# fifo_axis_reader

==> src/rtl/fifo_axis_reader.sv <==
// Read-side consumer for a standard (non-FWFT) FIFO, presented as an AXI-Stream master
// through a 2-entry skid buffer. Optional tlast generation: define FIFO_AXIS_READER_TLAST_EN.
module fifo_axis_reader #(
    parameter int unsigned BYTE_WIDTH   = 1,
    parameter int unsigned PACKET_BEATS = 16
) (
    input  logic                    rd_clk,
    input  logic                    rd_rstn,
    output logic                    fifo_rd_en,
    input  logic                    fifo_rd_empty,
    input  logic [BYTE_WIDTH*8-1:0] fifo_rd_data,
    output logic [BYTE_WIDTH*8-1:0] m_axis_tdata,
    output logic                    m_axis_tvalid,
    input  logic                    m_axis_tready,
    output logic                    m_axis_tlast
);

    localparam int unsigned DW = BYTE_WIDTH * 8;

    if (BYTE_WIDTH < 1) begin : g_bad_byte_width
        $error("BYTE_WIDTH must be >= 1");
    end
    if (PACKET_BEATS < 1) begin : g_bad_packet_beats
        $error("PACKET_BEATS must be >= 1");
    end

    typedef enum logic [1:0] {
        StEmpty = 2'd0,
        StHalf  = 2'd1,
        StFull  = 2'd2
    } buf_state_e;

    buf_state_e    state_q, state_d;
    logic          inflight_q;
    logic [DW-1:0] head_q, head_d;
    logic [DW-1:0] tail_q, tail_d;
    logic          push;
    logic          pop;
    logic [2:0]    occupancy;

    assign push = inflight_q;
    assign pop  = m_axis_tvalid & m_axis_tready;

    // Slots committed after this edge; a read is only issued if its word is sure to fit.
    assign occupancy  = {1'b0, state_q} + {2'b00, inflight_q} - {2'b00, pop};
    assign fifo_rd_en = rd_rstn & ~fifo_rd_empty & (occupancy <= 3'd1);

    assign m_axis_tvalid = (state_q != StEmpty);
    assign m_axis_tdata  = head_q;

    always_comb begin
        state_d = state_q;
        head_d  = head_q;
        tail_d  = tail_q;
        unique case (state_q)
            StEmpty: begin
                if (push) begin
                    head_d  = fifo_rd_data;
                    state_d = StHalf;
                end
            end
            StHalf: begin
                case ({push, pop})
                    2'b10: begin
                        tail_d  = fifo_rd_data;
                        state_d = StFull;
                    end
                    2'b01:   state_d = StEmpty;
                    2'b11:   head_d  = fifo_rd_data;
                    default: state_d = StHalf;
                endcase
            end
            StFull: begin
                if (pop) begin
                    head_d = tail_q;
                    if (push) begin
                        tail_d = fifo_rd_data;
                    end else begin
                        state_d = StHalf;
                    end
                end
            end
            default: state_d = StEmpty;
        endcase
    end

    always_ff @(posedge rd_clk or negedge rd_rstn) begin
        if (!rd_rstn) begin
            state_q    <= StEmpty;
            inflight_q <= 1'b0;
            head_q     <= '0;
            tail_q     <= '0;
        end else begin
            state_q    <= state_d;
            inflight_q <= fifo_rd_en;
            head_q     <= head_d;
            tail_q     <= tail_d;
        end
    end

`ifdef FIFO_AXIS_READER_TLAST_EN
    localparam int unsigned CntW = (PACKET_BEATS > 1) ? $clog2(PACKET_BEATS) : 1;
    localparam logic [CntW-1:0] LastBeat = CntW'(PACKET_BEATS - 1);

    logic [CntW-1:0] beat_q, beat_d;

    always_comb begin
        beat_d = beat_q;
        if (pop) begin
            beat_d = (beat_q == LastBeat) ? '0 : beat_q + CntW'(1);
        end
    end

    always_ff @(posedge rd_clk or negedge rd_rstn) begin
        if (!rd_rstn) begin
            beat_q <= '0;
        end else begin
            beat_q <= beat_d;
        end
    end

    assign m_axis_tlast = m_axis_tvalid & (beat_q == LastBeat);
`else
    assign m_axis_tlast = 1'b0;
`endif

    a_no_overfill: assert property (@(posedge rd_clk) disable iff (!rd_rstn)
        !(state_q == StFull && push && !pop));

    a_legal_state: assert property (@(posedge rd_clk) disable iff (!rd_rstn)
        state_q inside {StEmpty, StHalf, StFull});

    a_tdata_stable: assert property (@(posedge rd_clk) disable iff (!rd_rstn)
        (m_axis_tvalid && !m_axis_tready) |=> (m_axis_tvalid && $stable(m_axis_tdata)));

endmodule

==> config.mk <==
export PLATFORM = sky130hd
export DESIGN_NAME = fifo_axis_reader
export DESIGN_NICKNAME = d
export VERILOG_FILES = /design/src/rtl/fifo_axis_reader.sv
export SDC_FILE = /design/constraint.sdc
export NUM_CORES = 1
export LEC_CHECK = 0
export ABC_AREA = 1
export CAP_MARGIN = 25
export CORE_ASPECT_RATIO = 1.2
export CORE_UTILIZATION = 53
export DETAILED_ROUTE_END_ITERATION = 7
export GPL_ROUTABILITY_DRIVEN = 1
export GPL_TIMING_DRIVEN = 0
export PLACE_DENSITY = 0.83
export SLEW_MARGIN = 5
export SYNTH_ARGS = -nofsm -noshare
export SYNTH_HDL_FRONTEND = slang
export SYNTH_SLANG_ARGS = --single-unit
==> constraint.sdc <==
create_clock -name rd_clk -period 4.5 [get_ports rd_clk]
set_clock_uncertainty 0.15 [all_clocks]
set_input_delay 0.45 -clock rd_clk [delete_from_list [all_inputs] [get_ports rd_clk]]
set_output_delay 0.45 -clock rd_clk [all_outputs]
set_load 0.01 [all_outputs]
Fig. 1: fifo_axis_reader, PDN straps and rails
Pins as bars on the die edge. Tap cells in grey.
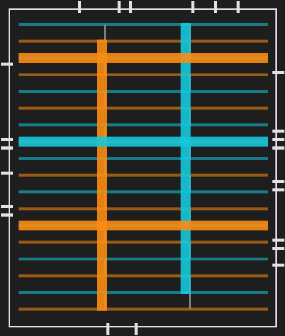
Key: orange = VSS; cyan = VDD
18 met1 rails follow the rows. 19 tap cells. 23 signal pins sit on the boundary. The core has 17 rows.

Fig. 2: fifo_axis_reader, cells coloured by class
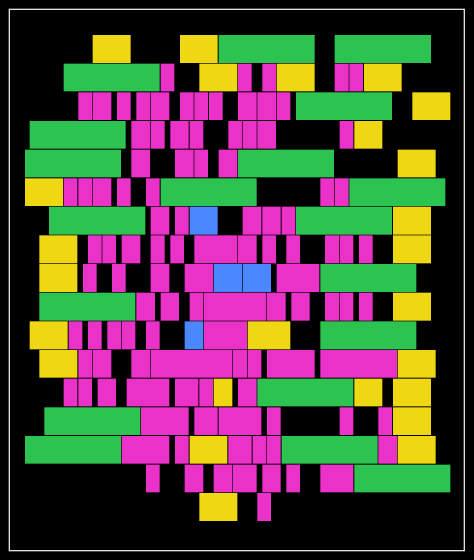
Key: green = flip-flops [cells 19, share of their area 36%]; magenta = all other logic [cells 107, share of their area 43%]; yellow = other buffers and delay cells [cells 25, share of their area 18%]; blue = clock drivers and dummy loads [cells 4, share of their area 2.1%]

==> flow_summary_export.csv <==
group,metric,value,unit
power_and_ir_drop,seq_cell_power,301,uW
yosys,ys.flop_type,"dfrtp_1",
status,outcome,"finished, final reports clean",
final_layout,final_cells,174,
yosys,most_common_cell,"nand2_1",
yosys,top_cell_area_share,44.29,%
placed_design,place.gp.congestion,0.8079,
die,rows,17,
final_layout,antenna_cells,0,
power_and_ir_drop,peakVddDrop,391.0,uV
clocking,cts_tree,"done",
final_layout,clock_area_share,2.062,%
detailed_routing,drtIter0Drc,23,
yosys,top_cells_by_count,"nand2_1, nand3_1, dfrtp_1, nand2_4, inv_1",
worst_setup_path,startpoint_type,"input pin",
placed_design,place_hpwl,1.541,mm
yosys,ys.warnings.count,0,
detailed_routing,vias,903,
final_layout,stdcell_area,1335,um2
global_routing,gr-total-overflow,0,
yosys,ys_cells,130,
yosys,synth-xor-area-share,0.8159,%
final_layout,seq_area,475.5,um2
yosys,syn_inst,130,
global_routing,grt_util_met1,29.61,%
final_timing,fmax,271.6,MHz
final_timing,max_slew_margin,40.37,%
final_layout,nFillCells,154,
final timing paths:
check / to / slack, ns / depth (start not counted)
min in group asynchronous: inflight_q / 0.50 / 1
worst max register to register: inflight_q / 2.08 / 11
worst min register to register: m_axis_tdata[2] / 0.34 / 2
worst max-delay path: fifo_rd_en / 0.82 / 10
worst min-delay path: m_axis_tdata[2] / 0.34 / 2
max in group asynchronous: tail_q[5] / 3.16 / 1
metal layers:
metal | share of wire (%) | vias up
met2 | 47 | 25
met4 | 0.79 | 0
li1 | - | 470
met5 | 0 | -
met1 | 48 | 406
met3 | 4.1 | 2
critical path, stage by stage:
cell and delay [ns]:
clkdlybuf4s50_1 0.60, nand2_1 0.11, ha_1 0.28, inv_1 0.08, ha_1 0.15, inv_1 0.06, fa_1 0.48, nand2_1 0.05
nor3_1 0.25, clkdlybuf4s50_1 0.57
registers in the layout, indices dropped and copies added, names as in the netlist:
signal / count
tail_q: 8
inflight_q: 1
state_q: 2
m_axis_tdata: 8
metrics by stage:
step	setup slack, ns	utilization, %
final	0.8181	71.32
after global routing	0.5517	71.32
after CTS	0.7885	71.32
after detailed placement	0.8003	69.85
after global placement	0.8980	69.85
after floorplan	1.787	-

# traffic_phase_ctrl

## src/rtl/traffic_phase_ctrl.sv

```systemverilog
// traffic_phase_ctrl: main/side road intersection phase sequencer.
// Runs green/yellow/all-red phases timed by an external one-second tick.
// Main green is extended until there is demand. A pedestrian walk phase
// runs alongside side green, and an emergency input forces all red.
// Ports:
//   clk, reset_n      clock, async active-low reset
//   one_sec_tick      one-cycle pulse per second from the timer
//   side_req          side-road vehicle sensor (level)
//   ped_req           pedestrian button (pulse)
//   emerg             emergency preempt (level)
//   rst_count         timer clear, high for the first cycle of every phase
//   main_light        {red,yellow,green} for the main road
//   side_light        {red,yellow,green} for the side road
//   walk              pedestrian walk lamp
//   phase             current state encoding (debug)
//   ped_pending       pedestrian request latched and not yet served
module traffic_phase_ctrl #(
  parameter int unsigned GREEN_MAIN_SEC = 10,
  parameter int unsigned GREEN_SIDE_SEC = 5,
  parameter int unsigned YELLOW_SEC     = 2,
  parameter int unsigned ALL_RED_SEC    = 1,
  parameter int unsigned CNT_W          = 6
) (
  input  logic       clk,
  input  logic       reset_n,
  input  logic       one_sec_tick,
  input  logic       side_req,
  input  logic       ped_req,
  input  logic       emerg,
  output logic       rst_count,
  output logic [2:0] main_light,
  output logic [2:0] side_light,
  output logic       walk,
  output logic [2:0] phase,
  output logic       ped_pending
);

  typedef enum logic [2:0] {
    MAIN_G = 3'd0,
    MAIN_Y = 3'd1,
    CLR_A  = 3'd2,
    SIDE_G = 3'd3,
    SIDE_Y = 3'd4,
    CLR_B  = 3'd5,
    EMERG  = 3'd6
  } state_t;

  localparam int unsigned EW = CNT_W + 1;

  // Durations held one bit wider than the counter so "elapsed >= D" is never constant.
  localparam logic [EW-1:0] GM_DUR = EW'(GREEN_MAIN_SEC);
  localparam logic [EW-1:0] GS_DUR = EW'(GREEN_SIDE_SEC);
  localparam logic [EW-1:0] Y_DUR  = EW'(YELLOW_SEC);
  localparam logic [EW-1:0] AR_DUR = EW'(ALL_RED_SEC);

  localparam logic [2:0] LAMP_R = 3'b100;
  localparam logic [2:0] LAMP_Y = 3'b010;
  localparam logic [2:0] LAMP_G = 3'b001;

  state_t           r_state;
  state_t           w_next_state;
  logic [CNT_W-1:0] r_sec_cnt;
  logic [CNT_W-1:0] w_sec_cnt_nxt;
  logic             r_rst_count;
  logic             r_walk;
  logic             r_ped_pending;
  logic [2:0]       r_main_light;
  logic [2:0]       r_side_light;
  logic             w_walk_nxt;
  logic             w_ped_nxt;
  logic [2:0]       w_main_nxt;
  logic [2:0]       w_side_nxt;
  logic             w_state_chg;
  logic             w_side_entry;

  // A tick landing in the first cycle of a phase belongs to the previous phase.
  logic             w_tick;
  logic [EW-1:0]    w_elapsed;
  logic             w_exit_gm;
  logic             w_exit_gs;
  logic             w_exit_y;
  logic             w_exit_ar;

  assign w_tick    = one_sec_tick & ~r_rst_count;
  assign w_elapsed = {1'b0, r_sec_cnt} + EW'(1);
  assign w_exit_gm = w_tick & (w_elapsed >= GM_DUR);
  assign w_exit_gs = w_tick & (w_elapsed >= GS_DUR);
  assign w_exit_y  = w_tick & (w_elapsed >= Y_DUR);
  assign w_exit_ar = w_tick & (w_elapsed >= AR_DUR);

  // Next state, counter, pedestrian bookkeeping and lamp decode of the next state.
  always_comb begin
    w_next_state  = r_state;
    w_sec_cnt_nxt = r_sec_cnt;
    w_walk_nxt    = 1'b0;
    w_ped_nxt     = r_ped_pending | ped_req;
    w_main_nxt    = LAMP_R;
    w_side_nxt    = LAMP_R;

    case (r_state)
      MAIN_G: begin
        if (emerg) begin
          w_next_state = MAIN_Y;
        end else if (w_exit_gm && (side_req || r_ped_pending)) begin
          w_next_state = MAIN_Y;
        end
      end
      MAIN_Y: begin
        if (w_exit_y) begin
          w_next_state = emerg ? EMERG : CLR_A;
        end
      end
      CLR_A: begin
        if (emerg) begin
          w_next_state = EMERG;
        end else if (w_exit_ar) begin
          w_next_state = SIDE_G;
        end
      end
      SIDE_G: begin
        if (emerg || w_exit_gs) begin
          w_next_state = SIDE_Y;
        end
      end
      SIDE_Y: begin
        if (w_exit_y) begin
          w_next_state = emerg ? EMERG : CLR_B;
        end
      end
      CLR_B: begin
        if (emerg) begin
          w_next_state = EMERG;
        end else if (w_exit_ar) begin
          w_next_state = MAIN_G;
        end
      end
      EMERG: begin
        if (!emerg) begin
          w_next_state = CLR_B;
        end
      end
      default: w_next_state = CLR_B;
    endcase

    w_state_chg  = (w_next_state != r_state);
    w_side_entry = (w_next_state == SIDE_G) && (r_state != SIDE_G);

    // Per-phase second counter: clears on change, saturates at all-ones.
    if (w_state_chg) begin
      w_sec_cnt_nxt = '0;
    end else if (w_tick && (r_sec_cnt != {CNT_W{1'b1}})) begin
      w_sec_cnt_nxt = r_sec_cnt + CNT_W'(1);
    end

    // Serving the request on side-green entry consumes it, including a same-cycle press.
    if (w_side_entry) begin
      w_walk_nxt = r_ped_pending | ped_req;
      w_ped_nxt  = 1'b0;
    end else if (w_next_state == SIDE_G) begin
      w_walk_nxt = r_walk;
    end

    case (w_next_state)
      MAIN_G:  w_main_nxt = LAMP_G;
      MAIN_Y:  w_main_nxt = LAMP_Y;
      SIDE_G:  w_side_nxt = LAMP_G;
      SIDE_Y:  w_side_nxt = LAMP_Y;
      default: begin
        w_main_nxt = LAMP_R;
        w_side_nxt = LAMP_R;
      end
    endcase
  end

  // State and output registers.
  always_ff @(posedge clk or negedge reset_n) begin
    if (!reset_n) begin
      r_state       <= CLR_B;
      r_sec_cnt     <= '0;
      r_rst_count   <= 1'b1;
      r_walk        <= 1'b0;
      r_ped_pending <= 1'b0;
      r_main_light  <= LAMP_R;
      r_side_light  <= LAMP_R;
    end else begin
      r_state       <= w_next_state;
      r_sec_cnt     <= w_sec_cnt_nxt;
      r_rst_count   <= w_state_chg;
      r_walk        <= w_walk_nxt;
      r_ped_pending <= w_ped_nxt;
      r_main_light  <= w_main_nxt;
      r_side_light  <= w_side_nxt;
    end
  end

  assign rst_count   = r_rst_count;
  assign main_light  = r_main_light;
  assign side_light  = r_side_light;
  assign walk        = r_walk;
  assign phase       = r_state;
  assign ped_pending = r_ped_pending;

endmodule

```

## config.mk

```make
export PLATFORM = sky130hd
export DESIGN_NAME = traffic_phase_ctrl
export DESIGN_NICKNAME = d
export VERILOG_FILES = /design/src/rtl/traffic_phase_ctrl.sv
export SDC_FILE = /design/constraint.sdc
export NUM_CORES = 1
export LEC_CHECK = 0
export ABC_AREA = 1
export CAP_MARGIN = 20
export CORE_MARGIN = 8
export CORE_UTILIZATION = 54
export DETAILED_ROUTE_END_ITERATION = 7
export PLACE_DENSITY = 0.78
export SLEW_MARGIN = 20
export SYNTH_ARGS = -nofsm -noshare
export SYNTH_HDL_FRONTEND = slang
export SYNTH_SLANG_ARGS = --single-unit
```

## constraint.sdc

```tcl
create_clock -name clk -period 2.75 [get_ports clk]
set_input_delay 0.4125 -clock clk [delete_from_list [all_inputs] [get_ports clk]]
set_output_delay 0.4125 -clock clk [all_outputs]
set_load 0.02 [all_outputs]
```

==> flow_summary_export.csv <==
group,metric,value,unit
status,outcome,"finished, final reports clean",
global_routing,grt_pass1_wl,5.444,mm
yosys,synth.area.top_cells,"dfrtp_1, dfstp_2, nand2_1, inv_1, nor2_1",
final_layout,signal_buffers,18,
yosys,edf_count,0,
clocking,cts.hold.buffers_added,0,
clocking,clock_latency,0.30,ns
clocking,h-tree-depth,1,
final_layout,nFillCells,210,
final_timing,rsz0062_at_grt,"no",
global_routing,antenna_found_initial,0,
final_layout,final_cells,216,
worst_setup_path,critPathSlowestCell,"dfrtp_1",
placed_design,place.gp.congestion,0.9606,
worst_setup_path,path_class,"reg2reg",
yosys,top_cells_by_count,"nand2_1, inv_1, nor2_1, dfrtp_1, nand2_2",
final_timing,drv_slew,0,
worst_setup_path,crit_fanout,7,
clocking,cts_buffer_depth,2,
final_layout,drive_above_1_share,25.81,%
yosys,syn_area,1306,um2
detailed_routing,dr.pass1.iters,4,
job,cap_viol_max_count,0,
worst_setup_path,startpoint_type,"flop",
final_layout,antenna_cells,0,
yosys,top_cell_area_share,24.90,%
die,die_area,4249,um2
yosys,ys.flop_type,"dfrtp_1",
final_timing,clock-skew-final,0.01720,ns
global_routing,grtUsageTotal,15.71,%
yosys,ys_types,31,
clocking,post_cts_buffers,0,
die,fp_util,54.72,%
clocking,cts_resized,0,
final_layout,syn_to_final_growth,17.53,%
global_routing,top_usage_layer,"met2",
die,core,2387,um2
==> state kept, by name, indices dropped and copies added (netlist names) <==
name         cells
ped_pending      1
phase            3
side_light       3
r_sec_cnt        6
walk             1
rst_count        1
main_light       3
==> how the worst max path moves through the flow <==
stage                 startpoint            to  slack, ns  cells after the start
floorplan           r_sec_cnt[0]  r_sec_cnt[2]       0.70                     14
global placement           emerg  r_sec_cnt[4]       0.52                     14
detailed placement  r_sec_cnt[0]  r_sec_cnt[3]       0.47                     16
CTS                 r_sec_cnt[0]  r_sec_cnt[3]       0.43                     16
global route        r_sec_cnt[0]  r_sec_cnt[3]       0.15                     15
finish              r_sec_cnt[0]  r_sec_cnt[3]       0.41                     16
==> where the power goes <==
| group | total [mW] | internal (mW) | switching, mW |
|---|---|---|---|
| registers | 0.443 | 0.366 | 0.0770 |
| clock network | 0.167 | 0.0807 | 0.0859 |
| logic | 0.891 | 0.327 | 0.564 |
| total | 1.50 | 0.774 | 0.727 |
==> tightest hold or removal path, delay by kind of cell (launching register included) <==
family                 cells  cell delay [ns]
AOI/OAI and AO/OA          1             0.07
buffers and inverters      1             0.05
DFF                        1             0.39
Fig. 3: traffic_phase_ctrl, PDN straps and rails
Pins as bars on the die edge. Tap cells in grey.
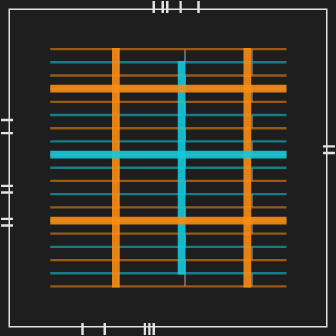
Key: orange = VSS; cyan = VDD
19 met1 rails follow the rows. 18 signal pins sit on the boundary.

Fig. 4: traffic_phase_ctrl, cells coloured by class
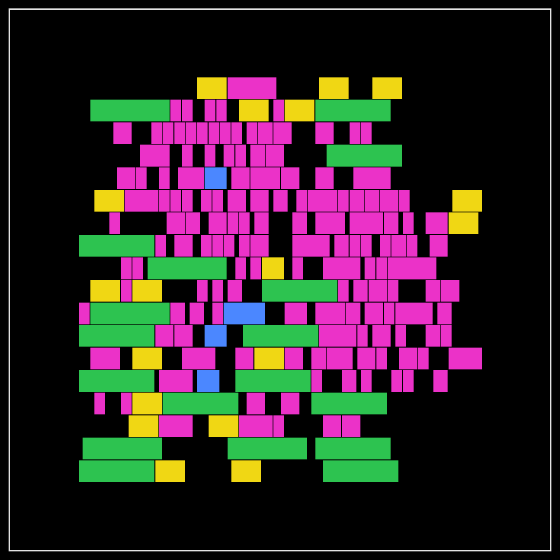
Key: magenta = all other logic [cells 146, share of their area 55%]; green = flip-flops [cells 18, share of their area 30%]; yellow = other buffers and delay cells [cells 18, share of their area 12%]; blue = clock drivers and dummy loads [cells 4, share of their area 2.4%]


# inst_prefetch_queue_flat

===== src/rtl/inst_prefetch_queue_if.sv =====
// inst_prefetch_queue_if: redirect, IF-side handshake and instruction-memory bus of the prefetch queue
//   redirect_i/redirect_pc_i       flush and restart fetch at a new PC
//   valid_o/inst_o/pc_o/ready_i    head-of-queue handshake towards IF
//   mem_req_o/mem_addr_o/mem_gnt_i request channel towards instruction memory
//   mem_rvalid_i/mem_rdata_i       in-order response channel from instruction memory
//   master: prefetch queue side, slave: core + memory side
interface inst_prefetch_queue_if;
    logic        redirect_i;
    logic [31:0] redirect_pc_i;
    logic        valid_o;
    logic [31:0] inst_o;
    logic [31:0] pc_o;
    logic        ready_i;
    logic        mem_req_o;
    logic [31:0] mem_addr_o;
    logic        mem_gnt_i;
    logic        mem_rvalid_i;
    logic [31:0] mem_rdata_i;
    modport master (
        input  redirect_i, redirect_pc_i, ready_i, mem_gnt_i, mem_rvalid_i, mem_rdata_i,
        output valid_o, inst_o, pc_o, mem_req_o, mem_addr_o
    );
    modport slave (
        output redirect_i, redirect_pc_i, ready_i, mem_gnt_i, mem_rvalid_i, mem_rdata_i,
        input  valid_o, inst_o, pc_o, mem_req_o, mem_addr_o
    );
endinterface


===== src/rtl/inst_prefetch_queue.sv =====
// inst_prefetch_queue: sequential instruction prefetcher with in-order FIFO, credit-limited issue and redirect flush
//   clk  clock, rising edge
//   rst  synchronous active-high reset
//   bus  inst_prefetch_queue_if.master: redirect, IF head handshake, memory request/response
module inst_prefetch_queue #(
    parameter int          DEPTH           = 4,
    parameter int          MAX_OUTSTANDING = 2,
    parameter logic [31:0] RESET_PC        = 32'h0
) (
    input logic                   clk,
    input logic                   rst,
    inst_prefetch_queue_if.master bus
);
    localparam int AW = $clog2(DEPTH);
    localparam int CW = $clog2(DEPTH + 1);
    localparam int OW = $clog2(MAX_OUTSTANDING + 1);
    localparam int DW = $clog2(MAX_OUTSTANDING + 2);
    typedef enum logic {BOOT, RUN} state_t;
    state_t        r_state;
    logic [31:0]   r_inst [DEPTH];
    logic [31:0]   r_pc [DEPTH];
    logic [AW-1:0] r_wptr;
    logic [AW-1:0] r_rptr;
    logic [CW-1:0] r_count;
    logic [OW-1:0] r_out;
    logic [DW-1:0] r_drop;
    logic [31:0]   r_fetch_pc;
    logic [31:0]   r_rsp_pc;
    logic [31:0]   r_addr;
    logic          r_req;
    logic          w_gnt;
    logic          w_held;
    logic          w_rsp;
    logic          w_push;
    logic          w_pop;
    logic          w_raise;
    logic [CW-1:0] w_count_n;
    logic [OW-1:0] w_out_n;
    logic [DW-1:0] w_drop_n;
    logic [31:0]   w_fpc;
    always_comb begin
        w_gnt     = r_req & bus.mem_gnt_i;
        w_held    = r_req & ~bus.mem_gnt_i;
        w_rsp     = bus.mem_rvalid_i;
        w_push    = w_rsp & (r_drop == '0) & ~bus.redirect_i;
        w_pop     = bus.valid_o & bus.ready_i & ~bus.redirect_i;
        w_count_n = bus.redirect_i ? '0 : r_count + CW'(w_push) - CW'(w_pop);
        w_out_n   = r_out + OW'(w_gnt) - OW'(w_rsp);
        // Everything still in flight after this cycle, plus a held request, becomes stale on redirect
        w_drop_n  = bus.redirect_i ? DW'(w_out_n) + DW'(w_held)
                                   : r_drop - DW'(w_rsp && r_drop != '0);
        w_fpc     = bus.redirect_i ? (bus.redirect_pc_i & ~32'h3) : r_fetch_pc;
        // Issue decision uses next-cycle occupancy so the registered request respects the credit limit
        w_raise   = r_state == RUN && !w_held
                    && (32'(w_count_n) + 32'(w_out_n)) < DEPTH
                    && 32'(w_out_n) < MAX_OUTSTANDING;
    end
    assign bus.valid_o    = r_count != '0;
    assign bus.inst_o     = bus.valid_o ? r_inst[r_rptr] : '0;
    assign bus.pc_o       = bus.valid_o ? r_pc[r_rptr] : '0;
    assign bus.mem_req_o  = r_req;
    assign bus.mem_addr_o = r_addr;
    always_ff @(posedge clk) begin
        if (rst) begin
            r_state    <= BOOT;
            r_wptr     <= '0;
            r_rptr     <= '0;
            r_count    <= '0;
            r_out      <= '0;
            r_drop     <= '0;
            r_fetch_pc <= RESET_PC;
            r_rsp_pc   <= RESET_PC;
            r_addr     <= RESET_PC;
            r_req      <= 1'b0;
        end else begin
            r_state    <= RUN;
            r_count    <= w_count_n;
            r_out      <= w_out_n;
            r_drop     <= w_drop_n;
            r_wptr     <= bus.redirect_i ? '0 : r_wptr + AW'(w_push);
            r_rptr     <= bus.redirect_i ? '0 : r_rptr + AW'(w_pop);
            // Non-dropped responses arrive in order starting at the last restart PC, so their PC is a running counter
            r_rsp_pc   <= bus.redirect_i ? w_fpc : r_rsp_pc + (w_push ? 32'd4 : 32'd0);
            r_req      <= w_held | w_raise;
            r_fetch_pc <= w_raise ? w_fpc + 32'd4 : w_fpc;
            if (w_raise)
                r_addr <= w_fpc;
            if (w_push) begin
                r_inst[r_wptr] <= bus.mem_rdata_i;
                r_pc[r_wptr]   <= r_rsp_pc;
            end
        end
    end
endmodule


===== src/flat_wrapper.sv =====
// flat-port wrapper written by rule: the top's interface ports become plain ports
module inst_prefetch_queue_flat 
#(
    parameter int          DEPTH           = 4,
    parameter int          MAX_OUTSTANDING = 2,
    parameter logic [31:0] RESET_PC        = 32'h0
)
  (clk, rst, bus_redirect_i, bus_redirect_pc_i, bus_ready_i, bus_mem_gnt_i, bus_mem_rvalid_i, bus_mem_rdata_i, bus_valid_o, bus_inst_o, bus_pc_o, bus_mem_req_o, bus_mem_addr_o);
  inst_prefetch_queue_if bus_i ();
  input logic clk;
  input logic rst;
  input wire logic [$bits(bus_i.redirect_i)-1:0] bus_redirect_i;
  input wire logic [$bits(bus_i.redirect_pc_i)-1:0] bus_redirect_pc_i;
  input wire logic [$bits(bus_i.ready_i)-1:0] bus_ready_i;
  input wire logic [$bits(bus_i.mem_gnt_i)-1:0] bus_mem_gnt_i;
  input wire logic [$bits(bus_i.mem_rvalid_i)-1:0] bus_mem_rvalid_i;
  input wire logic [$bits(bus_i.mem_rdata_i)-1:0] bus_mem_rdata_i;
  output wire logic [$bits(bus_i.valid_o)-1:0] bus_valid_o;
  output wire logic [$bits(bus_i.inst_o)-1:0] bus_inst_o;
  output wire logic [$bits(bus_i.pc_o)-1:0] bus_pc_o;
  output wire logic [$bits(bus_i.mem_req_o)-1:0] bus_mem_req_o;
  output wire logic [$bits(bus_i.mem_addr_o)-1:0] bus_mem_addr_o;
  assign bus_i.redirect_i = bus_redirect_i;
  assign bus_i.redirect_pc_i = bus_redirect_pc_i;
  assign bus_i.ready_i = bus_ready_i;
  assign bus_i.mem_gnt_i = bus_mem_gnt_i;
  assign bus_i.mem_rvalid_i = bus_mem_rvalid_i;
  assign bus_i.mem_rdata_i = bus_mem_rdata_i;
  assign bus_valid_o = bus_i.valid_o;
  assign bus_inst_o = bus_i.inst_o;
  assign bus_pc_o = bus_i.pc_o;
  assign bus_mem_req_o = bus_i.mem_req_o;
  assign bus_mem_addr_o = bus_i.mem_addr_o;
  inst_prefetch_queue #(.DEPTH(DEPTH), .MAX_OUTSTANDING(MAX_OUTSTANDING), .RESET_PC(RESET_PC)) u_core (.clk(clk), .rst(rst), .bus(bus_i));
endmodule

===== config.mk =====
export PLATFORM = sky130hd
export DESIGN_NAME = inst_prefetch_queue_flat
export DESIGN_NICKNAME = d
export VERILOG_FILES = /design/src/rtl/inst_prefetch_queue_if.sv /design/src/rtl/inst_prefetch_queue.sv /design/src/flat_wrapper.sv
export SDC_FILE = /design/constraint.sdc
export NUM_CORES = 1
export LEC_CHECK = 0
export CAP_MARGIN = 15
export CORE_ASPECT_RATIO = 0.5
export CORE_MARGIN = 4
export CORE_UTILIZATION = 35
export DETAILED_ROUTE_END_ITERATION = 7
export DONT_BUFFER_PORTS = 1
export PLACE_DENSITY = 0.59
export SYNTH_ARGS = -nofsm -noshare
export SYNTH_HDL_FRONTEND = slang
export SYNTH_SLANG_ARGS = --single-unit

===== constraint.sdc =====
create_clock -name clk -period 9 [get_ports clk]
set_clock_uncertainty 0.1 [all_clocks]
set_input_delay 1.35 -clock clk [delete_from_list [all_inputs] [get_ports clk]]
set_output_delay 1.35 -clock clk [all_outputs]
set_load 0.05 [all_outputs]

Fig. 5: inst_prefetch_queue_flat, PDN straps and rails
Pins as bars on the die edge. Tap cells in grey.
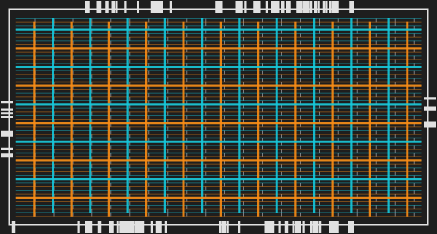
Key: orange = VSS; cyan = VDD
54 met1 rails follow the rows. The core has 53 rows. 168 signal pins sit on the boundary. 21 straps on met4. 10 straps on met5.

Fig. 6: inst_prefetch_queue_flat, cells coloured by class
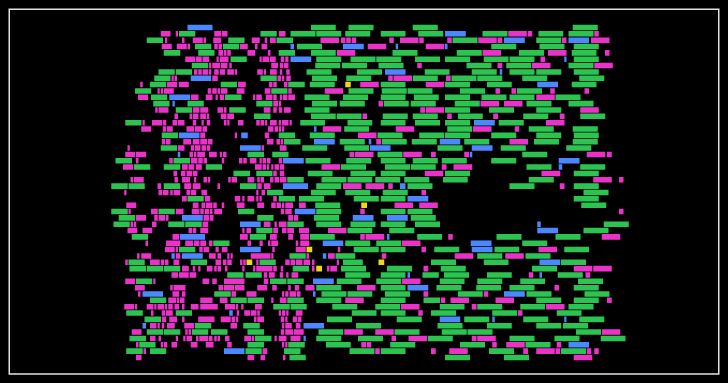
Key: green = flip-flops [cells 365, share of their area 61%]; yellow = other buffers and delay cells [cells 6, share of their area 0.28%]; magenta = all other logic [cells 608, share of their area 32%]; blue = clock drivers and dummy loads [cells 67, share of their area 7.3%]

==> flow_summary_export.csv <==
group,metric,value,unit
clocking,cts.hold.buffers_added,0,
final_timing,fin_tns_setup,0,ns
global_routing,grt_max_degree,95,
power_and_ir_drop,total_leakage_power,5.504,nW
detailed_routing,vias,8445,
yosys,synth_adder_area_share,0.9500,%
detailed_routing,viasPerCell,5.203,
detailed_routing,post_drt_wl_per_cell,20.33,um
status,outcome,"finished, final reports clean",
worst_hold_path,min_to,"u_core.r_fetch_pc[0]",
final_layout,reg_top3,"u_core.r_inst (128), u_core.r_pc (128)",
worst_setup_path,startpoint_type,"input pin",
worst_setup_path,crit_path_end,"u_core.r_fetch_pc[26]",
global_routing,antenna_found_initial,0,
yosys,ys_sh_simple,11.35,%
worst_setup_path,r2r_slack,4.51,ns
yosys,avgSynthCellArea,14.78,um2
==> metrics by stage <==
stage	power (mW)	area [um2]	hold WS (ns)	std cells	util (%)
after floorplan	2.346	15280	0.3289	1034	-
final	3.847	16940	0.3622	1623	39.79
after global routing	4.001	16940	0.3893	1623	39.79
after CTS	3.893	16940	0.3602	1623	39.79
after detailed placement	2.388	15760	0.3461	1556	37.02
after global placement	2.374	15760	0.3415	1556	37.02
==> worst register-to-register path, stage by stage (launching register included) <==
cell	delay, ns
dfxtp_1	0.33
nor4b_1	0.83
ha_1	0.30
inv_1	0.06
fa_1	0.46
nor2_1	0.13
ha_1	0.24
and4b_1	0.23
nor4_4	0.54
and4_1	0.79
nand4_1	0.20
a21oi_1	0.20
==> area by class of cell <==
type	instances	area (um2)	area share [%]
clock inverter	16	156.4	0.9233
multi-input combinational	588	5042	29.77
sequential	365	9877	58.31
clock buffer	51	1021	6.027
tap	577	721.9	4.262
inverter	20	75.07	0.4432
timing repair buffer	6	45.04	0.2659
==> per-layer routing <==
metal	vias up	global-route usage [%]	wire length, um
met4	0	4.344	840
li1	3928	-	-
met1	4290	16.99	13590
met5	-	0	0
met2	177	24.41	16860
met3	50	3.059	1698

# multicycle_control_flat

[config.mk]
export PLATFORM = sky130hd
export DESIGN_NAME = multicycle_control_flat
export DESIGN_NICKNAME = d
export VERILOG_FILES = /design/src/rtl/multicycle_control_if.sv /design/src/rtl/multicycle_control.sv /design/src/flat_wrapper.sv
export SDC_FILE = /design/constraint.sdc
export NUM_CORES = 1
export LEC_CHECK = 0
export CORE_ASPECT_RATIO = 0.7
export CORE_UTILIZATION = 51
export CTS_BUF_LIST = sky130_fd_sc_hd__clkbuf_8
export DETAILED_ROUTE_END_ITERATION = 10
export PLACE_DENSITY = 0.79
export REMOVE_ABC_BUFFERS = 1
export SLEW_MARGIN = 20
export SYNTH_ARGS = -nofsm -noshare
export SYNTH_HDL_FRONTEND = slang
export SYNTH_SLANG_ARGS = --single-unit
[constraint.sdc]
create_clock -name clk -period 2.3 [get_ports clk]
set_input_delay 0.69 -clock clk [delete_from_list [all_inputs] [get_ports clk]]
set_output_delay 0.69 -clock clk [all_outputs]
set_load 0.02 [all_outputs]
[src/rtl/multicycle_control_if.sv]
// Control-unit <-> RV32 datapath bundle: instruction/flags in, datapath controls and status out.
interface multicycle_control_if #(
   parameter int unsigned W = 32
);
   logic [31:0]  instruction;
   logic         zero;
   logic         mem_ready;
   logic         branch;
   logic         mem2reg;
   logic         memwrite;
   logic         alusrc;
   logic         regwrite;
   logic [3:0]   aluctl;
   logic         pc_en;
   logic [2:0]   state;
   logic         halted;
   logic [1:0]   err;
   logic [W-1:0] instret;

   modport master (
      input  instruction, zero, mem_ready,
      output branch, mem2reg, memwrite, alusrc, regwrite, aluctl,
             pc_en, state, halted, err, instret
   );

   modport slave (
      output instruction, zero, mem_ready,
      input  branch, mem2reg, memwrite, alusrc, regwrite, aluctl,
             pc_en, state, halted, err, instret
   );
endinterface

[src/rtl/multicycle_control.sv]
// Multicycle RV32 control unit: FETCH/DECODE/EXEC/MEM/WB sequencing, memory
// ready handshake with timeout, retired-instruction count, halt on illegal opcode.
module multicycle_control #(
   parameter int unsigned W       = 32,
   parameter int unsigned TIMEOUT = 16
) (
   input  logic                  clk,
   input  logic                  rst,
   multicycle_control_if.master  bus
);

   typedef enum logic [2:0] {
      S_FETCH  = 3'd0,
      S_DECODE = 3'd1,
      S_EXEC   = 3'd2,
      S_MEM    = 3'd3,
      S_WB     = 3'd4,
      S_HALT   = 3'd5
   } state_t;

   localparam logic [6:0] OP_R     = 7'b0110011;
   localparam logic [6:0] OP_I     = 7'b0010011;
   localparam logic [6:0] OP_LOAD  = 7'b0000011;
   localparam logic [6:0] OP_STORE = 7'b0100011;
   localparam logic [6:0] OP_BEQ   = 7'b1100011;
   localparam logic [6:0] OP_LUI   = 7'b0110111;

   localparam logic [3:0] ALU_AND = 4'b0000;
   localparam logic [3:0] ALU_OR  = 4'b0001;
   localparam logic [3:0] ALU_ADD = 4'b0010;
   localparam logic [3:0] ALU_SUB = 4'b0110;
   localparam logic [3:0] ALU_SLT = 4'b0111;

   localparam int unsigned WAIT_W    = 8;
   localparam logic [WAIT_W-1:0] WAIT_LAST = WAIT_W'(TIMEOUT - 1);

   // Returns {illegal, aluctl} for an instruction word.
   function automatic logic [4:0] decode(input logic [31:0] ir);
      logic [6:0] op;
      logic [2:0] f3;
      logic [6:0] f7;
      logic [4:0] d;
      op = ir[6:0];
      f3 = ir[14:12];
      f7 = ir[31:25];
      d  = {1'b1, ALU_ADD};
      case (op)
         OP_R: begin
            if (f7 == 7'b0000000) begin
               case (f3)
                  3'b000:  d = {1'b0, ALU_ADD};
                  3'b111:  d = {1'b0, ALU_AND};
                  3'b110:  d = {1'b0, ALU_OR};
                  3'b010:  d = {1'b0, ALU_SLT};
                  default: d = {1'b1, ALU_ADD};
               endcase
            end else if (f7 == 7'b0100000 && f3 == 3'b000) begin
               d = {1'b0, ALU_SUB};
            end
         end
         OP_I: begin
            case (f3)
               3'b000:  d = {1'b0, ALU_ADD};
               3'b111:  d = {1'b0, ALU_AND};
               3'b110:  d = {1'b0, ALU_OR};
               3'b010:  d = {1'b0, ALU_SLT};
               default: d = {1'b1, ALU_ADD};
            endcase
         end
         OP_LOAD, OP_STORE, OP_LUI: d = {1'b0, ALU_ADD};
         OP_BEQ:                    d = {1'b0, ALU_SUB};
         default:                   d = {1'b1, ALU_ADD};
      endcase
      return d;
   endfunction

   // Moore control word {branch, mem2reg, memwrite, alusrc, regwrite, aluctl}.
   function automatic logic [8:0] ctl_of(input state_t st, input logic [31:0] ir);
      logic [6:0] op;
      logic       active;
      logic       uses_imm;
      logic [4:0] d;
      op       = ir[6:0];
      d        = decode(ir);
      active   = (st == S_EXEC) || (st == S_MEM) || (st == S_WB);
      uses_imm = (op == OP_I) || (op == OP_LOAD) || (op == OP_STORE) || (op == OP_LUI);
      return {(st == S_EXEC) && (op == OP_BEQ),
              ((st == S_MEM) || (st == S_WB)) && (op == OP_LOAD),
              (st == S_MEM) && (op == OP_STORE),
              active && uses_imm,
              (st == S_WB),
              active ? d[3:0] : ALU_ADD};
   endfunction

   state_t            r_state;
   logic [31:0]       r_ir;
   logic [WAIT_W-1:0] r_wait;
   logic [1:0]        r_err;
   logic              r_halted;
   logic [8:0]        r_ctl;
   logic              r_pc_en;
   logic [W-1:0]      r_instret;

   state_t            w_nxt_state;
   logic [31:0]       w_nxt_ir;
   logic [WAIT_W-1:0] w_nxt_wait;
   logic [1:0]        w_nxt_err;
   logic              w_illegal;
   logic              w_store_done;
   logic              w_pc_en;
   logic              w_unused_ok;

   assign w_illegal    = decode(r_ir)[4];
   // A store retires in whichever MEM cycle sees mem_ready, so that strobe cannot be pre-registered.
   assign w_store_done = (r_state == S_MEM) && bus.mem_ready && (r_ir[6:0] == OP_STORE);
   assign w_pc_en      = r_pc_en | w_store_done;
   assign w_unused_ok  = &{1'b0, bus.zero, r_ir};

   always_comb begin
      w_nxt_state = r_state;
      w_nxt_ir    = r_ir;
      w_nxt_wait  = r_wait;
      w_nxt_err   = r_err;
      case (r_state)
         S_FETCH: begin
            w_nxt_state = S_DECODE;
            w_nxt_ir    = bus.instruction;
         end
         S_DECODE: begin
            if (w_illegal) begin
               w_nxt_state = S_HALT;
               w_nxt_err   = 2'b01;
            end else begin
               w_nxt_state = S_EXEC;
            end
         end
         S_EXEC: begin
            if (r_ir[6:0] == OP_LOAD || r_ir[6:0] == OP_STORE) begin
               w_nxt_state = S_MEM;
               w_nxt_wait  = '0;
            end else if (r_ir[6:0] == OP_BEQ) begin
               w_nxt_state = S_FETCH;
            end else begin
               w_nxt_state = S_WB;
            end
         end
         S_MEM: begin
            if (bus.mem_ready) begin
               w_nxt_state = (r_ir[6:0] == OP_LOAD) ? S_WB : S_FETCH;
            end else if (r_wait == WAIT_LAST) begin
               w_nxt_state = S_HALT;
               w_nxt_err   = 2'b10;
            end else begin
               w_nxt_wait = r_wait + WAIT_W'(1);
            end
         end
         S_WB:    w_nxt_state = S_FETCH;
         S_HALT:  w_nxt_state = S_HALT;
         default: w_nxt_state = S_FETCH;
      endcase
   end

   // Outputs are registered by decoding the next state and next IR.
   always_ff @(posedge clk or negedge rst) begin
      if (!rst) begin
         r_state   <= S_FETCH;
         r_ir      <= '0;
         r_wait    <= '0;
         r_err     <= 2'b00;
         r_halted  <= 1'b0;
         r_ctl     <= {5'b00000, ALU_ADD};
         r_pc_en   <= 1'b0;
         r_instret <= '0;
      end else begin
         r_state  <= w_nxt_state;
         r_ir     <= w_nxt_ir;
         r_wait   <= w_nxt_wait;
         r_err    <= w_nxt_err;
         r_halted <= (w_nxt_state == S_HALT);
         r_ctl    <= ctl_of(w_nxt_state, w_nxt_ir);
         r_pc_en  <= (w_nxt_state == S_WB) ||
                     ((w_nxt_state == S_EXEC) && (w_nxt_ir[6:0] == OP_BEQ));
         if (w_pc_en) begin
            r_instret <= r_instret + W'(1);
         end
      end
   end

   assign bus.branch   = r_ctl[8];
   assign bus.mem2reg  = r_ctl[7];
   assign bus.memwrite = r_ctl[6];
   assign bus.alusrc   = r_ctl[5];
   assign bus.regwrite = r_ctl[4];
   assign bus.aluctl   = r_ctl[3:0];
   assign bus.pc_en    = w_pc_en;
   assign bus.state    = r_state;
   assign bus.halted   = r_halted;
   assign bus.err      = r_err;
   assign bus.instret  = r_instret;

endmodule

[src/flat_wrapper.sv]
// flat-port wrapper written by rule: the top's interface ports become plain ports
module multicycle_control_flat 
#(
   parameter int unsigned W       = 32,
   parameter int unsigned TIMEOUT = 16
)
  (clk, rst, bus_instruction, bus_zero, bus_mem_ready, bus_branch, bus_mem2reg, bus_memwrite, bus_alusrc, bus_regwrite, bus_aluctl, bus_pc_en, bus_state, bus_halted, bus_err, bus_instret);
  multicycle_control_if #(.W(W)) bus_i ();
  input  logic clk;
  input  logic rst;
  input wire logic [$bits(bus_i.instruction)-1:0] bus_instruction;
  input wire logic [$bits(bus_i.zero)-1:0] bus_zero;
  input wire logic [$bits(bus_i.mem_ready)-1:0] bus_mem_ready;
  output wire logic [$bits(bus_i.branch)-1:0] bus_branch;
  output wire logic [$bits(bus_i.mem2reg)-1:0] bus_mem2reg;
  output wire logic [$bits(bus_i.memwrite)-1:0] bus_memwrite;
  output wire logic [$bits(bus_i.alusrc)-1:0] bus_alusrc;
  output wire logic [$bits(bus_i.regwrite)-1:0] bus_regwrite;
  output wire logic [$bits(bus_i.aluctl)-1:0] bus_aluctl;
  output wire logic [$bits(bus_i.pc_en)-1:0] bus_pc_en;
  output wire logic [$bits(bus_i.state)-1:0] bus_state;
  output wire logic [$bits(bus_i.halted)-1:0] bus_halted;
  output wire logic [$bits(bus_i.err)-1:0] bus_err;
  output wire logic [$bits(bus_i.instret)-1:0] bus_instret;
  assign bus_i.instruction = bus_instruction;
  assign bus_i.zero = bus_zero;
  assign bus_i.mem_ready = bus_mem_ready;
  assign bus_branch = bus_i.branch;
  assign bus_mem2reg = bus_i.mem2reg;
  assign bus_memwrite = bus_i.memwrite;
  assign bus_alusrc = bus_i.alusrc;
  assign bus_regwrite = bus_i.regwrite;
  assign bus_aluctl = bus_i.aluctl;
  assign bus_pc_en = bus_i.pc_en;
  assign bus_state = bus_i.state;
  assign bus_halted = bus_i.halted;
  assign bus_err = bus_i.err;
  assign bus_instret = bus_i.instret;
  multicycle_control #(.W(W), .TIMEOUT(TIMEOUT)) u_core (.clk(clk), .rst(rst), .bus(bus_i));
endmodule
==> flow_summary_export.csv <==
group,metric,value,unit
final_layout,nNonClkInverters,14,
final_layout,nFillCells,451,
final_timing,rsz0062_at_grt,"no",
yosys,ys_area,3511,um2
yosys,aoi_share,9.195,%
global_routing,grt_pass1_vias,2936,
final_layout,nets,482,
status,outcome,"finished, final reports clean",
placed_design,place_hpwl,6.438,mm
global_routing,grt_util_met1,34.98,%
yosys,synth.logic.top_family,"simple AND/OR/NAND/NOR gates",
final_layout,stdcell_area,4802,um2
final_timing,clock-skew-final,0.006446,ns
power_and_ir_drop,total_leakage_power,2.060,nW
clocking,post_cts_buffers,0,
yosys,ys.flops,72,
detailed_routing,route.detailed.drc,0,
job,cap_viol_max_count,0,
clocking,cts_root_buffer,"clkbuf_8",
die,tapCellCount,91,
[cells in the mapped netlist (3+ instances only)]
cell      count  area share [%]
nand2b_1      3            0.53
and4_1        5             1.2
buf_2         5            0.71
nand3_1      17             2.4
and2_1        4            0.71
o31ai_1       4            0.86
mux2i_1       3            0.86
xor2_1       18             4.5
dfrtp_1      71              51
nor4_1        6             1.1
xnor2_1      20             5.0
inv_1        14             1.5
nor2_1       13             1.4
and3_1        5            0.89
nor3_1       12             1.7
nand3b_1      3            0.64
clkbuf_1      4            0.43
nand4_1      11             2.0
nand2_1      56             6.0
a21oi_1       6            0.86
o21ai_0       4            0.57
mux2_2        3            0.96
[worst max-delay path, stage by stage]
cell,delay [ns]
clkdlybuf4s15_1,0.21
and4b_1,0.21
nand4_1,0.20
nand2_2,0.17
buf_6,0.13
[power by group through the flow]
stage          clock, mW  sequential, mW  combinational [mW]
6_report            1.21            1.57               0.870
5_1_grt             1.28            1.58               0.941
4_1_cts             1.23            1.56               0.857
3_5_place_dp           0            1.58               0.842
3_3_place_gp           0            1.57               0.810
2_1_floorplan          0            1.61               0.444
Fig. 7: multicycle_control_flat, PDN straps and rails
Pins as bars on the die edge. Tap cells in grey.
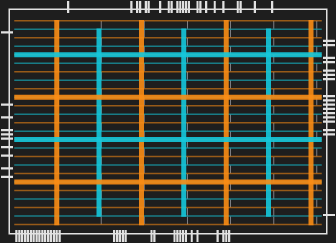
Key: orange = VSS; cyan = VDD
The core has 24 rows. 4 straps on met5. 91 tap cells. 25 met1 rails follow the rows.

Fig. 8: multicycle_control_flat, cells coloured by class
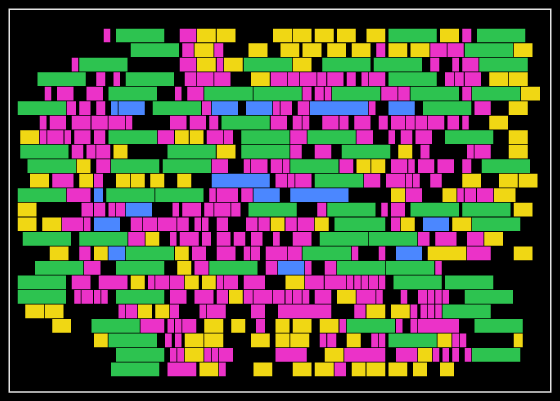
Key: magenta = all other logic [cells 257, share of their area 36%]; green = flip-flops [cells 72, share of their area 38%]; yellow = other buffers and delay cells [cells 104, share of their area 20%]; blue = clock drivers and dummy loads [cells 16, share of their area 5.2%]


# din_conditioner

Fig. 9: din_conditioner, PDN straps and rails
Pins as bars on the die edge. Tap cells in grey.
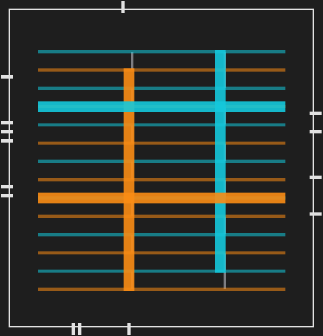
Fig. 10: din_conditioner, cells coloured by class
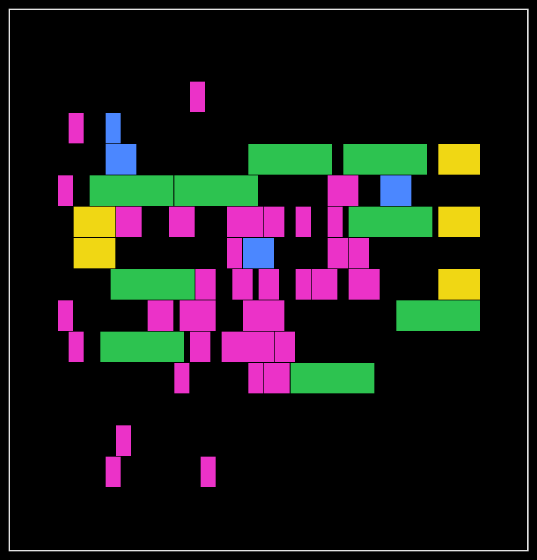
`src/rtl/din_cond_pkg.sv`:
```
// Shared types and constants for the din_conditioner input-conditioning slice.
package din_cond_pkg;

  localparam int unsigned GLITCH_W = 8;

  typedef enum logic [1:0] {
    IDLE_LO = 2'd0,
    WAIT_HI = 2'd1,
    IDLE_HI = 2'd2,
    WAIT_LO = 2'd3
  } state_e;

  // Saturating increment for the aborted-transition counter.
  function automatic logic [GLITCH_W-1:0] glitch_sat_inc(input logic [GLITCH_W-1:0] v);
    return (v == {GLITCH_W{1'b1}}) ? v : v + GLITCH_W'(1);
  endfunction

endpackage

```
`src/rtl/sync_2ff.sv`:
```
// Two-flop synchroniser for asynchronous single-bit pins; resets to 0.
module sync_2ff (
  input  logic clk,
  input  logic rst,
  input  logic d,
  output logic q
);

  logic sync1_q, sync1_d;
  logic sync2_q, sync2_d;

  always_comb begin
    sync1_d = d;
    sync2_d = sync1_q;
  end

  always_ff @(posedge clk) begin
    if (!rst) begin
      sync1_q <= 1'b0;
      sync2_q <= 1'b0;
    end else begin
      sync1_q <= sync1_d;
      sync2_q <= sync2_d;
    end
  end

  assign q = sync2_q;

endmodule

```
`src/rtl/din_conditioner.sv`:
```
// Synchronise, debounce and edge-detect a raw pin feeding the detector's din.
// Define DIN_COND_GLITCH_CNT_EN to count aborted transitions on glitch_cnt.
module din_conditioner
  import din_cond_pkg::*;
#(
  parameter int unsigned DEBOUNCE_CYCLES = 4
) (
  input  logic       clk,
  input  logic       rst,
  input  logic       raw_in,
  output logic       dout,
  output logic       rise,
  output logic       fall,
  output logic [7:0] glitch_cnt
);

  localparam int unsigned CNT_W = (DEBOUNCE_CYCLES > 1) ? $clog2(DEBOUNCE_CYCLES) : 1;
  localparam logic [CNT_W-1:0] CNT_LAST = CNT_W'(DEBOUNCE_CYCLES - 1);

  logic sync2;

  state_e           state_q, state_d;
  logic [CNT_W-1:0] cnt_q, cnt_d;
  logic             dout_q, dout_d;
  logic             rise_q, rise_d;
  logic             fall_q, fall_d;
`ifdef DIN_COND_GLITCH_CNT_EN
  logic [GLITCH_W-1:0] glitch_q, glitch_d;
`endif

  sync_2ff u_sync (
    .clk (clk),
    .rst (rst),
    .d   (raw_in),
    .q   (sync2)
  );

  // Debounce FSM: a new level must persist DEBOUNCE_CYCLES+1 samples of sync2.
  always_comb begin
    state_d = state_q;
    cnt_d   = cnt_q;
    dout_d  = dout_q;
    rise_d  = 1'b0;
    fall_d  = 1'b0;
`ifdef DIN_COND_GLITCH_CNT_EN
    glitch_d = glitch_q;
`endif
    case (state_q)
      IDLE_LO: begin
        if (sync2) begin
          state_d = WAIT_HI;
          cnt_d   = '0;
        end
      end
      WAIT_HI: begin
        if (!sync2) begin
          state_d = IDLE_LO;
`ifdef DIN_COND_GLITCH_CNT_EN
          glitch_d = glitch_sat_inc(glitch_q);
`endif
        end else if (cnt_q == CNT_LAST) begin
          state_d = IDLE_HI;
          dout_d  = 1'b1;
          rise_d  = 1'b1;
        end else begin
          cnt_d = cnt_q + CNT_W'(1);
        end
      end
      IDLE_HI: begin
        if (!sync2) begin
          state_d = WAIT_LO;
          cnt_d   = '0;
        end
      end
      WAIT_LO: begin
        if (sync2) begin
          state_d = IDLE_HI;
`ifdef DIN_COND_GLITCH_CNT_EN
          glitch_d = glitch_sat_inc(glitch_q);
`endif
        end else if (cnt_q == CNT_LAST) begin
          state_d = IDLE_LO;
          dout_d  = 1'b0;
          fall_d  = 1'b1;
        end else begin
          cnt_d = cnt_q + CNT_W'(1);
        end
      end
      default: begin
        state_d = IDLE_LO;
        dout_d  = 1'b0;
      end
    endcase
  end

  always_ff @(posedge clk) begin
    if (!rst) begin
      state_q <= IDLE_LO;
      cnt_q   <= '0;
      dout_q  <= 1'b0;
      rise_q  <= 1'b0;
      fall_q  <= 1'b0;
`ifdef DIN_COND_GLITCH_CNT_EN
      glitch_q <= '0;
`endif
    end else begin
      state_q <= state_d;
      cnt_q   <= cnt_d;
      dout_q  <= dout_d;
      rise_q  <= rise_d;
      fall_q  <= fall_d;
`ifdef DIN_COND_GLITCH_CNT_EN
      glitch_q <= glitch_d;
`endif
    end
  end

  assign dout = dout_q;
  assign rise = rise_q;
  assign fall = fall_q;
`ifdef DIN_COND_GLITCH_CNT_EN
  assign glitch_cnt = glitch_q;
`else
  assign glitch_cnt = 8'd0;
`endif

endmodule

```
`config.mk`:
```
export PLATFORM = sky130hd
export DESIGN_NAME = din_conditioner
export DESIGN_NICKNAME = d
export VERILOG_FILES = /design/src/rtl/din_cond_pkg.sv /design/src/rtl/sync_2ff.sv /design/src/rtl/din_conditioner.sv
export SDC_FILE = /design/constraint.sdc
export NUM_CORES = 1
export LEC_CHECK = 0
export CORE_AREA = 4 4 41 43
export CTS_CLUSTER_DIAMETER = 150
export DETAILED_ROUTE_END_ITERATION = 6
export DIE_AREA = 0 0 45 47
export PLACE_DENSITY = 0.58
export SYNTH_ARGS = -nofsm -noshare
export SYNTH_HDL_FRONTEND = slang
export SYNTH_SLANG_ARGS = --single-unit
```
`constraint.sdc`:
```
create_clock -name clk -period 2.3 [get_ports clk]
set_clock_uncertainty 0.2 [all_clocks]
set_input_delay 0.23 -clock clk [delete_from_list [all_inputs] [get_ports clk]]
set_output_delay 0.23 -clock clk [all_outputs]
set_load 0.005 [all_outputs]
```
==> flow_summary_export.csv <==
group,metric,value,unit
detailed_routing,met1_length,265,um
yosys,yosysSeqAreaShare,45.43,%
worst_setup_path,cp.required,2.30,ns
clocking,clock_latency,0.26,ns
yosys,top_area_cell,"dfxtp_1",
status,outcome,"finished, final reports clean",
final_timing,setup_viol_count_final,0,
yosys,ys_area,396.6,um2
die,die_area,2115,um2
worst_setup_path,endpoint_kind,"flop",
die,die-width,45,um
power_and_ir_drop,powerDensity,647.6,nW/um2
yosys,ys.flops,9,
job,tool_warnings,26,
worst_setup_path,r2r-start,"cnt_q[0]",
global_routing,grtUsageTotal,6.022,%
clocking,cts_resized,0,
yosys,synth-xor-area-share,2.208,%
clocking,cts.sinks,9,
clocking,h-tree-depth,1,
power_and_ir_drop,pg_comb,12.0,uW
yosys,synth_adder_area_share,3.155,%
detailed_routing,route.detailed.drc,0,
global_routing,top_usage_layer,"met2",
worst_setup_path,worst-r2r-cell-count,3,
yosys,async_reset_ff_share,0,%
yosys,edf_count,0,
final_layout,drive_above_1_share,5.882,%
die,boundaryPins,14,
final_timing,fmax,654.4,MHz
Notes on Fig. 9 above:
Key: orange = VSS; cyan = VDD
2 straps on met4. 2 straps on met5. 15 tap cells.

Notes on Fig. 10 above:
Key: yellow = other buffers and delay cells [cells 5, share of their area 11%]; magenta = all other logic [cells 33, share of their area 41%]; green = flip-flops [cells 9, share of their area 41%]; blue = clock drivers and dummy loads [cells 4, share of their area 6.0%]

cells in the final DEF (no fill, tap or decap), drive strengths merged, types with 2 or more instances in the layout:
master         n
clkbuf         4
conb           8
and2           3
inv            2
dfxtp          9
nand3          4
a21oi          3
clkdlybuf4s50  5
nand2          4
layout make-up:
cell class / instances / area, um2
Fill cell: 154 / 847.1
Sequential cell: 9 / 180.2
Multi-Input combinational cell: 31 / 171.4
Timing Repair Buffer: 5 / 50.05
Clock buffer: 4 / 26.28
Tap cell: 15 / 18.77
Inverter: 2 / 7.507
per-stage QoR:
step / utilization [%] / instances / hold WS [ns] / total power [mW] / cell area, um2
floorplan: - / 51 / 0.1517 / 0.1799 / 422.9
global placement: 32.88 / 62 / 0.2155 / 0.1756 / 427.9
detailed placement: 32.88 / 62 / 0.2230 / 0.1756 / 427.9
CTS: 34.90 / 66 / 0.2367 / 0.2996 / 454.2
global route: 34.90 / 66 / 0.2512 / 0.3073 / 454.2
finish: 34.90 / 66 / 0.2310 / 0.2941 / 454.2
logic make-up after synthesis:
kind of cell | Yosys count
other | 1
flip-flops | 9
AND/OR/NAND/NOR | 15
adder cells (fa/ha/maj) | 1
buffers and inverters | 11
XOR/XNOR | 1
AND-OR/OR-AND | 6

# pipe_hazard_ctrl

Fig. 11: pipe_hazard_ctrl, PDN straps and rails
Pins as bars on the die edge. Tap cells in grey.
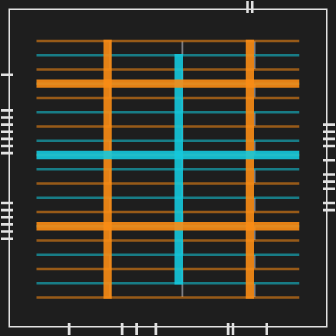
Fig. 12: pipe_hazard_ctrl, cells coloured by class
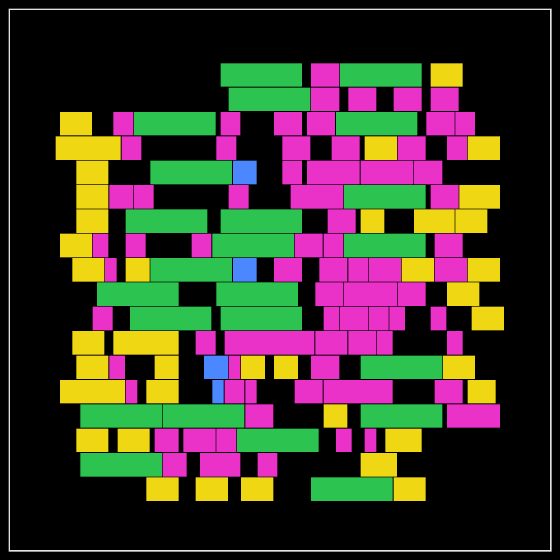
===== src/rtl/pipe_hazard_ctrl.sv =====
// Hazard/sequencing controller for the 5-stage MIPS pipeline: scoreboard-based RAW stalls, MEM-stage redirect flushes.
// Optional HAZ_PERF_CNT_EN adds perf_stall/perf_flush event counters.
module pipe_hazard_cmp (
    input  logic       en,
    input  logic       sb_vld,
    input  logic [4:0] sb_rd,
    input  logic [4:0] id_rs,
    input  logic [4:0] id_rt,
    input  logic       id_uses_rs,
    input  logic       id_uses_rt,
    output logic       hit
);
    assign hit = en && sb_vld &&
                 ((id_uses_rs && (sb_rd == id_rs)) || (id_uses_rt && (sb_rd == id_rt)));
endmodule

module pipe_hazard_ctrl #(
    parameter int WB_BYPASS = 0,
    parameter int MAX_STALL = 3
) (
    input  logic        clk,
    input  logic        rst_n,
    input  logic [4:0]  id_rs,
    input  logic [4:0]  id_rt,
    input  logic        id_uses_rs,
    input  logic        id_uses_rt,
    input  logic        id_reg_write,
    input  logic [4:0]  id_wr_reg,
    input  logic        mem_branch,
    input  logic        mem_zf,
    input  logic        mem_jump,
    output logic        pc_en,
    output logic        ifid_en,
    output logic        ifid_flush,
    output logic        idex_bubble,
    output logic        exmem_bubble,
    output logic [1:0]  state,
    output logic [1:0]  stall_cnt,
    output logic        stall_err
`ifdef HAZ_PERF_CNT_EN
    ,
    output logic [15:0] perf_stall,
    output logic [15:0] perf_flush
`endif
);
    typedef enum logic [1:0] {RUN = 2'b00, STALL = 2'b01, FLUSH = 2'b10} act_e;

    typedef struct packed {
        logic       vld;
        logic [4:0] rd;
    } sb_entry_t;

    localparam sb_entry_t  NO_ENT = '0;
    localparam logic [1:0] MAX_L  = 2'(MAX_STALL);

    // sb[0]=EX, sb[1]=MEM, sb[2]=WB
    sb_entry_t [2:0] sb;
    sb_entry_t       ex_new;
    logic      [2:0] hit;
    logic            hazard;
    logic            redirect;
    act_e            act;
    act_e            state_q;

    genvar i;
    generate
        for (i = 0; i < 3; i++) begin : g_cmp
            pipe_hazard_cmp u_cmp (
                .en         ((i != 2) || (WB_BYPASS == 0)),
                .sb_vld     (sb[i].vld),
                .sb_rd      (sb[i].rd),
                .id_rs      (id_rs),
                .id_rt      (id_rt),
                .id_uses_rs (id_uses_rs),
                .id_uses_rt (id_uses_rt),
                .hit        (hit[i])
            );
        end
    endgenerate

    assign hazard   = |hit;
    assign redirect = (mem_branch & mem_zf) | mem_jump;
    assign ex_new   = '{vld: id_reg_write && (id_wr_reg != 5'd0), rd: id_wr_reg};
    assign state    = state_q;

    // Held in RUN while reset is asserted so no flush/bubble leaks out during reset.
    always_comb begin
        act          = RUN;
        pc_en        = 1'b1;
        ifid_en      = 1'b1;
        ifid_flush   = 1'b0;
        idex_bubble  = 1'b0;
        exmem_bubble = 1'b0;
        if (rst_n) begin
            if (redirect)    act = FLUSH;
            else if (hazard) act = STALL;
        end
        unique case (act)
            FLUSH: begin
                ifid_flush   = 1'b1;
                idex_bubble  = 1'b1;
                exmem_bubble = 1'b1;
            end
            STALL: begin
                pc_en       = 1'b0;
                ifid_en     = 1'b0;
                idex_bubble = 1'b1;
            end
            default: ;
        endcase
    end

    always_ff @(posedge clk or negedge rst_n) begin
        if (!rst_n) state_q <= RUN;
        else        state_q <= act;
    end

    always_ff @(posedge clk or negedge rst_n) begin
        if (!rst_n) begin
            sb        <= {NO_ENT, NO_ENT, NO_ENT};
            stall_cnt <= 2'd0;
            stall_err <= 1'b0;
        end else begin
            unique case (act)
                STALL: begin
                    sb <= {sb[1], sb[0], NO_ENT};
                    if (stall_cnt != 2'd3) stall_cnt <= stall_cnt + 2'd1;
                    if (stall_cnt == MAX_L) stall_err <= 1'b1;
                end
                FLUSH: begin
                    sb        <= {sb[1], NO_ENT, NO_ENT};
                    stall_cnt <= 2'd0;
                end
                default: begin
                    sb        <= {sb[1], sb[0], ex_new};
                    stall_cnt <= 2'd0;
                end
            endcase
        end
    end

`ifdef HAZ_PERF_CNT_EN
    always_ff @(posedge clk or negedge rst_n) begin
        if (!rst_n) begin
            perf_stall <= 16'd0;
            perf_flush <= 16'd0;
        end else begin
            if (act == STALL) perf_stall <= perf_stall + 16'd1;
            if (act == FLUSH) perf_flush <= perf_flush + 16'd1;
        end
    end
`endif
endmodule


===== config.mk =====
export PLATFORM = sky130hd
export DESIGN_NAME = pipe_hazard_ctrl
export DESIGN_NICKNAME = d
export VERILOG_FILES = /design/src/rtl/pipe_hazard_ctrl.sv
export SDC_FILE = /design/constraint.sdc
export NUM_CORES = 1
export LEC_CHECK = 0
export ABC_AREA = 0
export CORE_MARGIN = 5
export CORE_UTILIZATION = 46
export DETAILED_ROUTE_END_ITERATION = 6
export PLACE_DENSITY_LB_ADDON = 0.15
export SLEW_MARGIN = 0
export SYNTH_ARGS = -nofsm -noshare
export SYNTH_HDL_FRONTEND = slang
export SYNTH_SLANG_ARGS = --single-unit

===== constraint.sdc =====
create_clock -name clk -period 1.95 [get_ports clk]
set_input_delay 0.195 -clock clk [delete_from_list [all_inputs] [get_ports clk]]
set_output_delay 0.195 -clock clk [all_outputs]
set_load 0.05 [all_outputs]

==> flow_summary_export.csv <==
group,metric,value,unit
status,outcome,"finished, violations left",
detailed_routing,met1_length,1.034,mm
placed_design,dp_cells,163,
final_timing,setup_viol_count_final,3,
final_timing,layout_setup_ws,-0.02167,ns
die,rows,18,
final_layout,nFillCells,192,
final_timing,clock-skew-final,0.006574,ns
yosys,top_cell_area_share,49.46,%
yosys,async_reset_ff_share,100.0,%
power_and_ir_drop,powerDensity,597.7,nW/um2
detailed_routing,post_drt_wl_per_cell,14.65,um
final_layout,final_cells,168,
final_layout,seq_cells,23,
job,cap_viol_max_count,0,
worst_setup_path,r2r_slack,0.33,ns
final_layout,clock_area_share,1.591,%
yosys,syn_area,1164,um2
detailed_routing,vias,859,
detailed_routing,viasPerCell,5.113,
final_layout,comb_share,36.29,%
worst_setup_path,path_cells,"clkdlybuf4s50_1, xnor2_1, nand4_1, o22a_2, a41oi_4, buf_12",
worst_setup_path,crit_fanout,3,
global_routing,grt_util_met3,3.672,%
detailed_routing,postRouteAntennaNets,0,
placed_design,post-place-ws,-0.06548,ns
clocking,cts.hold.buffers_added,0,
status,violations,"negative setup slack",
Notes on Fig. 11 above:
Key: orange = VSS; cyan = VDD
33 signal pins sit on the boundary. The core has 18 rows. 19 met1 rails follow the rows. 30 tap cells.

Notes on Fig. 12 above:
Key: blue = clock drivers and dummy loads [cells 4, share of their area 1.6%]; green = flip-flops [cells 23, share of their area 36%]; yellow = other buffers and delay cells [cells 38, share of their area 25%]; magenta = all other logic [cells 73, share of their area 38%]

cell families after synthesis:
| kind of cell | synth area share (%) |
|---|---|
| XOR/XNOR | 23.33 |
| AND/OR/NAND/NOR | 14.73 |
| flip-flops | 49.46 |
| AND-OR/OR-AND | 8.279 |
| buffers and inverters | 2.258 |
| multiplexers | 0.8602 |
| adder cells (fa/ha/maj) | 1.075 |
worst max path at each step:
stage / end / slack, ns / depth (start not counted)
2_1_floorplan: pc_en / 0.13 / 6
3_3_place_gp: idex_bubble / -0.005 / 6
3_5_place_dp: ifid_en / -0.07 / 7
4_1_cts: idex_bubble / -0.06 / 5
5_1_grt: idex_bubble / -0.08 / 5
6_report: idex_bubble / -0.02 / 6
cells in the final DEF, fill, tap and decap left out, types with 2 or more instances in the layout:
master / count
clkdlybuf4s50_1: 24
nor2b_1: 5
inv_1: 2
buf_4: 6
buf_6: 2
clkbuf_4: 3
o22a_2: 3
xnor2_1: 26
buf_12: 3
dlymetal6s2s_1: 2
and2_1: 7
nand4_1: 6
dfrtp_1: 23
nand3_1: 6
xnor2_2: 5
registers in the layout (all words and copies together) (netlist names):
name	flops
stall_err	1
stall_cnt	2
sb	18
state	2

# risc240_step_ctrl

Fig. 13: risc240_step_ctrl, PDN straps and rails
Pins as bars on the die edge. Tap cells in grey.
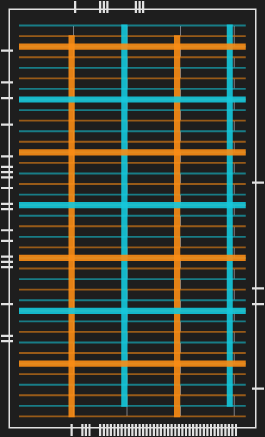
$ cat src/rtl/risc240_step_ctrl_pkg.sv
// Purpose: shared run-control state encoding and constants for the RISC240 step controller.
// Latency: n/a (types and pure functions only).
// Backpressure: n/a.
package risc240_step_ctrl_pkg;

    // Run-control states. HALT is the reset state.
    typedef enum logic [2:0] {
        HALT   = 3'd0,
        STEP   = 3'd1,
        RUN    = 3'd2,
        BREAK  = 3'd3,
        RESUME = 3'd4
    } step_state_t;

    localparam logic [31:0] CYCLE_COUNT_MAX = 32'hFFFF_FFFF;

    // Increment that sticks at all-ones instead of wrapping to zero.
    function automatic logic [31:0] sat_inc32(input logic [31:0] value);
        return (value == CYCLE_COUNT_MAX) ? value : value + 32'd1;
    endfunction

endpackage

$ cat src/rtl/risc240_step_ctrl_key_debounce.sv
// Purpose: synchronize and debounce the raw step pushbutton; emit a one-cycle press pulse.
// Latency: 2 sync cycles + DEBOUNCE_CYCLES stable cycles + 1 registered pulse cycle.
// Backpressure: none; a press is a single pulse and is lost if the consumer ignores it.
module key_debounce #(
    parameter logic [15:0] DEBOUNCE_CYCLES = 16'd50000
) (
    input  logic clock,
    input  logic reset_L,
    input  logic key_raw_L,
    output logic key_level,
    output logic press
);

    logic        sync1_q, sync1_d;
    logic        sync2_q, sync2_d;
    logic        level_q, level_d;
    logic        press_q, press_d;
    logic [15:0] cnt_q,   cnt_d;

    // Sync pipeline, stability counter, level acceptance and press edge detection.
    always_comb begin
        sync1_d = key_raw_L;
        sync2_d = sync1_q;
        level_d = level_q;
        press_d = 1'b0;
        cnt_d   = 16'd0;
        if (sync2_q != level_q) begin
            if (cnt_q == DEBOUNCE_CYCLES - 16'd1) begin
                // Input has differed long enough: take the new level.
                // Only the released->pressed transition produces a pulse.
                level_d = sync2_q;
                press_d = ~sync2_q;
            end else begin
                cnt_d = cnt_q + 16'd1;
            end
        end
    end

    // Register bank; everything resets to the released level.
    always_ff @(posedge clock or negedge reset_L) begin
        if (!reset_L) begin
            sync1_q <= 1'b1;
            sync2_q <= 1'b1;
            level_q <= 1'b1;
            press_q <= 1'b0;
            cnt_q   <= 16'd0;
        end else begin
            sync1_q <= sync1_d;
            sync2_q <= sync2_d;
            level_q <= level_d;
            press_q <= press_d;
            cnt_q   <= cnt_d;
        end
    end

    assign key_level = level_q;
    assign press     = press_q;

endmodule

$ cat src/rtl/risc240_step_ctrl.sv
// Purpose: single-step / free-run / breakpoint clock-enable controller for the RISC240 core.
// Latency: run_sw acts 2 cycles after sync; breakpoint and run-stop exits gate cpu_clk_en in the same cycle.
// Backpressure: none; presses arriving outside HALT/BREAK are dropped, not queued.
module risc240_step_ctrl
    import risc240_step_ctrl_pkg::*;
#(
    parameter logic [15:0] DEBOUNCE_CYCLES = 16'd50000
) (
    input  logic        clock,
    input  logic        reset_L,
    input  logic        step_key_L,
    input  logic        run_sw,
    input  logic        bp_en,
    input  logic [15:0] bp_addr,
    input  logic [15:0] pc,
    input  logic        at_fetch,
    output logic        cpu_clk_en,
    output logic        halted,
    output logic        at_break,
    output logic [31:0] cycle_count
);

    step_state_t state_q, state_d;
    logic        run_sync1_q, run_sync1_d;
    logic        run_sync2_q, run_sync2_d;
    logic [31:0] cycle_count_q, cycle_count_d;
    logic        press;
    logic        key_level_unused;
    logic        bp_hit;
    logic        clk_en;
    logic        halted_o;
    logic        at_break_o;

    // Accepted key level is kept on a named net so it is easy to probe on a board.
    key_debounce #(
        .DEBOUNCE_CYCLES (DEBOUNCE_CYCLES)
    ) u_key_debounce (
        .clock     (clock),
        .reset_L   (reset_L),
        .key_raw_L (step_key_L),
        .key_level (key_level_unused),
        .press     (press)
    );

    // Breakpoint matches only at the first fetch state so it stops before the instruction.
    assign bp_hit = bp_en && at_fetch && (pc == bp_addr);

    // Next-state and Moore decodes; RUN additionally gates its own exit cycle.
    always_comb begin
        state_d    = state_q;
        clk_en     = 1'b0;
        halted_o   = 1'b0;
        at_break_o = 1'b0;
        case (state_q)
            HALT: begin
                halted_o = 1'b1;
                if (run_sync2_q) begin
                    state_d = RUN;
                end else if (press) begin
                    state_d = STEP;
                end
            end
            STEP: begin
                clk_en  = 1'b1;
                state_d = HALT;
            end
            RUN: begin
                // Stop request outranks the breakpoint; either one withholds this cycle's enable.
                if (!run_sync2_q) begin
                    state_d = HALT;
                end else if (bp_hit) begin
                    state_d = BREAK;
                end else begin
                    clk_en = 1'b1;
                end
            end
            BREAK: begin
                halted_o   = 1'b1;
                at_break_o = 1'b1;
                if (!run_sync2_q) begin
                    state_d = HALT;
                end else if (press) begin
                    state_d = RESUME;
                end
            end
            RESUME: begin
                // One unconditional cycle lets the core move past the breakpoint address.
                clk_en  = 1'b1;
                state_d = run_sync2_q ? RUN : HALT;
            end
            default: begin
                halted_o = 1'b1;
                state_d  = HALT;
            end
        endcase
    end

    // State register; reset drops straight to HALT, which kills cpu_clk_en immediately.
    always_ff @(posedge clock or negedge reset_L) begin
        if (!reset_L) begin
            state_q <= HALT;
        end else begin
            state_q <= state_d;
        end
    end

    // run_sw synchronizer input and saturating enabled-cycle counter.
    always_comb begin
        run_sync1_d   = run_sw;
        run_sync2_d   = run_sync1_q;
        cycle_count_d = clk_en ? sat_inc32(cycle_count_q) : cycle_count_q;
    end

    // Synchronizer and counter registers; run request resets to "not running".
    always_ff @(posedge clock or negedge reset_L) begin
        if (!reset_L) begin
            run_sync1_q   <= 1'b0;
            run_sync2_q   <= 1'b0;
            cycle_count_q <= 32'd0;
        end else begin
            run_sync1_q   <= run_sync1_d;
            run_sync2_q   <= run_sync2_d;
            cycle_count_q <= cycle_count_d;
        end
    end

    assign cpu_clk_en  = clk_en;
    assign halted      = halted_o;
    assign at_break    = at_break_o;
    assign cycle_count = cycle_count_q;

endmodule

$ cat config.mk
export PLATFORM = sky130hd
export DESIGN_NAME = risc240_step_ctrl
export DESIGN_NICKNAME = d
export VERILOG_FILES = /design/src/rtl/risc240_step_ctrl_pkg.sv /design/src/rtl/risc240_step_ctrl_key_debounce.sv /design/src/rtl/risc240_step_ctrl.sv
export SDC_FILE = /design/constraint.sdc
export NUM_CORES = 1
export LEC_CHECK = 0
export ABC_AREA = 0
export CAP_MARGIN = 20
export CORE_ASPECT_RATIO = 1.75
export CORE_MARGIN = 2
export CORE_UTILIZATION = 49
export DETAILED_ROUTE_END_ITERATION = 8
export DONT_BUFFER_PORTS = 1
export GPL_TIMING_DRIVEN = 0
export PLACE_DENSITY = 0.66
export SLEW_MARGIN = 30
export SYNTH_ARGS = -nofsm -noshare
export SYNTH_HDL_FRONTEND = slang
export SYNTH_HIERARCHICAL = 1
export SYNTH_SLANG_ARGS = --single-unit
$ cat constraint.sdc
create_clock -name clock -period 3.92 [get_ports clock]
set_clock_uncertainty 0.1 [all_clocks]
set_input_delay 1.176 -clock clock [delete_from_list [all_inputs] [get_ports clock]]
set_output_delay 1.176 -clock clock [all_outputs]
set_load 0.01 [all_outputs]
==> flow_summary_export.csv <==
group,metric,value,unit
status,outcome,"finished, final reports clean",
worst_setup_path,path_class,"in2out",
worst_setup_path,worst-r2r-cell-count,8,
placed_design,place_hpwl,4.382,mm
worst_setup_path,cp.depth,8,
final_layout,syn_to_final_growth,11.04,%
yosys,avgSynthCellArea,10.50,um2
worst_setup_path,crit_path_max_incr_delay,0.27,ns
final_timing,max_slew_margin,71.36,%
yosys,ys_cells,285,
worst_setup_path,critPathTopFamily,"simple AND/OR/NAND/NOR gates",
power_and_ir_drop,total_leakage_power,1.391,nW
detailed_routing,vias,2119,
yosys,ys_area,2992,um2
power_and_ir_drop,switching_share,28.17,%
die,rows,37,
job,cap_viol_max_count,0,
power_and_ir_drop,power,1.518,mW
yosys,async_reset_ff_share,100.0,%
global_routing,grt_pass1_vias,2083,
clocking,cts_root_buffer,"clkbuf_8",
worst_setup_path,cp.required,2.64,ns
global_routing,grt_max_degree,58,
die,fp_util,50.88,%
placed_design,place_area,3089,um2
worst_setup_path,critPathSlowestCell,"nor4_2",
die,die-width,63.07,um
yosys,syn_inst,285,
detailed_routing,dr.pass1.iters,4,
clocking,post_cts_buffers,0,
power_and_ir_drop,p_clk,588,uW
power_and_ir_drop,seq_cell_power,774,uW
yosys,yosysSeqAreaShare,47.80,%
final_timing,layout_setup_ws,0.1164,ns
yosys,syn_nets,325,
power_and_ir_drop,seqPwrFrac,51.0,%
worst_setup_path,path_buffers,3,
About Fig. 13:
Key: orange = VSS; cyan = VDD
73 signal pins sit on the boundary. 7 straps on met5.

-- sequential cells by signal (all words and copies together) (netlist names) --
name	count
u_key_debounce/sync1_q	1
u_key_debounce/sync2_q	1
state_q	3
u_key_debounce/press	1
u_key_debounce/key_level	1
run_sync1_q	1
cycle_count	32
run_sync2_q	1
u_key_debounce/cnt_q	16
-- final cells by class --
class	count	area, um2
multi-input cells	213	1476
flip-flops and latches	57	1430
fillers	526	2557
plain buffers	9	81.33
inverters	6	22.52
clock buffers	13	178.9
well taps	78	97.59
clock inverters	2	35.03
-- logic make-up (layout without fill, tap and decap cells) --
logic type / count (synthesis) / count (layout) / synth area share, %
AND-OR/OR-AND: 7 / 7 / 1.506
AND/OR/NAND/NOR: 140 / 140 / 27.81
flip-flops: 57 / 57 / 47.80
XOR/XNOR: 61 / 61 / 17.86
adder cells (fa/ha/maj): 2 / 2 / 0.8363
buffers and inverters: 15 / 30 / 3.053
multiplexers: 3 / 3 / 1.129
-- per-layer routing --
layer  wire [um]  global-route usage, %  up-vias  part of all wire [%]
li1            -                      -     1008                     -
met1        2465                  20.93     1064                    41
met2        3283                  33.74       40                    54
met3         229                  5.753        7                   3.8
met4          98                  8.413        0                   1.6
met5           0                      0        -                     0


## Gallery

Routing congestion map.
(a)
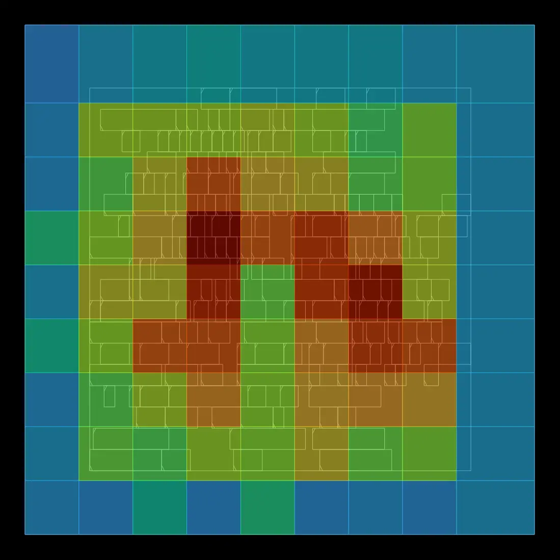
(b)
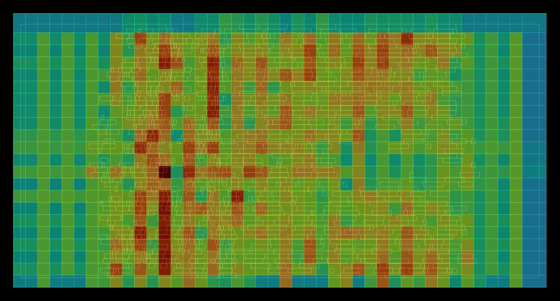
(c)
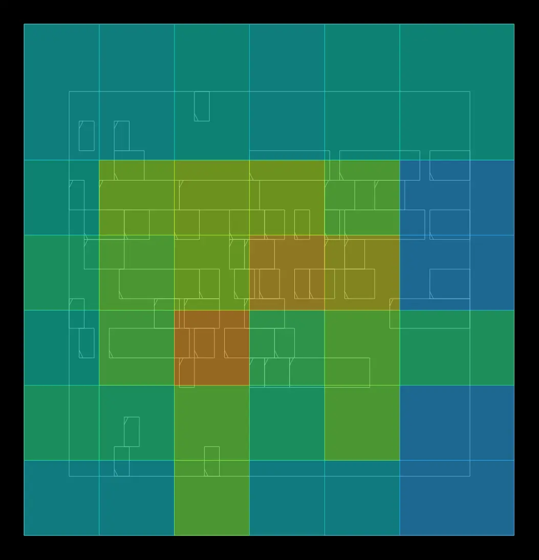
(d)
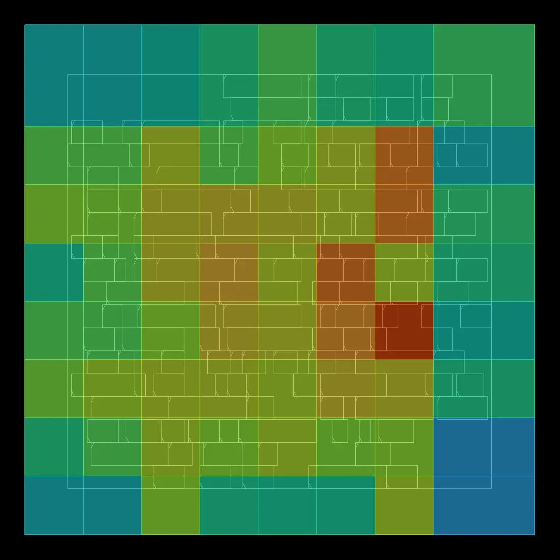
(e)
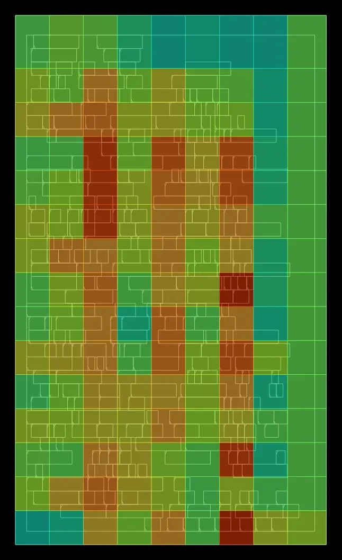
(f)
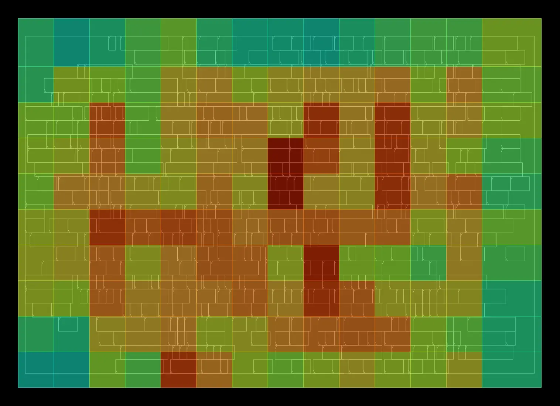
inst_prefetch_queue_flat: (b)
din_conditioner: (c)
pipe_hazard_ctrl: (d)
risc240_step_ctrl: (e)
multicycle_control_flat: (f)
traffic_phase_ctrl: (a)


## Gallery

Routed metal, one colour a layer.
Plate I
Bar = 20 um.
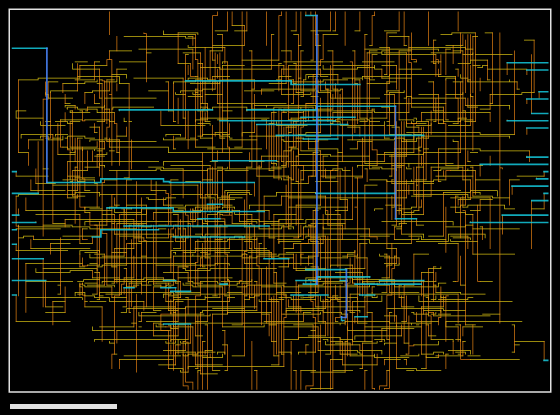
Plate II
Bar = 10 um.
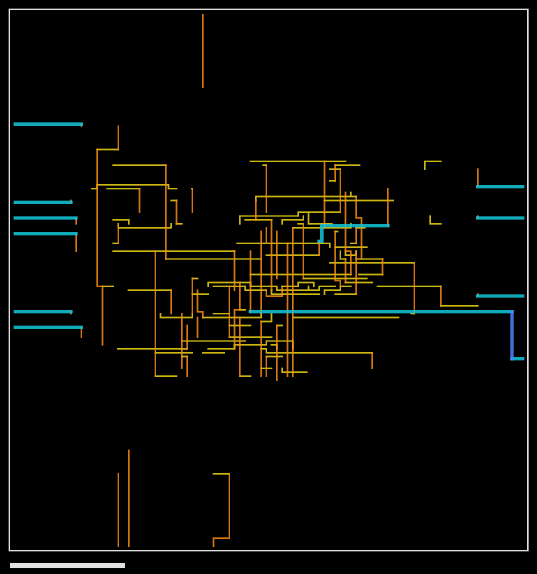
Plate III
Bar = 100 um.
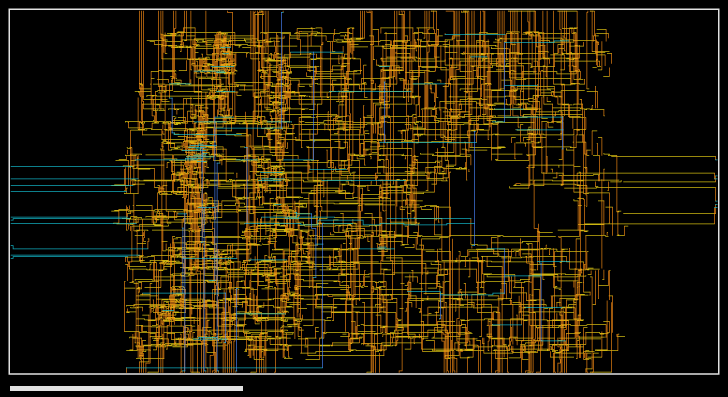
Plate IV
Bar = 20 um.
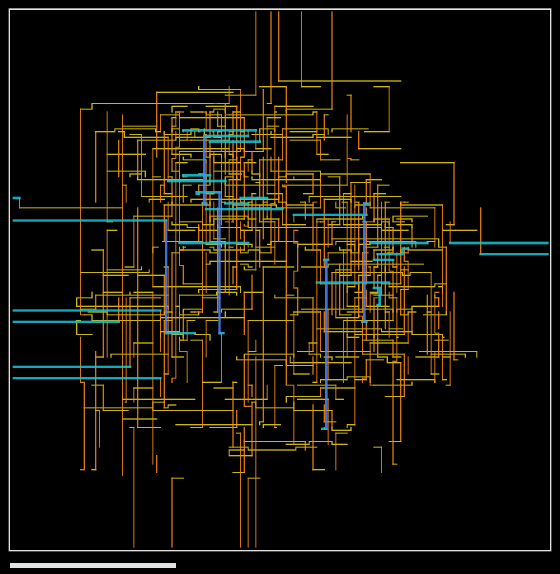
Plate V
Bar = 20 um.
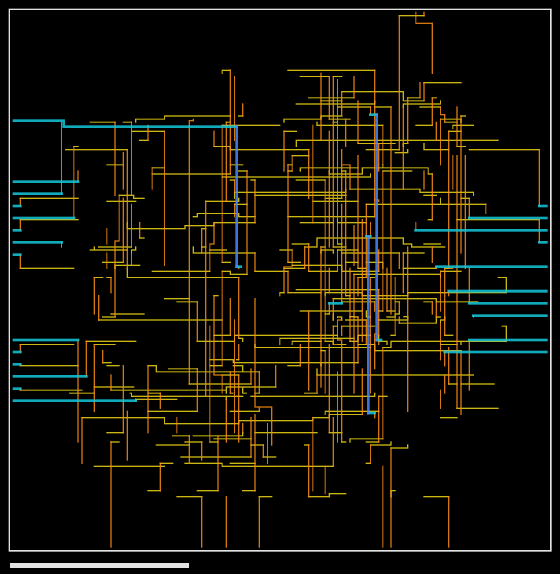
Plate VI
Bar = 10 um.
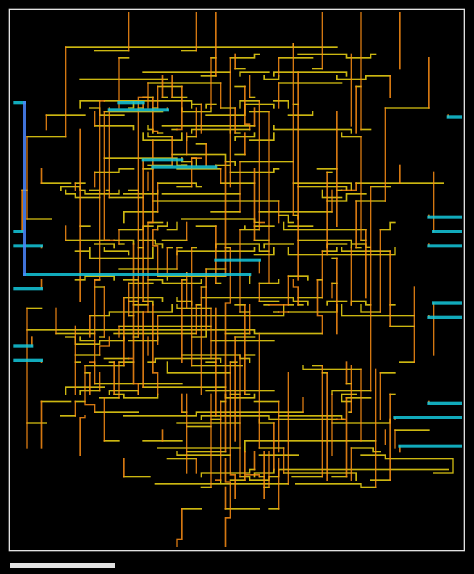
- largest die: Plate III
- least wire: Plate II
Plate III: inst_prefetch_queue_flat
Plate I: multicycle_control_flat
Plate V: pipe_hazard_ctrl
Plate II: din_conditioner
Plate VI: fifo_axis_reader
Plate IV: traffic_phase_ctrl

Power and IR drop assume default switching activity.
